=== reg_file_2r1w_flat ===
**reg_file_2r1w_flat: sizing map**

The bar under the picture is 50 um long.
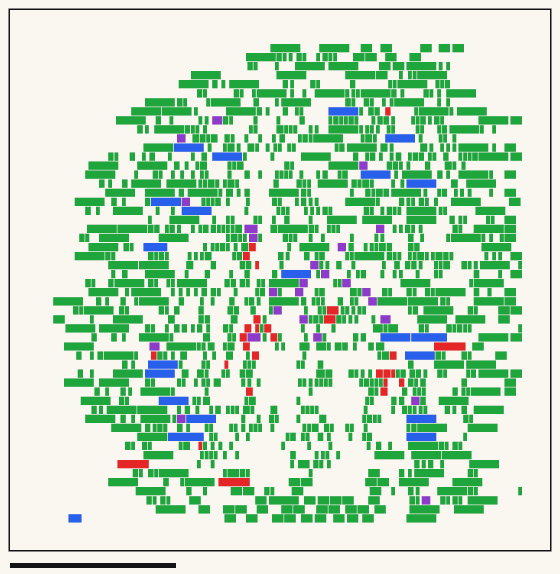
**reg_file_2r1w_flat: placed cells, one color a class**

The bar under the picture is 50 um long.
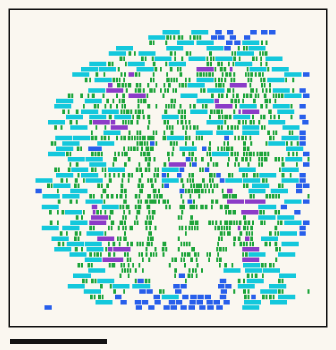
## src/rtl/reg_file_2r1w_if.sv

```systemverilog
// Register-file access bundle: one write port, two read ports,
// and the always-visible config buses REG0..REG3.
interface reg_file_2r1w_if #(
  parameter int DATA_WIDTH   = 8,
  parameter int ADDRESS_BITS = 4
);
  logic                    W_REG_EN;
  logic [ADDRESS_BITS-1:0] W_REG_ADDRESS;
  logic [DATA_WIDTH-1:0]   W_REG_DATA;
  logic                    WR_ERR;

  logic                    RA_REG_EN;
  logic [ADDRESS_BITS-1:0] RA_REG_ADDRESS;
  logic [DATA_WIDTH-1:0]   RA_REG_DATA;
  logic                    RA_DATA_VALID;
  logic                    RA_ERR;

  logic                    RB_REG_EN;
  logic [ADDRESS_BITS-1:0] RB_REG_ADDRESS;
  logic [DATA_WIDTH-1:0]   RB_REG_DATA;
  logic                    RB_DATA_VALID;
  logic                    RB_ERR;

  logic [DATA_WIDTH-1:0]   REG0;
  logic [DATA_WIDTH-1:0]   REG1;
  logic [DATA_WIDTH-1:0]   REG2;
  logic [DATA_WIDTH-1:0]   REG3;

  modport master (
    output W_REG_EN, W_REG_ADDRESS, W_REG_DATA,
    input  WR_ERR,
    output RA_REG_EN, RA_REG_ADDRESS,
    input  RA_REG_DATA, RA_DATA_VALID, RA_ERR,
    output RB_REG_EN, RB_REG_ADDRESS,
    input  RB_REG_DATA, RB_DATA_VALID, RB_ERR,
    input  REG0, REG1, REG2, REG3
  );

  modport slave (
    input  W_REG_EN, W_REG_ADDRESS, W_REG_DATA,
    output WR_ERR,
    input  RA_REG_EN, RA_REG_ADDRESS,
    output RA_REG_DATA, RA_DATA_VALID, RA_ERR,
    input  RB_REG_EN, RB_REG_ADDRESS,
    output RB_REG_DATA, RB_DATA_VALID, RB_ERR,
    output REG0, REG1, REG2, REG3
  );
endinterface

```

## src/rtl/reg_file_2r1w.sv

```systemverilog
// 2-read/1-write register file: registered reads with write-first
// bypass, per-entry reset image, per-entry write protection.
module reg_file_2r1w #(
  parameter int DATA_WIDTH   = 8,
  parameter int ADDRESS_BITS = 4,
  parameter int DEPTH        = 16,
  parameter logic [DEPTH*DATA_WIDTH-1:0] RST_VECTOR =
    128'h0000_0000_0000_0000_0000_0000_2081_0000,
  parameter logic [DEPTH-1:0] WR_PROT_MASK = 16'h0000
) (
  input logic             CLK,
  input logic             RST,
  reg_file_2r1w_if.slave  io_rf
);

  localparam int AB = ADDRESS_BITS;
  localparam int DW = DATA_WIDTH;
  localparam logic [AB:0] L_DEPTH = (AB+1)'(DEPTH);

  logic [DW-1:0] w_ent [DEPTH];

  logic          w_wr_inr;
  logic          w_wr_prot;
  logic          w_wr_ok;
  logic          w_ra_oor;
  logic          w_rb_oor;
  logic [DW-1:0] w_ra_mux;
  logic [DW-1:0] w_rb_mux;

  logic [DW-1:0] r_ra_data;
  logic          r_ra_vld;
  logic          r_ra_err;
  logic [DW-1:0] r_rb_data;
  logic          r_rb_vld;
  logic          r_rb_err;
  logic          r_wr_err;

  assign w_wr_inr = {1'b0, io_rf.W_REG_ADDRESS} < L_DEPTH;
  assign w_ra_oor = !({1'b0, io_rf.RA_REG_ADDRESS} < L_DEPTH);
  assign w_rb_oor = !({1'b0, io_rf.RB_REG_ADDRESS} < L_DEPTH);

  always_comb begin
    w_wr_prot = 1'b0;
    for (int i = 0; i < DEPTH; i++) begin
      if (io_rf.W_REG_ADDRESS == AB'(i))
        w_wr_prot = WR_PROT_MASK[i];
    end
  end

  assign w_wr_ok = io_rf.W_REG_EN && w_wr_inr && !w_wr_prot;

  // Protected entries are constants; only writable ones get flops.
  for (genvar gi = 0; gi < DEPTH; gi++) begin : g_ent
    localparam logic [DW-1:0] L_RST =
      RST_VECTOR[gi*DW +: DW];
    if (WR_PROT_MASK[gi]) begin : g_ro
      assign w_ent[gi] = L_RST;
    end else begin : g_rw
      logic [DW-1:0] r_val;
      logic          w_hit;
      assign w_hit = w_wr_ok &&
        (io_rf.W_REG_ADDRESS == AB'(gi));
      always_ff @(posedge CLK or negedge RST) begin
        if (!RST)
          r_val <= L_RST;
        else if (w_hit)
          r_val <= io_rf.W_REG_DATA;
      end
      assign w_ent[gi] = r_val;
    end
  end

  // Out-of-range addresses match no entry and fall through as zero.
  always_comb begin
    w_ra_mux = '0;
    w_rb_mux = '0;
    for (int i = 0; i < DEPTH; i++) begin
      if (io_rf.RA_REG_ADDRESS == AB'(i))
        w_ra_mux = w_ent[i];
      if (io_rf.RB_REG_ADDRESS == AB'(i))
        w_rb_mux = w_ent[i];
    end
    if (w_wr_ok &&
        io_rf.W_REG_ADDRESS == io_rf.RA_REG_ADDRESS)
      w_ra_mux = io_rf.W_REG_DATA;
    if (w_wr_ok &&
        io_rf.W_REG_ADDRESS == io_rf.RB_REG_ADDRESS)
      w_rb_mux = io_rf.W_REG_DATA;
  end

  always_ff @(posedge CLK or negedge RST) begin
    if (!RST) begin
      r_ra_data <= '0;
      r_ra_vld  <= 1'b0;
      r_ra_err  <= 1'b0;
      r_rb_data <= '0;
      r_rb_vld  <= 1'b0;
      r_rb_err  <= 1'b0;
      r_wr_err  <= 1'b0;
    end else begin
      r_wr_err <= io_rf.W_REG_EN && !w_wr_ok;
      r_ra_vld <= io_rf.RA_REG_EN;
      r_ra_err <= io_rf.RA_REG_EN && w_ra_oor;
      r_rb_vld <= io_rf.RB_REG_EN;
      r_rb_err <= io_rf.RB_REG_EN && w_rb_oor;
      if (io_rf.RA_REG_EN)
        r_ra_data <= w_ra_mux;
      if (io_rf.RB_REG_EN)
        r_rb_data <= w_rb_mux;
    end
  end

  assign io_rf.WR_ERR        = r_wr_err;
  assign io_rf.RA_REG_DATA   = r_ra_data;
  assign io_rf.RA_DATA_VALID = r_ra_vld;
  assign io_rf.RA_ERR        = r_ra_err;
  assign io_rf.RB_REG_DATA   = r_rb_data;
  assign io_rf.RB_DATA_VALID = r_rb_vld;
  assign io_rf.RB_ERR        = r_rb_err;

  assign io_rf.REG0 = w_ent[0];
  assign io_rf.REG1 = w_ent[1];
  assign io_rf.REG2 = w_ent[2];
  assign io_rf.REG3 = w_ent[3];

endmodule

```

## src/flat_wrapper.sv

```systemverilog
// flat-port wrapper written by rule: the top's interface ports become plain ports
module reg_file_2r1w_flat 
#(
  parameter int DATA_WIDTH   = 8,
  parameter int ADDRESS_BITS = 4,
  parameter int DEPTH        = 16,
  parameter logic [DEPTH*DATA_WIDTH-1:0] RST_VECTOR =
    128'h0000_0000_0000_0000_0000_0000_2081_0000,
  parameter logic [DEPTH-1:0] WR_PROT_MASK = 16'h0000
)
  (CLK, RST, io_rf_W_REG_EN, io_rf_W_REG_ADDRESS, io_rf_W_REG_DATA, io_rf_WR_ERR, io_rf_RA_REG_EN, io_rf_RA_REG_ADDRESS, io_rf_RA_REG_DATA, io_rf_RA_DATA_VALID, io_rf_RA_ERR, io_rf_RB_REG_EN, io_rf_RB_REG_ADDRESS, io_rf_RB_REG_DATA, io_rf_RB_DATA_VALID, io_rf_RB_ERR, io_rf_REG0, io_rf_REG1, io_rf_REG2, io_rf_REG3);
  reg_file_2r1w_if #(.DATA_WIDTH(DATA_WIDTH), .ADDRESS_BITS(ADDRESS_BITS)) io_rf_i ();
  input logic CLK;
  input logic RST;
  input wire logic [$bits(io_rf_i.W_REG_EN)-1:0] io_rf_W_REG_EN;
  input wire logic [$bits(io_rf_i.W_REG_ADDRESS)-1:0] io_rf_W_REG_ADDRESS;
  input wire logic [$bits(io_rf_i.W_REG_DATA)-1:0] io_rf_W_REG_DATA;
  output wire logic [$bits(io_rf_i.WR_ERR)-1:0] io_rf_WR_ERR;
  input wire logic [$bits(io_rf_i.RA_REG_EN)-1:0] io_rf_RA_REG_EN;
  input wire logic [$bits(io_rf_i.RA_REG_ADDRESS)-1:0] io_rf_RA_REG_ADDRESS;
  output wire logic [$bits(io_rf_i.RA_REG_DATA)-1:0] io_rf_RA_REG_DATA;
  output wire logic [$bits(io_rf_i.RA_DATA_VALID)-1:0] io_rf_RA_DATA_VALID;
  output wire logic [$bits(io_rf_i.RA_ERR)-1:0] io_rf_RA_ERR;
  input wire logic [$bits(io_rf_i.RB_REG_EN)-1:0] io_rf_RB_REG_EN;
  input wire logic [$bits(io_rf_i.RB_REG_ADDRESS)-1:0] io_rf_RB_REG_ADDRESS;
  output wire logic [$bits(io_rf_i.RB_REG_DATA)-1:0] io_rf_RB_REG_DATA;
  output wire logic [$bits(io_rf_i.RB_DATA_VALID)-1:0] io_rf_RB_DATA_VALID;
  output wire logic [$bits(io_rf_i.RB_ERR)-1:0] io_rf_RB_ERR;
  output wire logic [$bits(io_rf_i.REG0)-1:0] io_rf_REG0;
  output wire logic [$bits(io_rf_i.REG1)-1:0] io_rf_REG1;
  output wire logic [$bits(io_rf_i.REG2)-1:0] io_rf_REG2;
  output wire logic [$bits(io_rf_i.REG3)-1:0] io_rf_REG3;
  assign io_rf_i.W_REG_EN = io_rf_W_REG_EN;
  assign io_rf_i.W_REG_ADDRESS = io_rf_W_REG_ADDRESS;
  assign io_rf_i.W_REG_DATA = io_rf_W_REG_DATA;
  assign io_rf_WR_ERR = io_rf_i.WR_ERR;
  assign io_rf_i.RA_REG_EN = io_rf_RA_REG_EN;
  assign io_rf_i.RA_REG_ADDRESS = io_rf_RA_REG_ADDRESS;
  assign io_rf_RA_REG_DATA = io_rf_i.RA_REG_DATA;
  assign io_rf_RA_DATA_VALID = io_rf_i.RA_DATA_VALID;
  assign io_rf_RA_ERR = io_rf_i.RA_ERR;
  assign io_rf_i.RB_REG_EN = io_rf_RB_REG_EN;
  assign io_rf_i.RB_REG_ADDRESS = io_rf_RB_REG_ADDRESS;
  assign io_rf_RB_REG_DATA = io_rf_i.RB_REG_DATA;
  assign io_rf_RB_DATA_VALID = io_rf_i.RB_DATA_VALID;
  assign io_rf_RB_ERR = io_rf_i.RB_ERR;
  assign io_rf_REG0 = io_rf_i.REG0;
  assign io_rf_REG1 = io_rf_i.REG1;
  assign io_rf_REG2 = io_rf_i.REG2;
  assign io_rf_REG3 = io_rf_i.REG3;
  reg_file_2r1w #(.DATA_WIDTH(DATA_WIDTH), .ADDRESS_BITS(ADDRESS_BITS), .DEPTH(DEPTH), .RST_VECTOR(RST_VECTOR), .WR_PROT_MASK(WR_PROT_MASK)) u_core (.CLK(CLK), .RST(RST), .io_rf(io_rf_i));
endmodule
```

## config.mk

```make
export PLATFORM = sky130hd
export DESIGN_NAME = reg_file_2r1w_flat
export DESIGN_NICKNAME = d
export VERILOG_FILES = /design/src/rtl/reg_file_2r1w_if.sv /design/src/rtl/reg_file_2r1w.sv /design/src/flat_wrapper.sv
export SDC_FILE = /design/constraint.sdc
export NUM_CORES = 1
export LEC_CHECK = 0
export ABC_AREA = 1
export CORE_MARGIN = 8
export CORE_UTILIZATION = 36
export CTS_BUF_LIST = sky130_fd_sc_hd__clkbuf_16
export DETAILED_ROUTE_END_ITERATION = 8
export SYNTH_ARGS = -nofsm -noshare
export SYNTH_HDL_FRONTEND = slang
export SYNTH_SLANG_ARGS = --single-unit
```

## constraint.sdc

```tcl
create_clock -name CLK -period 3.5 [get_ports CLK]
set_input_delay 0.525 -clock CLK [delete_from_list [all_inputs] [get_ports CLK]]
set_output_delay 0.525 -clock CLK [all_outputs]
set_load 0.02 [all_outputs]
```

==> changes_impl.md <==
### Changed

* Outcome: finished clean
* RSZ-0062 raised after global routing: false
* Final wirelength at 28600 um
* # Post-CTS Setup Buffers at 0
* Die Y at 162 um
* Slew Limit Headroom at 0.478
* Reg2reg end: u_core.io_rf.RA_REG_DATA[1]$_DFFE_PN0P_
* Vias/cell at 5.21
* P_leak at 4.22 nW
* Sequential share of power at 0.447
* Worst-Skew Late Latency at 430 ps
* CTS buffer count at 17
* IO buf count at 74
* Synth Area in Simple Gates at 0.317
* PwrDens at 579 nW/um^2
* Most common logic cells in the final layout: 343 x nand2_1, 143 x dfrtp_1, 128 x nor2_1, 121 x o21ai_0, 105 x inv_1
* Clock network power at 0.00179 W
* Post-synth seq share at 0.474
* Tool warning count at 26
* Final HPWL DP at 21100 um
* Cell taking the most area after synthesis: dfrtp_1
About 'sizing map' of reg_file_2r1w_flat:
purple -> x3 and x4  # cells 25
green -> x1 and smaller  # cells 1097
blue -> x6 and larger  # cells 21
red -> x2  # cells 28
non-clock buffer count: 90
post-route cell area: 9360 sq um

About 'placed cells, one color a class' of reg_file_2r1w_flat:
green -> remaining logic cells  # cells 904
cyan -> registers  # cells 146
purple -> clock drivers and dummy loads  # cells 31
blue -> remaining buffers and delay cells  # cells 90
Layout Utilization: 0.445
row cnt: 53
flop share of the area: 0.391
core area: 21000 sq um

-- cell type report --
class                   count  area, sq um  share of cell area
clock buffers              17          425              0.0455
clock inverters            14          143              0.0152
repair buffers             90          875              0.0935
multi-input cells         792         3490               0.373
flip-flops and latches    146         3660               0.391
well taps                 275          344              0.0368
inverters                 112          420              0.0449
-- stage by stage --
step	area (sq um)	setup WS, ps
floorplan	7720	1690
global placement	8790	417
detailed placement	8790	455
CTS	9360	891
global route	9360	642
finish	9360	792
-- state kept, by name (all words and copies together), names as in the netlist --
signal / cells
u_core.io_rf.RA_REG_DATA: 8
u_core.io_rf.REG2: 8
u_core.io_rf.RB_DATA_VALID: 1
u_core.io_rf.RA_DATA_VALID: 1
u_core.g_ent.g_rw.r_val: 96
u_core.io_rf.REG3: 8
u_core.io_rf.RB_REG_DATA: 8
u_core.io_rf.REG0: 8
u_core.io_rf.REG1: 8
-- critical path: stages --
cell and delay (ps):
clkdlybuf4s50_1 550, inv_1 130, nand2_1 220, nor2_1 190, nand2_1 90, nand3_1 130
nor2_1 120, nand4_1 130, o21ai_0 150, nand4_1 140, nor3_1 390, nand4_1 140
nand2_1 90, nand2_1 40

=== seven_seg_display_ctrl ===
**seven_seg_display_ctrl: placed cells, one color a class**

The bar under the picture is 50 um long.
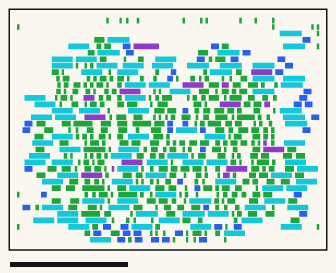
**seven_seg_display_ctrl: sizing map**

The bar under the picture is 50 um long.
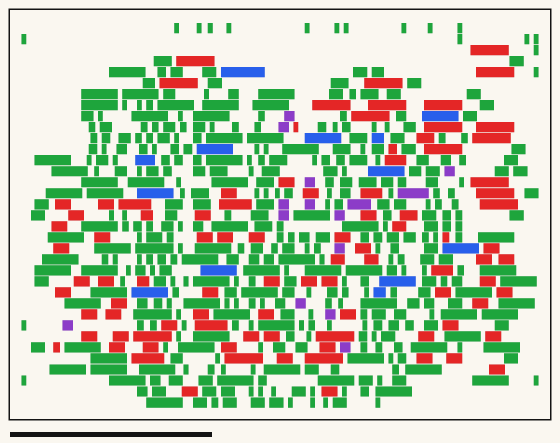
$ cat src/rtl/seven_seg_pkg.sv
// Shared definitions for the multiplexed seven-segment display controller:
// register layout, segment type and the hex-to-segment lookup.
package seven_seg_pkg;

    // DIGITn words start at DIGIT_BASE; CTRL sits directly after the last digit
    localparam int DIGIT_BASE      = 0;

    localparam int DIGIT_VAL_LSB   = 0;
    localparam int DIGIT_VAL_W     = 4;
    localparam int DIGIT_DP_BIT    = 4;
    localparam int DIGIT_BLANK_BIT = 5;
    localparam int DIGIT_W         = 6;

    localparam int CTRL_EN_BIT     = 0;
    localparam int CTRL_BRIGHT_LSB = 1;
    localparam int CTRL_BRIGHT_W   = 4;

    typedef logic [6:0] seg_t;

    localparam seg_t                     SEG_OFF      = 7'h7F;
    localparam logic [CTRL_BRIGHT_W-1:0] BRIGHT_RESET = 4'hF;

    // Cathode pattern {g,f,e,d,c,b,a}, active-low
    function automatic seg_t hex_to_seg(input logic [3:0] hex);
        seg_t seg;
        case (hex)
            4'h0:    seg = 7'h40;
            4'h1:    seg = 7'h79;
            4'h2:    seg = 7'h24;
            4'h3:    seg = 7'h30;
            4'h4:    seg = 7'h19;
            4'h5:    seg = 7'h12;
            4'h6:    seg = 7'h02;
            4'h7:    seg = 7'h78;
            4'h8:    seg = 7'h00;
            4'h9:    seg = 7'h10;
            4'hA:    seg = 7'h08;
            4'hB:    seg = 7'h03;
            4'hC:    seg = 7'h46;
            4'hD:    seg = 7'h21;
            4'hE:    seg = 7'h06;
            default: seg = 7'h0E;
        endcase
        return seg;
    endfunction

endpackage

$ cat src/rtl/seven_seg_encoder.sv
// Combinational digit encoder: hex value and decimal-point enable to
// active-low cathode and dp levels.
module seven_seg_encoder
    import seven_seg_pkg::*;
(
    input  logic [3:0] hex,
    input  logic       dp_en,
    output seg_t       seg,
    output logic       dp_n
);

    assign seg  = hex_to_seg(hex);
    assign dp_n = ~dp_en;

endmodule

$ cat src/rtl/seven_seg_display_ctrl.sv
// Memory-mapped, time-multiplexed seven-segment display controller with
// per-digit value/dp/blank registers and PWM brightness on the anodes.
module seven_seg_display_ctrl
    import seven_seg_pkg::*;
#(
    parameter int NUM_DIGITS  = 8,
    parameter int REFRESH_DIV = 4096,
    parameter int ADDR_W      = $clog2(NUM_DIGITS + 1)
) (
    input  logic                  clk_i,
    input  logic                  rst_i,
    input  logic                  wr_en_i,
    input  logic                  rd_en_i,
    input  logic [ADDR_W-1:0]     addr_i,
    input  logic [31:0]           wr_data_i,
    output logic [31:0]           rd_data_o,
    output seg_t                  seg_o,
    output logic                  dp_o,
    output logic [NUM_DIGITS-1:0] an_o
);

    localparam int PW = $clog2(REFRESH_DIV);
    localparam int IW = (NUM_DIGITS > 1) ? $clog2(NUM_DIGITS) : 1;
    localparam logic [ADDR_W-1:0] CTRL_ADDR = ADDR_W'(DIGIT_BASE + NUM_DIGITS);

    logic [DIGIT_W-1:0]       digit_regs [NUM_DIGITS];
    logic                     ctrl_enable;
    logic [CTRL_BRIGHT_W-1:0] ctrl_bright;

    logic [PW-1:0]            prescaler;
    logic [IW-1:0]            digit_idx;
    logic [3:0]               ph;

    logic [31:0]              rd_mux;
    logic [DIGIT_W-1:0]       cur_digit;
    seg_t                     enc_seg;
    logic                     enc_dp_n;
    logic                     anode_on;
    logic [NUM_DIGITS-1:0]    an_next;

    logic                     unused_wr_bits;
    assign unused_wr_bits = ^wr_data_i[31:DIGIT_W];

    // Bus: wr_en_i/rd_en_i are single-cycle strobes with no back-pressure;
    // writes commit on the strobed edge, reads present data one cycle later.
    always_ff @(posedge clk_i or posedge rst_i) begin
        if (rst_i) begin
            for (int i = 0; i < NUM_DIGITS; i++) begin
                digit_regs[i] <= '0;
            end
            ctrl_enable <= 1'b0;
            ctrl_bright <= BRIGHT_RESET;
        end else if (wr_en_i) begin
            for (int i = 0; i < NUM_DIGITS; i++) begin
                if (addr_i == ADDR_W'(DIGIT_BASE + i)) begin
                    digit_regs[i] <= wr_data_i[DIGIT_W-1:0];
                end
            end
            if (addr_i == CTRL_ADDR) begin
                ctrl_enable <= wr_data_i[CTRL_EN_BIT];
                ctrl_bright <= wr_data_i[CTRL_BRIGHT_LSB +: CTRL_BRIGHT_W];
            end
        end
    end

    always_comb begin
        rd_mux = '0;
        for (int i = 0; i < NUM_DIGITS; i++) begin
            if (addr_i == ADDR_W'(DIGIT_BASE + i)) begin
                rd_mux = 32'(digit_regs[i]);
            end
        end
        if (addr_i == CTRL_ADDR) begin
            rd_mux = 32'({ctrl_bright, ctrl_enable});
        end
    end

    // Sampled before any same-edge write lands, so a colliding read sees the old word
    always_ff @(posedge clk_i or posedge rst_i) begin
        if (rst_i) begin
            rd_data_o <= '0;
        end else if (rd_en_i) begin
            rd_data_o <= rd_mux;
        end
    end

    always_ff @(posedge clk_i or posedge rst_i) begin
        if (rst_i) begin
            prescaler <= '0;
            digit_idx <= '0;
        end else if (!ctrl_enable) begin
            prescaler <= '0;
            digit_idx <= '0;
        end else if (&prescaler) begin
            prescaler <= '0;
            digit_idx <= (digit_idx == IW'(NUM_DIGITS - 1)) ? '0 : digit_idx + IW'(1);
        end else begin
            prescaler <= prescaler + PW'(1);
        end
    end

    assign ph = prescaler[PW-1 -: 4];

    always_comb begin
        cur_digit = '0;
        for (int i = 0; i < NUM_DIGITS; i++) begin
            if (digit_idx == IW'(i)) begin
                cur_digit = digit_regs[i];
            end
        end
    end

    seven_seg_encoder u_encoder (
        .hex   (cur_digit[DIGIT_VAL_LSB +: DIGIT_VAL_W]),
        .dp_en (cur_digit[DIGIT_DP_BIT]),
        .seg   (enc_seg),
        .dp_n  (enc_dp_n)
    );

    assign anode_on = ctrl_enable && !cur_digit[DIGIT_BLANK_BIT] && (ph <= ctrl_bright);

    always_comb begin
        an_next = '1;
        for (int i = 0; i < NUM_DIGITS; i++) begin
            if (anode_on && (digit_idx == IW'(i))) begin
                an_next[i] = 1'b0;
            end
        end
    end

    // Cathodes are forced off whenever the anode is off to avoid ghosting
    always_ff @(posedge clk_i or posedge rst_i) begin
        if (rst_i) begin
            seg_o <= SEG_OFF;
            dp_o  <= 1'b1;
            an_o  <= '1;
        end else begin
            seg_o <= anode_on ? enc_seg : SEG_OFF;
            dp_o  <= anode_on ? enc_dp_n : 1'b1;
            an_o  <= an_next;
        end
    end

endmodule

$ cat config.mk
export PLATFORM = sky130hd
export DESIGN_NAME = seven_seg_display_ctrl
export DESIGN_NICKNAME = d
export VERILOG_FILES = /design/src/rtl/seven_seg_pkg.sv /design/src/rtl/seven_seg_encoder.sv /design/src/rtl/seven_seg_display_ctrl.sv
export SDC_FILE = /design/constraint.sdc
export NUM_CORES = 1
export LEC_CHECK = 0
export CELL_PAD_IN_SITES_DETAIL_PLACEMENT = 1
export CELL_PAD_IN_SITES_GLOBAL_PLACEMENT = 1
export CORE_ASPECT_RATIO = 0.75
export CORE_MARGIN = 2
export CORE_UTILIZATION = 42
export CTS_CLUSTER_DIAMETER = 100
export DETAILED_ROUTE_END_ITERATION = 16
export GPL_TIMING_DRIVEN = 1
export PLACE_DENSITY = 0.92
export SETUP_SLACK_MARGIN = 0.02
export SLEW_MARGIN = 10
export SYNTH_ARGS = -nofsm -noshare
export SYNTH_HDL_FRONTEND = slang
export SYNTH_SLANG_ARGS = --single-unit
export TNS_END_PERCENT = 50
$ cat constraint.sdc
create_clock -name clk_i -period 3.6 [get_ports clk_i]
set_input_delay 0.36 -clock clk_i [delete_from_list [all_inputs] [get_ports clk_i]]
set_output_delay 0.36 -clock clk_i [all_outputs]
set_load 0.1 [all_outputs]
==> changes_impl.md <==
### Changed

* Vias/cell at 6.02
* Area of the mapped netlist at 5270 sq um
* Ant. Diodes at 0
* Drt pass-1 iters at 5
* Main flop type: dfrtp_1
* Worst slack at placement at 277 ps
* Yosys Instances at 490
* Post-route cell area at 5980 sq um
* Fmax at 308 MHz
* Worst path buffer plus inverter count at 4
* Met1 usage at 0.295
* M1 WL at 6420 um
* Cell area leaders: dfrtp_1 33%, mux2_2 12%, dfstp_2 10%, ha_1 4.0%, buf_4 4.0%
* Fin nets at 581
* Longest Clk Path Bufs at 2
* Most instantiated library cell after synthesis: dfrtp_1
* CP top delay family: AND-OR/OR-AND gates
* Pin count of the biggest net entering global routing at 38
* Worst setup path startpoint: digit_idx[1]$_DFFE_PP0P_
* Setup Viol. Count Final at 0
* Reg2Reg Launch Point: digit_idx[1]$_DFFE_PP0P_
* Critical Path End: seg_o[0]$_DFF_PP1_
* Gpl congestion at 0.875
* Critical-path maximum fanout at 16
* Hold Worst Slack at 356 ps
* Routed WL per cell at 21.4 um
* Synth Area in Simple Gates at 0.122
* Depth of the worst register-to-register path at 13
* Outcome: finished clean
* P_leak at 2.50 nW
* Post-synth seq share at 0.432
* Top cells by count: 70 x dfrtp_1, 54 x mux2_2, 33 x nor2_1
* Worst path depth at 13
* Max-cap check violation count at 0
* Synth Instances at 490
* DRC Markers at 0
* Layout area overhead at 13.5%
* Reg2reg setup slack at 360 ps
* Slowest cell on crit path: o311ai_1
* Non-Filler Instances at 695
* Distinct lib cells at 66
* Most common logic cells in the final layout: 70 x dfrtp_1, 54 x mux2_2, 35 x clkdlybuf4s50_1, 33 x nor2_1
* Gr ovfl total at 0
* Total power at 0.00344 W
* Slew Limit Headroom at 0.338
* Hold Crit Class: in -> async
* Number of global-route vias before repair at 4430
* Io pins at 88
* Fp util at 0.430
* Die Y at 101 um
* Initial antenna violation count at 0
* Compound Share, Synth at 0.151
* Metal3 WL at 746 um
* Grt met2 use at 0.400
* RSZ-0062 raised after global routing: false
* Uppermost routed layer: met4
* Placed Area at 5680 sq um
## Picture notes: 'placed cells, one color a class' of seven_seg_display_ctrl
green -> remaining logic cells  # cells 376
blue -> remaining buffers and delay cells  # cells 47
cyan -> registers  # cells 90
purple -> clock drivers and dummy loads  # cells 16

## Picture notes: 'sizing map' of seven_seg_display_ctrl
purple -> x3 and x4  # cells 15
blue -> x6 and larger  # cells 13
green -> x1 and smaller  # cells 409
red -> x2  # cells 92

[power breakdown]
part           total [W]  switching [W]  internal (W)  leakage (nW)
sequential       0.00138       0.000162       0.00122          1.09
clock           0.000971       0.000409      0.000561         0.147
combinational    0.00109       0.000732      0.000359          1.26
[state kept, by name (all words and copies together) (netlist names)]
| register | count |
|---|---|
| digit_regs | 48 |
| prescaler | 12 |
| an_o | 8 |
| seg_o | 7 |
| rd_data_o | 6 |
| ctrl_bright | 4 |
| digit_idx | 3 |
| ctrl_enable | 1 |
| dp_o | 1 |
[what timing repair did]
| action | 4_1_cts | 5_1_grt |
|---|---|---|
| endpoints found under the setup margin | 0 | 1 |
| setup buffers | 0 | 0 |
| gates resized | 0 | 1 |
[cell type report]
class | count | area (sq um) | share of cell area
flip-flops and latches | 90 | 2280 | 0.381
clock inverters | 5 | 60.1 | 0.0100
multi-input cells | 349 | 2650 | 0.443
repair buffers | 47 | 440 | 0.0736
well taps | 166 | 208 | 0.0347
inverters | 27 | 103 | 0.0171
clock buffers | 11 | 243 | 0.0406

=== ttl_in_check ===
==> src/rtl/ttl_check_pkg.sv <==
// Shared types and defaults for the TTL loop-back input checker.
// Imported by the checker top level and its line synchronizer.
package ttl_check_pkg;

   typedef enum logic [1:0] {
      IDLE    = 2'd0,
      ARM     = 2'd1,
      MEASURE = 2'd2,
      EVAL    = 2'd3
   } ttl_state_e;

   localparam int DIV_DEF        = 100;
   localparam int WINDOW_US_DEF  = 10;
   localparam int SETTLE_CYC_DEF = 4;
   localparam int MIN_EDGES_DEF  = 2;
   localparam int CNT_W_DEF      = 16;

   typedef logic [CNT_W_DEF-1:0] ttl_count_t;

   function automatic int cnt_w(input int n);
      return (n > 1) ? $clog2(n) : 1;
   endfunction

endpackage

==> src/rtl/ttl_in_sync.sv <==
// Two-flop synchronizer for one asynchronous TTL line,
// followed by a registered single-cycle rising-edge pulse.
module ttl_in_sync (
   input  logic clk_100Mz,
   input  logic rst,
   input  logic i_data,
   output logic o_rise
);

   logic r_meta;
   logic r_sync;
   logic r_prev;
   logic r_rise;

   always_ff @(posedge clk_100Mz) begin
      if (rst) begin
         r_meta <= 1'b0;
         r_sync <= 1'b0;
         r_prev <= 1'b0;
         r_rise <= 1'b0;
      end else begin
         r_meta <= i_data;
         r_sync <= r_meta;
         r_prev <= r_sync;
         r_rise <= r_sync & ~r_prev;
      end
   end

   assign o_rise = r_rise;

endmodule

==> src/rtl/ttl_in_check.sv <==
// Loop-back checker: counts rising edges on both TTL lines over a
// fixed window and grades them against the latched configuration.
module ttl_in_check
   import ttl_check_pkg::*;
#(
   parameter int DIV        = DIV_DEF,
   parameter int WINDOW_US  = WINDOW_US_DEF,
   parameter int SETTLE_CYC = SETTLE_CYC_DEF,
   parameter int MIN_EDGES  = MIN_EDGES_DEF,
   parameter int CNT_W      = CNT_W_DEF
) (
   input  logic             clk_100Mz,
   input  logic             rst,
   input  logic             data_in_0,
   input  logic             data_in_1,
   input  logic             branch_channel,
   input  logic             enable_channel,
   input  logic             start,
   output logic             busy,
   output logic             done,
   output logic             pass,
   output logic             err_cross,
   output logic [CNT_W-1:0] cnt_0,
   output logic [CNT_W-1:0] cnt_1
);

   localparam int PRE_W = cnt_w(DIV);
   localparam int US_W  = cnt_w(WINDOW_US);
   localparam int SET_W = cnt_w(SETTLE_CYC);

   localparam logic [PRE_W-1:0] PRE_LAST = PRE_W'(DIV - 1);
   localparam logic [US_W-1:0]  US_LAST  = US_W'(WINDOW_US - 1);
   localparam logic [SET_W-1:0] SET_LAST = SET_W'(SETTLE_CYC - 1);

   ttl_state_e       r_state;
   logic [PRE_W-1:0] r_pre;
   logic [US_W-1:0]  r_us;
   logic [SET_W-1:0] r_set;
   logic             r_br;
   logic             r_en;
   logic             r_busy;
   logic             r_done;
   logic             r_pass;
   logic             r_err;
   logic [CNT_W-1:0] r_cnt_0;
   logic [CNT_W-1:0] r_cnt_1;

   logic             w_rise_0;
   logic             w_rise_1;
   logic             w_accept;
   logic [CNT_W-1:0] w_exp;
   logic [CNT_W-1:0] w_oth;
   logic             w_pass;
   logic             w_err;

   ttl_in_sync u_sync_0 (
      .clk_100Mz (clk_100Mz),
      .rst       (rst),
      .i_data    (data_in_0),
      .o_rise    (w_rise_0)
   );

   ttl_in_sync u_sync_1 (
      .clk_100Mz (clk_100Mz),
      .rst       (rst),
      .i_data    (data_in_1),
      .o_rise    (w_rise_1)
   );

   // A start coinciding with the done pulse is dropped.
   assign w_accept = start && (r_state == IDLE) && !r_done;

   assign w_exp = r_br ? r_cnt_1 : r_cnt_0;
   assign w_oth = r_br ? r_cnt_0 : r_cnt_1;

   always_comb begin
      w_pass = 1'b0;
      w_err  = 1'b0;
      if (r_en) begin
         w_pass = (int'(w_exp) >= MIN_EDGES) && (w_oth == '0);
         w_err  = (w_oth != '0);
      end else begin
         w_pass = (r_cnt_0 == '0) && (r_cnt_1 == '0);
         w_err  = (r_cnt_0 != '0) || (r_cnt_1 != '0);
      end
   end

   always_ff @(posedge clk_100Mz) begin
      if (rst) begin
         r_state <= IDLE;
         r_pre   <= '0;
         r_us    <= '0;
         r_set   <= '0;
         r_br    <= 1'b0;
         r_en    <= 1'b0;
         r_busy  <= 1'b0;
         r_done  <= 1'b0;
         r_pass  <= 1'b0;
         r_err   <= 1'b0;
         r_cnt_0 <= '0;
         r_cnt_1 <= '0;
      end else begin
         r_done <= 1'b0;
         unique case (r_state)
            IDLE: begin
               if (w_accept) begin
                  r_br    <= branch_channel;
                  r_en    <= enable_channel;
                  r_cnt_0 <= '0;
                  r_cnt_1 <= '0;
                  r_pass  <= 1'b0;
                  r_err   <= 1'b0;
                  r_set   <= '0;
                  r_busy  <= 1'b1;
                  r_state <= ARM;
               end
            end
            ARM: begin
               if (r_set == SET_LAST) begin
                  r_pre   <= '0;
                  r_us    <= '0;
                  r_state <= MEASURE;
               end else begin
                  r_set <= r_set + 1'b1;
               end
            end
            MEASURE: begin
               if (r_pre == PRE_LAST) begin
                  r_pre <= '0;
                  if (r_us == US_LAST) begin
                     r_state <= EVAL;
                  end else begin
                     r_us <= r_us + 1'b1;
                  end
               end else begin
                  r_pre <= r_pre + 1'b1;
               end
               if (w_rise_0 && (r_cnt_0 != '1)) begin
                  r_cnt_0 <= r_cnt_0 + 1'b1;
               end
               if (w_rise_1 && (r_cnt_1 != '1)) begin
                  r_cnt_1 <= r_cnt_1 + 1'b1;
               end
            end
            EVAL: begin
               r_pass  <= w_pass;
               r_err   <= w_err;
               r_done  <= 1'b1;
               r_busy  <= 1'b0;
               r_state <= IDLE;
            end
            default: begin
               r_state <= IDLE;
            end
         endcase
      end
   end

   assign busy      = r_busy;
   assign done      = r_done;
   assign pass      = r_pass;
   assign err_cross = r_err;
   assign cnt_0     = r_cnt_0;
   assign cnt_1     = r_cnt_1;

endmodule

==> config.mk <==
export PLATFORM = sky130hd
export DESIGN_NAME = ttl_in_check
export DESIGN_NICKNAME = d
export VERILOG_FILES = /design/src/rtl/ttl_check_pkg.sv /design/src/rtl/ttl_in_sync.sv /design/src/rtl/ttl_in_check.sv
export SDC_FILE = /design/constraint.sdc
export NUM_CORES = 1
export LEC_CHECK = 0
export CORE_UTILIZATION = 30
export DETAILED_ROUTE_END_ITERATION = 6
export PLACE_DENSITY_LB_ADDON = 0.1
export SLEW_MARGIN = 10
export SYNTH_ARGS = -nofsm -noshare
export SYNTH_HDL_FRONTEND = slang
export SYNTH_SLANG_ARGS = --single-unit
==> constraint.sdc <==
create_clock -name clk_100Mz -period 5.6 [get_ports clk_100Mz]
set_clock_uncertainty 0.1 [all_clocks]
set_input_delay 0.56 -clock clk_100Mz [delete_from_list [all_inputs] [get_ports clk_100Mz]]
set_output_delay 0.56 -clock clk_100Mz [all_outputs]
set_load 0.005 [all_outputs]
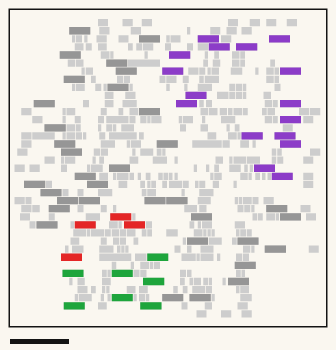
**Above:** ttl_in_check (where the registers sit).
The bar under the picture is 20 um long. Other sequential cells in the stronger gray, the rest of the logic in the fainter gray.
green -> r_pre  # sequential cells 7
purple -> cnt_0  # sequential cells 16
red -> r_us  # sequential cells 4
not colored = 34
seq pwr: 0.000471 W
FF+latch area: 1220 sq um
Layout Utilization: 0.384
flop share of the area: 0.305

==> changes_impl.md <==
### Changed

* CTS buffer count at 9
* Gr ovfl total at 0
* YS warnings at 0
* First DRT Iteration DRCs at 105
* Hold Crit Class: reg -> reg
* Slowest cell delay on critical path at 580 ps
* Setup TNS Final at 0 ps
* YS chip area at 3260 sq um
* Compound Share, Synth at 0.142
* Startpoint types: flop
* Outcome: finished clean
* First-pass GRT wire length at 13800 um
* Synth Area in Simple Gates at 0.313
* Worst path depth at 7
* Clock network fraction of total power at 0.378
* Logic cell area at 1900 sq um
* Number of global-route vias before repair at 2768
* Slowest cell on crit path: nand2_1
* Io pins at 43
* FILL cells at 1087
* Gpl congestion at 0.747
* H-tree depth at 3
* ANT nets after route at 0
* Fin nets at 436
* Fa+ha+maj area frac at 0.0499
* Post-route cell area at 4000 sq um
* Die x size at 106 um
* Cell-internal power at 0.000827 W
* Main flop type: dfxtp_1
* Final wirelength at 8150 um
* Fp util at 0.313
* CP top delay family: simple AND/OR/NAND/NOR gates
* Distinct lib cells at 56
* Core area at 10400 sq um
* Die area at 11300 sq um
* Worst setup path startpoint: r_state[0]$_SDFFE_PP0P_
* WHS Endpoint: u_sync_1.o_rise$_SDFF_PP0_
* Sw Ratio at 0.327
* Yosys xor share at 0.0376
* Synth Instances at 374
* CP cell instances: inv_1 > ha_1 > inv_1 > nand2_1 > nand2_1 > or2_2 > mux2i_1
* Cell area leaders: dfxtp_1 37%, ha_1 5.0%, nand2_1 5.0%, nor2_1 4.3%, mux2i_1 3.4%
* Placed Area at 3770 sq um
* Async SR Flop Fraction at 0
* Net count after synthesis at 394
* Critical Path RT at 5780 ps
* Routed WL per cell at 14.6 um
* Longest Clk Path Bufs at 2
* Comb power at 0.000295 W
* Overall global routing resource usage at 0.154
* Clock network power at 0.000465 W
* Worst setup margin at 2610 ps
* # Post-CTS Setup Buffers at 0
* Fmax at 334 MHz
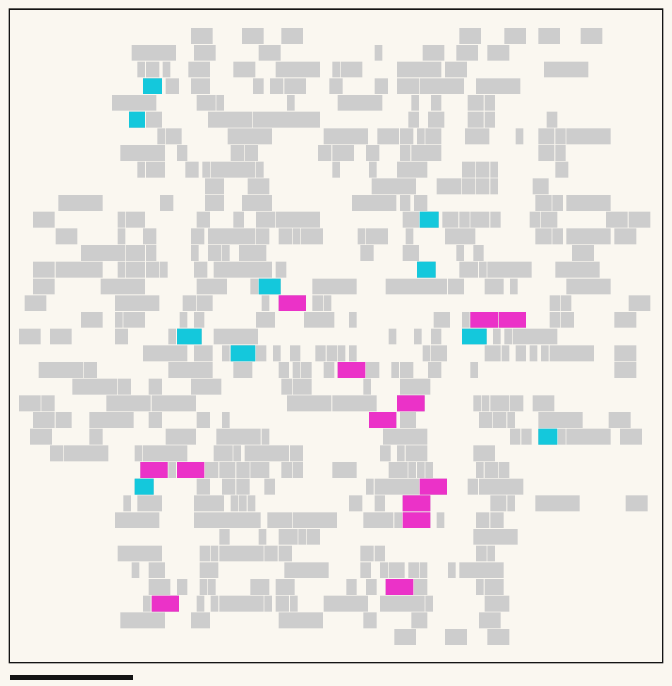
**Above:** ttl_in_check (logic cells by family).
The bar under the picture is 20 um long.
magenta -> fa/ha/maj cells  # cells 13, most used ha_1
cyan -> non-inverting ao/oa cells  # cells 10, most used a2111o_1
Non-Filler Instances: 557
logic share of the area: 0.475
Commonest Layout Cell: dfxtp_1

[per-layer routing]
layer / part of all wire / vias up / track usage
li1: - / 1452 / -
met1: 0.51 / 1334 / 0.209
met2: 0.44 / 49 / 0.231
met3: 0.035 / 13 / 0.0349
met4: 0.016 / 0 / 0.0665
met5: 0 / - / 0
[layout by cell type, fill, tap and decap left out, drive strengths merged, types with 12 or more instances in the layout]
cell type / count
a21oi: 17
clkdlybuf4s50: 42
dfxtp: 61
ha: 13
inv: 12
nand2: 43
nand3: 19
nor2: 37
nor2b: 12
nor4: 15
[final cells by class]
cell class                 instances  share of cell area
tap                              136              0.0425
clock buffer                      11              0.0378
clock inverter                     5              0.0206
inverter                          12              0.0113
timing repair buffer              43               0.107
multi-input combinational        289               0.475
sequential                        61               0.305
[per-stage QoR]
step           std cells  hold WS [ps]
2_1_floorplan        374           267
6_report             557           284
4_1_cts              557           289
3_5_place_dp         541           279
5_1_grt              557           304
3_3_place_gp         541           272

=== ps2_kbd_ctrl ===
**src/rtl/ps2_kbd_ctrl_pkg.sv**
```systemverilog
// Shared definitions for the PS/2 keyboard controller: sequencer states,
// byte classes and the scan-code constants the decoder cares about.
package ps2_kbd_ctrl_pkg;

    // Pop sequencer: wait for a byte, acknowledge it, then one settle cycle.
    typedef enum logic [1:0] {
        ST_IDLE = 2'd0,
        ST_ACK  = 2'd1,
        ST_GAP  = 2'd2
    } state_e;

    // Classification of a received byte.
    typedef enum logic [2:0] {
        CLS_BRK   = 3'd0,
        CLS_EXT   = 3'd1,
        CLS_SHIFT = 3'd2,
        CLS_CTRL  = 3'd3,
        CLS_OTHER = 3'd4
    } code_class_e;

    localparam logic [7:0] SC_BRK    = 8'hF0;
    localparam logic [7:0] SC_EXT    = 8'hE0;
    localparam logic [7:0] SC_LSHIFT = 8'h12;
    localparam logic [7:0] SC_RSHIFT = 8'h59;
    localparam logic [7:0] SC_CTRL   = 8'h14;

    // E0 12 is the fake-shift that some keyboards inject around extended keys.
    function automatic logic is_fake_shift(input logic ext_pend, input logic [7:0] code);
        return ext_pend && (code == SC_LSHIFT);
    endfunction

endpackage

```
**src/rtl/ps2_kbd_ctrl_code_class.sv**
```systemverilog
// Combinational classifier mapping a scan-code byte to its decode class.
module ps2_code_class
    import ps2_kbd_ctrl_pkg::*;
(
    input  logic [7:0]  code_i,
    output code_class_e class_o
);

    // Pure lookup; anything not a prefix or modifier is an ordinary key.
    always_comb begin
        class_o = CLS_OTHER;
        case (code_i)
            SC_BRK:               class_o = CLS_BRK;
            SC_EXT:               class_o = CLS_EXT;
            SC_LSHIFT, SC_RSHIFT: class_o = CLS_SHIFT;
            SC_CTRL:              class_o = CLS_CTRL;
            default:              class_o = CLS_OTHER;
        endcase
    end

endmodule

```
**src/rtl/ps2_kbd_ctrl.sv**
```systemverilog
// PS/2 keyboard controller: pops bytes from the receiver FIFO at most one per
// three cycles, tracks break/extended prefixes, modifier state and the held
// key, and emits one-cycle press/repeat/release pulses.
module ps2_kbd_ctrl
    import ps2_kbd_ctrl_pkg::*;
#(
    parameter int CNT_W = 8
) (
    input  logic             clk,
    input  logic             rst,
    input  logic [7:0]       kbd_data,
    input  logic             kbd_ready,
    input  logic             kbd_overflow,
    output logic             kbd_nextdata_n,
    input  logic             clr_ovf,
    output logic [7:0]       key_code,
    output logic             key_ext,
    output logic             key_press,
    output logic             key_repeat,
    output logic             key_release,
    output logic             key_down,
    output logic             shift_held,
    output logic             ctrl_held,
    output logic [CNT_W-1:0] press_cnt,
    output logic             ovf_flag
);

    localparam logic [CNT_W-1:0] CNT_ONE = {{(CNT_W-1){1'b0}}, 1'b1};

    state_e           state_q, state_d;
    logic             nextdata_n_q, nextdata_n_d;
    logic [7:0]       byte_q, byte_d;
    logic             brk_pend_q, brk_pend_d;
    logic             ext_pend_q, ext_pend_d;
    logic [7:0]       key_code_q, key_code_d;
    logic             key_ext_q, key_ext_d;
    logic             key_press_q, key_press_d;
    logic             key_repeat_q, key_repeat_d;
    logic             key_release_q, key_release_d;
    logic             key_down_q, key_down_d;
    logic             shift_q, shift_d;
    logic             ctrl_q, ctrl_d;
    logic [CNT_W-1:0] press_cnt_q, press_cnt_d;
    logic             ovf_q, ovf_d;
    code_class_e      byte_class_s;

    ps2_code_class u_code_class (
        .code_i  (byte_q),
        .class_o (byte_class_s)
    );

    // Pop sequencer: capture on IDLE->ACK, pop strobe low for the ACK cycle only.
    always_comb begin
        state_d      = state_q;
        nextdata_n_d = 1'b1;
        byte_d       = byte_q;
        case (state_q)
            ST_IDLE: begin
                if (kbd_ready) begin
                    state_d      = ST_ACK;
                    byte_d       = kbd_data;
                    nextdata_n_d = 1'b0;
                end else begin
                    state_d      = ST_IDLE;
                    nextdata_n_d = 1'b1;
                end
            end
            ST_ACK:  state_d = ST_GAP;
            ST_GAP:  state_d = ST_IDLE;
            default: state_d = ST_IDLE;
        endcase
    end

    // Byte decoder: evaluated on the ACK->GAP edge so pulses appear in GAP.
    // Modifier bytes only touch modifier state; key_code/key_ext describe the
    // last ordinary-key event so a held key keeps repeating while ctrl/shift
    // are pressed or released.
    always_comb begin
        brk_pend_d    = brk_pend_q;
        ext_pend_d    = ext_pend_q;
        key_code_d    = key_code_q;
        key_ext_d     = key_ext_q;
        key_down_d    = key_down_q;
        shift_d       = shift_q;
        ctrl_d        = ctrl_q;
        press_cnt_d   = press_cnt_q;
        key_press_d   = 1'b0;
        key_repeat_d  = 1'b0;
        key_release_d = 1'b0;
        if (state_q == ST_ACK) begin
            case (byte_class_s)
                CLS_BRK: brk_pend_d = 1'b1;
                CLS_EXT: ext_pend_d = 1'b1;
                default: begin
                    brk_pend_d = 1'b0;
                    ext_pend_d = 1'b0;
                    if (is_fake_shift(ext_pend_q, byte_q)) begin
                        brk_pend_d = 1'b0;
                    end else if (byte_class_s == CLS_SHIFT) begin
                        shift_d = ~brk_pend_q;
                    end else if (byte_class_s == CLS_CTRL) begin
                        ctrl_d = ~brk_pend_q;
                    end else if (brk_pend_q) begin
                        key_code_d    = byte_q;
                        key_ext_d     = ext_pend_q;
                        key_release_d = 1'b1;
                        if (byte_q == key_code_q) begin
                            key_down_d = 1'b0;
                        end else begin
                            key_down_d = key_down_q;
                        end
                    end else if (key_down_q && (byte_q == key_code_q) && (ext_pend_q == key_ext_q)) begin
                        key_repeat_d = 1'b1;
                    end else begin
                        key_code_d  = byte_q;
                        key_ext_d   = ext_pend_q;
                        key_down_d  = 1'b1;
                        key_press_d = 1'b1;
                        press_cnt_d = press_cnt_q + CNT_ONE;
                    end
                end
            endcase
        end else begin
            key_press_d = 1'b0;
        end
    end

    // Sticky overflow flag; a new overflow beats a simultaneous clear.
    always_comb begin
        if (kbd_overflow) begin
            ovf_d = 1'b1;
        end else if (clr_ovf) begin
            ovf_d = 1'b0;
        end else begin
            ovf_d = ovf_q;
        end
    end

    // State register with synchronous reset that overrides every input.
    always_ff @(posedge clk) begin
        if (rst) begin
            state_q       <= ST_IDLE;
            nextdata_n_q  <= 1'b1;
            byte_q        <= 8'h00;
            brk_pend_q    <= 1'b0;
            ext_pend_q    <= 1'b0;
            key_code_q    <= 8'h00;
            key_ext_q     <= 1'b0;
            key_press_q   <= 1'b0;
            key_repeat_q  <= 1'b0;
            key_release_q <= 1'b0;
            key_down_q    <= 1'b0;
            shift_q       <= 1'b0;
            ctrl_q        <= 1'b0;
            press_cnt_q   <= {CNT_W{1'b0}};
            ovf_q         <= 1'b0;
        end else begin
            state_q       <= state_d;
            nextdata_n_q  <= nextdata_n_d;
            byte_q        <= byte_d;
            brk_pend_q    <= brk_pend_d;
            ext_pend_q    <= ext_pend_d;
            key_code_q    <= key_code_d;
            key_ext_q     <= key_ext_d;
            key_press_q   <= key_press_d;
            key_repeat_q  <= key_repeat_d;
            key_release_q <= key_release_d;
            key_down_q    <= key_down_d;
            shift_q       <= shift_d;
            ctrl_q        <= ctrl_d;
            press_cnt_q   <= press_cnt_d;
            ovf_q         <= ovf_d;
        end
    end

    assign kbd_nextdata_n = nextdata_n_q;
    assign key_code       = key_code_q;
    assign key_ext        = key_ext_q;
    assign key_press      = key_press_q;
    assign key_repeat     = key_repeat_q;
    assign key_release    = key_release_q;
    assign key_down       = key_down_q;
    assign shift_held     = shift_q;
    assign ctrl_held      = ctrl_q;
    assign press_cnt      = press_cnt_q;
    assign ovf_flag       = ovf_q;

endmodule

```
**config.mk**
```make
export PLATFORM = sky130hd
export DESIGN_NAME = ps2_kbd_ctrl
export DESIGN_NICKNAME = d
export VERILOG_FILES = /design/src/rtl/ps2_kbd_ctrl_pkg.sv /design/src/rtl/ps2_kbd_ctrl_code_class.sv /design/src/rtl/ps2_kbd_ctrl.sv
export SDC_FILE = /design/constraint.sdc
export NUM_CORES = 1
export LEC_CHECK = 0
export CORE_AREA = 2 2 66 68
export CTS_BUF_LIST = sky130_fd_sc_hd__clkbuf_8
export CTS_CLUSTER_DIAMETER = 60
export DETAILED_ROUTE_END_ITERATION = 7
export DIE_AREA = 0 0 68 70
export GPL_ROUTABILITY_DRIVEN = 0
export HOLD_SLACK_MARGIN = 0.03
export PLACE_DENSITY = 0.81
export SETUP_SLACK_MARGIN = 0.1
export SYNTH_ARGS = -nofsm -noshare
export SYNTH_HDL_FRONTEND = slang
export SYNTH_HIERARCHICAL = 1
export SYNTH_SLANG_ARGS = --single-unit
```
**constraint.sdc**
```tcl
create_clock -name clk -period 3 [get_ports clk]
set_clock_uncertainty 0.2 [all_clocks]
set_input_delay 0.45 -clock clk [delete_from_list [all_inputs] [get_ports clk]]
set_output_delay 0.45 -clock clk [all_outputs]
set_load 0.05 [all_outputs]
```
==> changes_impl.md <==
### Changed

* Reg2Reg Launch Point: byte_q[2]$_SDFFE_PP0P_
* Fa+ha+maj area frac at 0.00717
* Fin crit period at 2670 ps
* Fin. Hold Viols at 0
* Die area at 4760 sq um
* Final Cycle Share at 0.891
* Area of the mapped netlist at 1740 sq um
* CTS Hold Bufs at 0
* Most instantiated library cell after synthesis: dfxtp_1
* CTS Sinks at 37
* Drt pass-1 iters at 4
* P_sw at 0.000272 W
* Arrival time at the worst endpoint at 2660 ps
* Count of library flops with an enable pin at 0
* Setup Viol. Count Final at 0
* Clock Tree Root: clkbuf_8
* Yosys xor share at 0.0502
* Tool warning count at 26
* Post-synth top area share at 0.425
* Die x size at 68 um
* Total power at 0.00103 W
* Post-synth seq share at 0.425
* Max-slew violations at 0
* Ant. Diodes at 0
* Net count after synthesis at 198
* Outcome: finished clean
* Reg2reg setup slack at 330 ps
* Clock network fraction of total power at 0.341
* Compound Share, Synth at 0.0696
* Max-cap check violation count at 0
* Die Y at 70 um
* Slowest cell delay on critical path at 470 ps
* ANT nets after route at 0
* RSZ-0062 raised after global routing: false
* First-pass GRT wire length at 5750 um
* Critical Path End: press_cnt[2]$_SDFFE_PP0P_
* Worst path buffer plus inverter count at 0
* Routed WL per cell at 13.0 um
* Async SR Flop Fraction at 0
* Worst Tran Pin Value at 520 ps
* Mux frac, synth at 0.122
* Fp util at 0.421
* Comb pwr share at 0.142
* FILL cells at 390
* YS warnings at 6
* First DRT Iteration DRCs at 88
* Initial antenna violation count at 0
* Min-delay src: press_cnt[7]$_SDFFE_PP0P_
* Hold path depth at 2
* Slew Limit Headroom at 0.652
* Sequential share of power at 0.516
* Yosys reg bits at 37
* Startpoint types: flop
* Critical Path RT at 2980 ps
* Layout cells sized above 1 at 0.0724
* Layout area overhead at 28.0%
* YS chip area at 1740 sq um
* Sw Ratio at 0.265
* Worst path depth at 7
* Core area at 4140 sq um
* H-tree depth at 2
* Synth Instances at 184
* Cell taking the most area after synthesis: dfxtp_1
* Peak supply drop at 309 uV
## metal layers
layer,track usage,vias up,share of wire
met2,0.232,38,0.47
met3,0.0548,2,0.050
met1,0.213,661,0.47
li1,-,726,-
met5,0,-,0
met4,0.0800,0,0.013
## final cells by class
cell class	count	area (sq um)	area share
multi-input cells	133	930	0.416
flip-flops and latches	37	741	0.332
repair buffers	40	393	0.176
clock buffers	6	82.6	0.0370
well taps	52	65.1	0.0291
inverters	4	15.0	0.00672
clock inverters	1	7.51	0.00336
## per-stage QoR
stage                     setup WS [ps]  hold slack, ps  cell area, sq um  instances   util
after floorplan                     722             280              1740        184      -
after global placement              409             263              2140        266  0.516
after detailed placement            216             272              2140        266  0.516
after CTS                           212             284              2230        273  0.538
after global routing                155             325              2230        273  0.539
final                               327             283              2230        273  0.539
## power groups by stage
stage,Sequential [W],Clock (W),Combinational [W]
2_1_floorplan,0.000561,0,0.0000795
3_3_place_gp,0.000541,0,0.000143
3_5_place_dp,0.000542,0,0.000145
4_1_cts,0.000530,0.000359,0.000146
5_1_grt,0.000533,0.000387,0.000157
6_report,0.000530,0.000351,0.000146
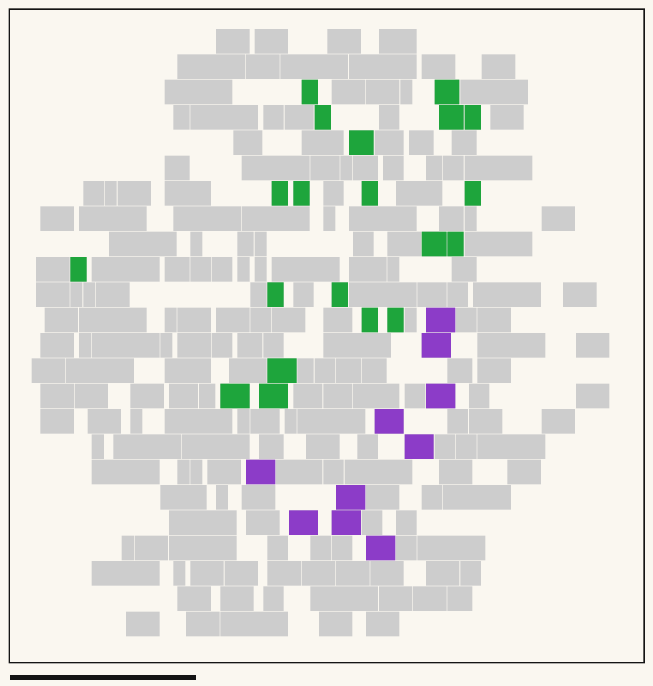
**Above:** ps2_kbd_ctrl (logic cells by family).
The bar under the picture is 20 um long.
purple -> xor and xnor cells  # cells 10, most used xor2_1
green -> aoi and oai cells  # cells 20, most used a21oi_1

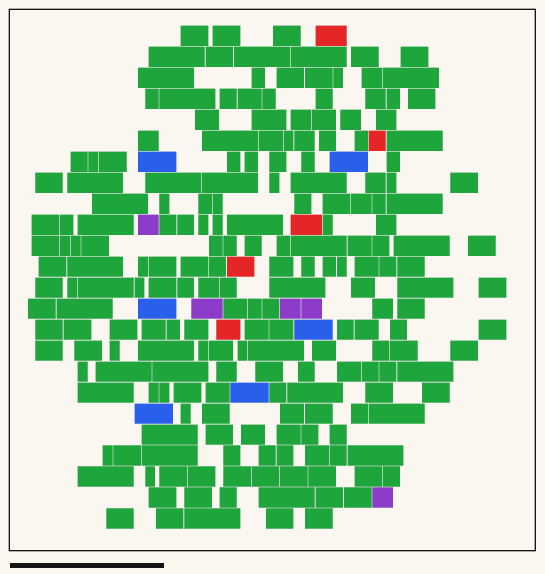
**Above:** ps2_kbd_ctrl (sizing map).
The bar under the picture is 20 um long.
red -> x2  # cells 5
purple -> x3 and x4  # cells 5
green -> x1 and smaller  # cells 205
blue -> x6 and larger  # cells 6
worst setup margin: 327 ps
post-route cell area: 2230 sq um
non-clock buffer count: 40


=== territory_cursor_ctrl ===
**territory_cursor_ctrl: logic cells by family**

The bar under the picture is 50 um long.
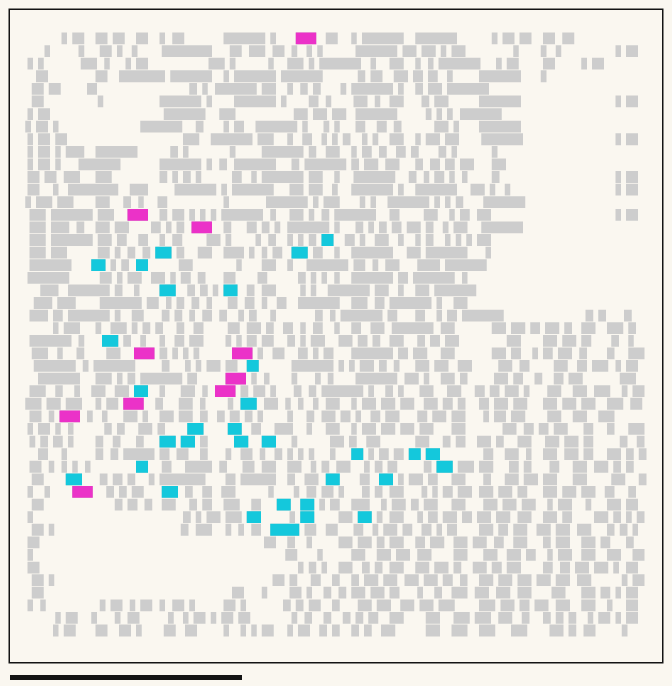
**territory_cursor_ctrl: where the registers sit**

The bar under the picture is 50 um long. Other sequential cells in the stronger gray, the rest of the logic in the fainter gray.
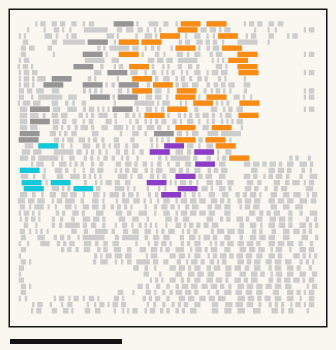
`src/rtl/territory_cursor_ctrl.sv`:
```
// Territory cursor controller: turns keyboard presses into wrap-around cursor moves with
// auto-repeat, and runs a two-step Enter/Escape source/destination selection.
module territory_cursor_ctrl #(
    parameter int NUM_TERRITORIES = 42,
    parameter int ROW_STEP        = 6,
    parameter int REPEAT_DELAY    = 25_000_000,
    parameter int REPEAT_RATE     = 5_000_000
) (
    input  logic        clk,
    input  logic        reset,
    input  logic        en,
    input  logic [31:0] keycode,
    input  logic [31:0] prev_keycode,
    output logic [31:0] cursor_idx,
    output logic [31:0] src_idx,
    output logic [31:0] dst_idx,
    output logic        picking_dst,
    output logic        sel_valid
);
    localparam int CW = $clog2(NUM_TERRITORIES);

    localparam logic [7:0] KEY_RIGHT = 8'h4F;
    localparam logic [7:0] KEY_LEFT  = 8'h50;
    localparam logic [7:0] KEY_DOWN  = 8'h51;
    localparam logic [7:0] KEY_UP    = 8'h52;
    localparam logic [7:0] KEY_ENTER = 8'h28;
    localparam logic [7:0] KEY_ESC   = 8'h29;

    typedef enum logic [1:0] {PICK_SRC, PICK_DST, DONE} state_t;

    state_t        state, state_n;
    logic [CW-1:0] cur, cur_n, src, src_n, dst, dst_n;
    logic [7:0]    held, held_n;
    logic [31:0]   cnt, cnt_n, lim;
    logic          rate, rate_n;
    logic          win_hit, held_present, fire;
    logic [7:0]    win_code;

    function automatic logic in_word(input logic [7:0] c, input logic [31:0] w);
        return (c == w[7:0]) || (c == w[15:8]) || (c == w[23:16]) || (c == w[31:24]);
    endfunction

    function automatic logic is_move(input logic [7:0] c);
        return (c == KEY_RIGHT) || (c == KEY_LEFT) || (c == KEY_UP) || (c == KEY_DOWN);
    endfunction

    function automatic logic [CW-1:0] step(input logic [CW-1:0] c, input logic [7:0] code);
        int v;
        case (code)
            KEY_RIGHT: v = int'(c) + 1;
            KEY_LEFT:  v = int'(c) - 1;
            KEY_UP:    v = int'(c) + ROW_STEP;
            KEY_DOWN:  v = int'(c) - ROW_STEP;
            default:   v = int'(c);
        endcase
        if (v >= NUM_TERRITORIES) v = v - NUM_TERRITORIES;
        else if (v < 0)           v = v + NUM_TERRITORIES;
        return v[CW-1:0];
    endfunction

    // Lowest-indexed byte that is nonzero and absent from the previous keycode wins.
    always_comb begin
        win_hit  = 1'b0;
        win_code = 8'h00;
        for (int i = 3; i >= 0; i--) begin
            if (keycode[8*i +: 8] != 8'h00 && !in_word(keycode[8*i +: 8], prev_keycode)) begin
                win_hit  = 1'b1;
                win_code = keycode[8*i +: 8];
            end
        end
    end

    assign held_present = (held != 8'h00) && in_word(held, keycode);
    assign lim = rate ? 32'(REPEAT_RATE - 1) : 32'(REPEAT_DELAY - 1);

    always_comb begin
        state_n = state;
        cur_n   = cur;
        src_n   = src;
        dst_n   = dst;
        held_n  = held;
        cnt_n   = cnt;
        rate_n  = rate;
        fire    = 1'b0;
        if (!en) begin
            held_n = 8'h00;
            cnt_n  = '0;
            rate_n = 1'b0;
            if (state == DONE) state_n = PICK_SRC;
        end else begin
            if (win_hit && is_move(win_code) && state != DONE) begin
                held_n = win_code;
                cnt_n  = '0;
                rate_n = 1'b0;
            end else if (held_present) begin
                if (cnt == lim) begin
                    fire   = 1'b1;
                    cnt_n  = '0;
                    rate_n = 1'b1;
                end else begin
                    cnt_n = cnt + 32'd1;
                end
            end else begin
                held_n = 8'h00;
                cnt_n  = '0;
                rate_n = 1'b0;
            end

            // A new press of any kind takes the cycle; a coincident repeat step is dropped.
            if (state == DONE) begin
                state_n = PICK_SRC;
            end else if (win_hit) begin
                if (is_move(win_code)) begin
                    cur_n = step(cur, win_code);
                end else if (win_code == KEY_ENTER) begin
                    if (state == PICK_SRC) begin
                        src_n   = cur;
                        state_n = PICK_DST;
                    end else if (cur != src) begin
                        dst_n   = cur;
                        state_n = DONE;
                    end
                end else if (win_code == KEY_ESC && state == PICK_DST) begin
                    cur_n   = src;
                    state_n = PICK_SRC;
                end
            end else if (fire) begin
                cur_n = step(cur, held);
            end
        end
    end

    always_ff @(posedge clk or posedge reset) begin
        if (reset) begin
            state       <= PICK_SRC;
            cur         <= '0;
            src         <= '0;
            dst         <= '0;
            held        <= 8'h00;
            cnt         <= '0;
            rate        <= 1'b0;
            picking_dst <= 1'b0;
            sel_valid   <= 1'b0;
        end else begin
            state       <= state_n;
            cur         <= cur_n;
            src         <= src_n;
            dst         <= dst_n;
            held        <= held_n;
            cnt         <= cnt_n;
            rate        <= rate_n;
            picking_dst <= (state_n == PICK_DST);
            sel_valid   <= (state_n == DONE);
        end
    end

    assign cursor_idx = {{(32-CW){1'b0}}, cur};
    assign src_idx    = {{(32-CW){1'b0}}, src};
    assign dst_idx    = {{(32-CW){1'b0}}, dst};

endmodule

```
`config.mk`:
```
export PLATFORM = sky130hd
export DESIGN_NAME = territory_cursor_ctrl
export DESIGN_NICKNAME = d
export VERILOG_FILES = /design/src/rtl/territory_cursor_ctrl.sv
export SDC_FILE = /design/constraint.sdc
export NUM_CORES = 1
export LEC_CHECK = 0
export CAP_MARGIN = 20
export CELL_PAD_IN_SITES_DETAIL_PLACEMENT = 1
export CELL_PAD_IN_SITES_GLOBAL_PLACEMENT = 1
export CORE_MARGIN = 3
export CORE_UTILIZATION = 41
export DETAILED_ROUTE_END_ITERATION = 10
export GPL_TIMING_DRIVEN = 0
export PLACE_DENSITY = 0.95
export SLEW_MARGIN = 20
export SYNTH_ARGS = -nofsm -noshare
export SYNTH_HDL_FRONTEND = slang
export SYNTH_SLANG_ARGS = --single-unit
```
`constraint.sdc`:
```
create_clock -name clk -period 7.2 [get_ports clk]
set_input_delay 1.44 -clock clk [delete_from_list [all_inputs] [get_ports clk]]
set_output_delay 1.44 -clock clk [all_outputs]
set_load 0.01 [all_outputs]
```
==> changes_impl.md <==
### Changed

* Outcome: finished clean
* Final Cycle Share at 0.854
* Post-route cell area at 8740 sq um
* Clock Tree Root: clkbuf_16
* Hold Crit Class: reg -> reg
* P_sw at 0.000368 W
* Placed cells at 1298
* # Post-CTS Setup Buffers at 0
* WHS Endpoint: dst[3]$_DFFE_PP0P_
* Setup TNS Final at 0 ps
* Worst Tran Pin Value at 1070 ps
* H-tree depth at 3
* Hold path depth at 2
* Die x size at 141 um
* Reg2reg setup slack at 2900 ps
* Fin crit period at 6150 ps
* Post-synth top area share at 0.212
* Fin. Hold Viols at 0
* Worst slack at placement at 844 ps
* Gpl congestion at 0.949
* Reg with most FFs: cnt
* Initial antenna violation count at 0
* CTS Sinks at 63
* Top cells by count: 151 x xnor2_1, 85 x nor2_1, 78 x buf_4, 78 x nand2_1, 63 x dfrtp_1
* Setup Viol. Count Final at 0
* Critical Path RT at 7410 ps
* Via count at 7456
* Area of the mapped netlist at 7450 sq um
* Gr ovfl total at 0
* Gr busiest metal: met2
* Clock network fraction of total power at 0.391
* P_leak at 3.63 nW
* Critical-path maximum fanout at 10
* Worst setup path startpoint: prev_keycode[18]
* YS chip area at 7450 sq um
* Mux frac, synth at 0.0175
* Total power at 0.00120 W
* Cell-internal power at 0.000827 W
* CTS buffer count at 9
* Slew Limit Headroom at 0.282
* Top Registers: cnt: 32 flops, held: 8 flops
* Placed Area at 8430 sq um
* Core area at 17500 sq um
* Io pins at 165
* Row cnt at 48
* Yosys reg bits at 63
* Fmax at 163 MHz
* PwrDens at 137 nW/um^2
## Picture notes: 'logic cells by family' of territory_cursor_ctrl
cyan -> non-inverting ao/oa cells  # cells 32, most used a22o_1
magenta -> fa/ha/maj cells  # cells 10, most used ha_1, where west

## Picture notes: 'where the registers sit' of territory_cursor_ctrl
cyan -> cur  # sequential cells 6, where west
purple -> held  # sequential cells 8, where center
orange -> cnt  # sequential cells 32, where north
not colored = 17

cell type report:
class / instances / area (sq um)
Clock buffer: 12 / 246
Sequential cell: 63 / 1580
Inverter: 18 / 70.1
Tap cell: 225 / 282
Clock inverter: 3 / 67.6
Multi-Input combinational cell: 789 / 5110
Buffer: 164 / 987
Timing Repair Buffer: 39 / 408
Fill cell: 2203 / 8790
cells in the final DEF (no fill, tap or decap), types with 30 or more instances in the layout:
cell type,instances
buf_4,78
xnor2_1,151
o21ai_0,30
buf_2,42
xor2_1,51
nand2_1,78
conb_1,78
nor2_1,85
dfrtp_1,63
clkdlybuf4s50_1,38
nand4_1,39
power by group through the flow:
stage | Sequential, W | Combinational, W | Clock, W
floorplan | 0.000372 | 0.000262 | 0
global placement | 0.000371 | 0.000341 | 0
global route | 0.000365 | 0.000390 | 0.000493
detailed placement | 0.000371 | 0.000354 | 0
CTS | 0.000365 | 0.000355 | 0.000473
finish | 0.000365 | 0.000363 | 0.000467
critical path, delay by kind of cell:
family	cells	cell delay, ps
muxes	1	220
AOI/OAI and AO/OA	8	2230
buffers and inverters	2	910
and+or+nand+nor	5	1410
xor gates and xnor gates	1	120

=== qsys_design_nios2_qsys_0_oci_dct_packer ===
## config.mk

```make
export PLATFORM = sky130hd
export DESIGN_NAME = qsys_design_nios2_qsys_0_oci_dct_packer
export DESIGN_NICKNAME = d
export VERILOG_FILES = /design/src/rtl/qsys_design_nios2_qsys_0_oci_dct_packer.sv
export SDC_FILE = /design/constraint.sdc
export NUM_CORES = 1
export LEC_CHECK = 0
export ABC_AREA = 1
export CAP_MARGIN = 25
export CORE_MARGIN = 2
export CORE_UTILIZATION = 50
export CTS_CLUSTER_DIAMETER = 200
export CTS_CLUSTER_SIZE = 24
export DETAILED_ROUTE_END_ITERATION = 10
export PLACE_DENSITY = 0.82
export SLEW_MARGIN = 20
export SYNTH_ARGS = -nofsm -noshare
export SYNTH_HDL_FRONTEND = slang
export SYNTH_SLANG_ARGS = --single-unit
```

## constraint.sdc

```tcl
create_clock -name clk -period 3.5 [get_ports clk]
set_input_delay 0.7 -clock clk [delete_from_list [all_inputs] [get_ports clk]]
set_output_delay 0.7 -clock clk [all_outputs]
set_load 0.02 [all_outputs]
```

## src/rtl/qsys_design_nios2_qsys_0_oci_dct_packer.sv

```systemverilog
// Packs 2-bit compressed-trace codes into 30-bit frames (with slot count) and hands
// them downstream over a valid/ready port; also reports end-of-test drain status.
module qsys_design_nios2_qsys_0_oci_dct_packer #(
  parameter int unsigned CODE_W = 2,
  parameter int unsigned SLOTS  = 15,
  parameter int unsigned CNT_W  = 4
) (
  input  logic                      clk,
  input  logic                      reset_n,
  input  logic                      code_valid,
  input  logic [CODE_W-1:0]         code,
  output logic                      code_ready,
  input  logic                      flush,
  input  logic                      test_ending,
  output logic                      frame_valid,
  input  logic                      frame_ready,
  output logic [CODE_W*SLOTS-1:0]   frame_buffer,
  output logic [CNT_W-1:0]          frame_count,
  output logic [CODE_W*SLOTS-1:0]   dct_buffer,
  output logic [CNT_W-1:0]          dct_count,
  output logic                      test_has_ended
);

  localparam int unsigned BUF_W = CODE_W * SLOTS;

  logic             flush_pend;
  logic             ending;

  logic             accept;
  logic             slot_free;
  logic             flush_any;
  logic             full;
  logic             launch;

  logic [BUF_W-1:0] dct_buffer_nxt;
  logic [CNT_W-1:0] dct_count_nxt;
  logic             frame_valid_nxt;
  logic [BUF_W-1:0] frame_buffer_nxt;
  logic [CNT_W-1:0] frame_count_nxt;
  logic             flush_pend_nxt;
  logic             ending_nxt;
  logic             test_has_ended_nxt;

  // Ready depends only on registered state, never on this cycle's inputs.
  assign code_ready = (dct_count < CNT_W'(SLOTS)) && !ending;

  always_comb begin
    dct_buffer_nxt     = dct_buffer;
    dct_count_nxt      = dct_count;
    frame_valid_nxt    = frame_valid;
    frame_buffer_nxt   = frame_buffer;
    frame_count_nxt    = frame_count;
    flush_pend_nxt     = flush_pend;
    ending_nxt         = ending || test_ending;
    test_has_ended_nxt = test_has_ended;

    accept    = code_valid && code_ready;
    slot_free = !frame_valid || frame_ready;
    flush_any = flush || flush_pend || ending;
    full      = (dct_count == CNT_W'(SLOTS));
    launch    = slot_free && (full || (flush_any && (dct_count != '0)));

    if (frame_ready) frame_valid_nxt = 1'b0;

    // A launch empties the packing buffer; a same-cycle code starts the next frame.
    if (launch) begin
      frame_buffer_nxt = dct_buffer;
      frame_count_nxt  = dct_count;
      frame_valid_nxt  = 1'b1;
      flush_pend_nxt   = 1'b0;
      if (accept) begin
        dct_buffer_nxt = BUF_W'(code);
        dct_count_nxt  = CNT_W'(1);
      end else begin
        dct_buffer_nxt = '0;
        dct_count_nxt  = '0;
      end
    end else begin
      if (accept) begin
        dct_buffer_nxt = {dct_buffer[BUF_W-CODE_W-1:0], code};
        dct_count_nxt  = dct_count + CNT_W'(1);
      end
      // Flushing an empty buffer is a no-op so empty frames never go out.
      flush_pend_nxt = (flush || flush_pend) && ((dct_count != '0) || accept);
    end

    if (ending && (dct_count == '0) && !frame_valid) test_has_ended_nxt = 1'b1;
  end

  always_ff @(posedge clk) begin
    if (!reset_n) begin
      dct_buffer     <= '0;
      dct_count      <= '0;
      frame_valid    <= 1'b0;
      frame_buffer   <= '0;
      frame_count    <= '0;
      flush_pend     <= 1'b0;
      ending         <= 1'b0;
      test_has_ended <= 1'b0;
    end else begin
      dct_buffer     <= dct_buffer_nxt;
      dct_count      <= dct_count_nxt;
      frame_valid    <= frame_valid_nxt;
      frame_buffer   <= frame_buffer_nxt;
      frame_count    <= frame_count_nxt;
      flush_pend     <= flush_pend_nxt;
      ending         <= ending_nxt;
      test_has_ended <= test_has_ended_nxt;
    end
  end

endmodule
```

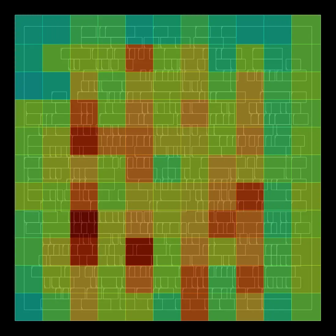
**Above:** qsys_design_nios2_qsys_0_oci_dct_packer (track usage over the die).
gr busiest metal: met2
grt met2 use: 0.366
met3 usage: 0.0379

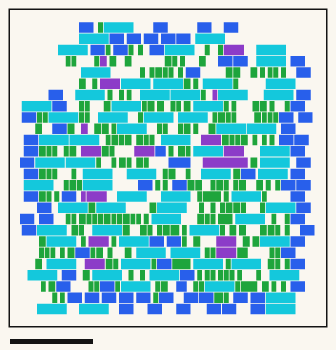
**Above:** qsys_design_nios2_qsys_0_oci_dct_packer (placed cells, one color a class).
The bar under the picture is 20 um long.
cyan -> registers  # cells 72
purple -> clock drivers and dummy loads  # cells 16
green -> remaining logic cells  # cells 241
blue -> remaining buffers and delay cells  # cells 81
post-route cell area: 3580 sq um
Layout Utilization: 0.705
row cnt: 26

==> changes_impl.md <==
### Changed

* Outcome: finished clean
* Area of the mapped netlist at 2610 sq um
* Routed WL per cell at 12.6 um
* DRC Markers at 0
* Compound Share, Synth at 0.136
* Critical-path maximum fanout at 7
* Post-synth seq share at 0.552
* Pin count of the biggest net entering global routing at 39
* Mean area per synthesized cell at 7.85 sq um
* Core area at 5070 sq um
* Tap cells at 70
* Top comb family, area: simple AND/OR/NAND/NOR gates
* Fp util at 0.515
* Fin crit period at 2590 ps
* Startpoint types: flop
* CTS buffer count at 9
* Worst-Skew Late Latency at 340 ps
* Cell area leaders: dfxtp_1 55%, nor2_1 11%, nand2_1 10%, a21oi_1 6.5%, o21ai_1 3.8%
* Fin. Hold Viols at 0
* Max-slew violations at 0
* Gr ovfl total at 0
* First-pass GRT wire length at 10100 um
* Met1 usage at 0.252
* Setup TNS Final at 0 ps
* Slew Limit Headroom at 0.613
* Gpl congestion at 0.765
* FILL cells at 433
* Io pins at 79
* Drt pass-1 iters at 4
* Non-Filler Instances at 480
* Fin Clk Skew at 5.85 ps
* CTS tree: built
* FF+latch area at 1440 sq um
* Post-synth top area share at 0.552
* Logic share of the area at 0.277
* Final Cycle Share at 0.740
* Placed Area at 3360 sq um
* Logic cell area at 991 sq um
* Top cells by count: 75 x nor2_1, 72 x dfxtp_1, 70 x nand2_1
* Count of library flops with an enable pin at 0
* Vias/cell at 4.98
* Critical Path RT at 2800 ps
* Die Y at 76.3 um
* # Post-CTS Setup Buffers at 0
* Commonest Layout Cell: clkdlybuf4s50_1
* Hold Crit Class: reg -> reg
* Clock Tree Root: clkbuf_8
* Layout clock buffer count at 13
* ANT nets after route at 0
* Die area at 5820 sq um
* Async SR Flop Fraction at 0
* Clock network share of area at 0.0556
* Top Registers: dct_buffer: 30 flops, frame_buffer: 30 flops
* YS chip area at 2610 sq um
* RSZ-0062 raised after global routing: false
* Net count after synthesis at 343
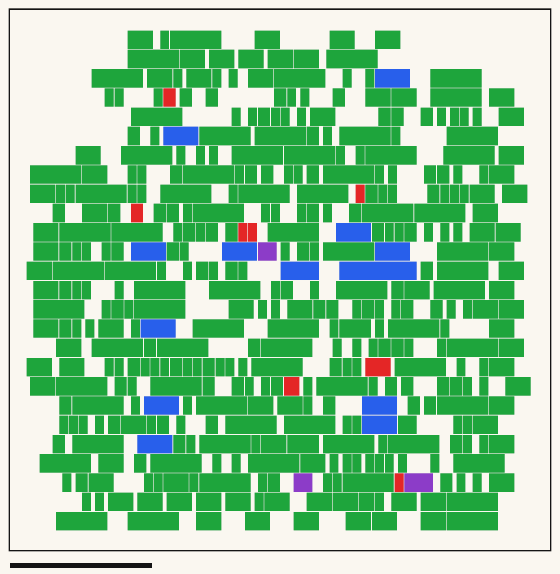
**Above:** qsys_design_nios2_qsys_0_oci_dct_packer (sizing map).
The bar under the picture is 20 um long.
blue -> x6 and larger  # cells 13
green -> x1 and smaller  # cells 386
red -> x2  # cells 8
purple -> x3 and x4  # cells 3
worst setup margin: 910 ps
Layout area overhead: 37.0%
non-clock buffer count: 81

stage by stage:
step / setup WS, ps / hold WS [ps]
2_1_floorplan: 1810 / 459
3_3_place_gp: 827 / 457
3_5_place_dp: 749 / 471
4_1_cts: 922 / 487
5_1_grt: 822 / 507
6_report: 910 / 480
report_power, final:
group / internal (W) / leakage (nW) / switching [W]
Sequential: 0.000868 / 0.586 / 0.0000265
Combinational: 0.000133 / 0.617 / 0.000185
Clock: 0.000367 / 0.103 / 0.000291
Total: 0.00137 / 1.31 / 0.000502
path summary, 6_finish.rpt:
check                                                 start                           to  slack (ps)  cells after the start
worst max register to register    dct_count[0]$_SDFFE_PN0P_    dct_count[0]$_SDFFE_PN0P_        1450                      9
worst min register to register  test_has_ended$_SDFFE_PN0P_  test_has_ended$_SDFFE_PN0P_         480                      2
worst max-delay path              dct_count[0]$_SDFFE_PN0P_                   code_ready         910                      5
worst min-delay path            test_has_ended$_SDFFE_PN0P_  test_has_ended$_SDFFE_PN0P_         480                      2
critical path, stage by stage (launching register included):
cell	delay (ps)
dfxtp_1	470
ha_1	270
nand3_1	130
nand2_1	100
inv_2	50
clkdlybuf4s50_1	530


==> layout pictures side by side <==
Where the registers sit.
Plate I
The bar under the picture is 20 um long. Other sequential cells in the stronger gray, the rest of the logic in the fainter gray.
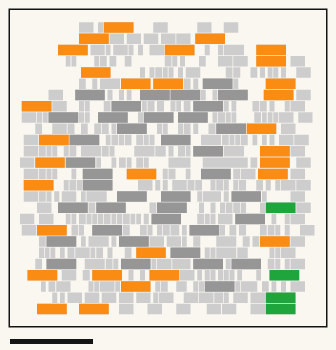
Plate II
The bar under the picture is 20 um long. Other sequential cells in the stronger gray, the rest of the logic in the fainter gray.
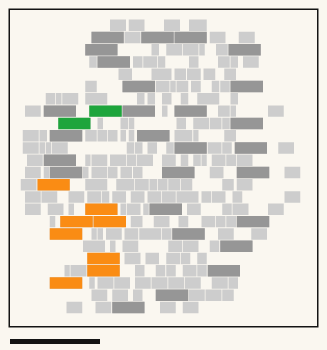
Plate III
The bar under the picture is 50 um long. Other sequential cells in the stronger gray, the rest of the logic in the fainter gray.
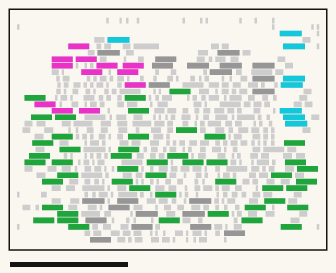
Plate IV
The bar under the picture is 50 um long. Other sequential cells in the stronger gray, the rest of the logic in the fainter gray.
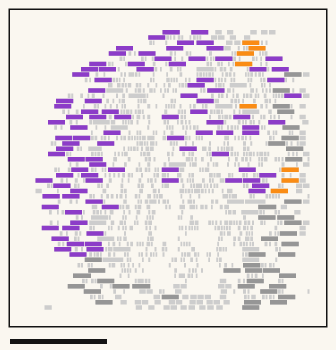
Plate IV -> reg_file_2r1w_flat
Plate II -> ps2_kbd_ctrl
Plate I -> qsys_design_nios2_qsys_0_oci_dct_packer
Plate III -> seven_seg_display_ctrl


==> screenshots <==
Track usage over the die.
picture 1
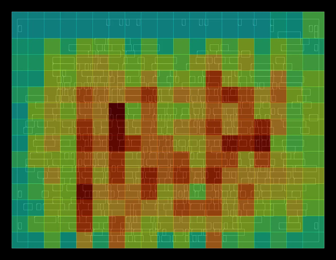
picture 2
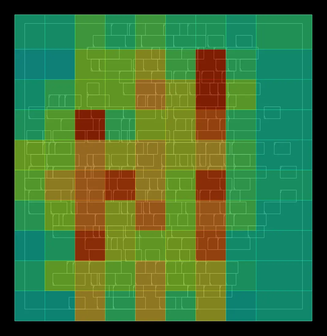
picture 3
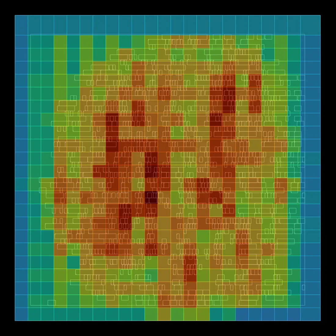
picture 4
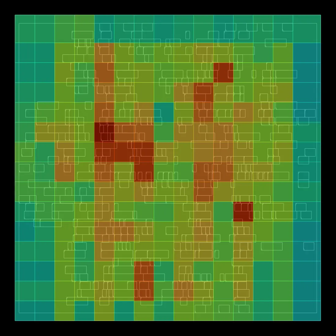
picture 5
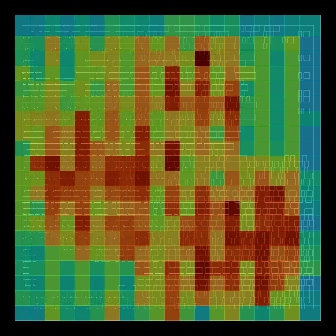
Picture 3 is reg_file_2r1w_flat.
Picture 4 is ttl_in_check.
Picture 1 is seven_seg_display_ctrl.
Picture 2 is ps2_kbd_ctrl.
Picture 5 is territory_cursor_ctrl.

Power is estimated from default activity; no workload was simulated.
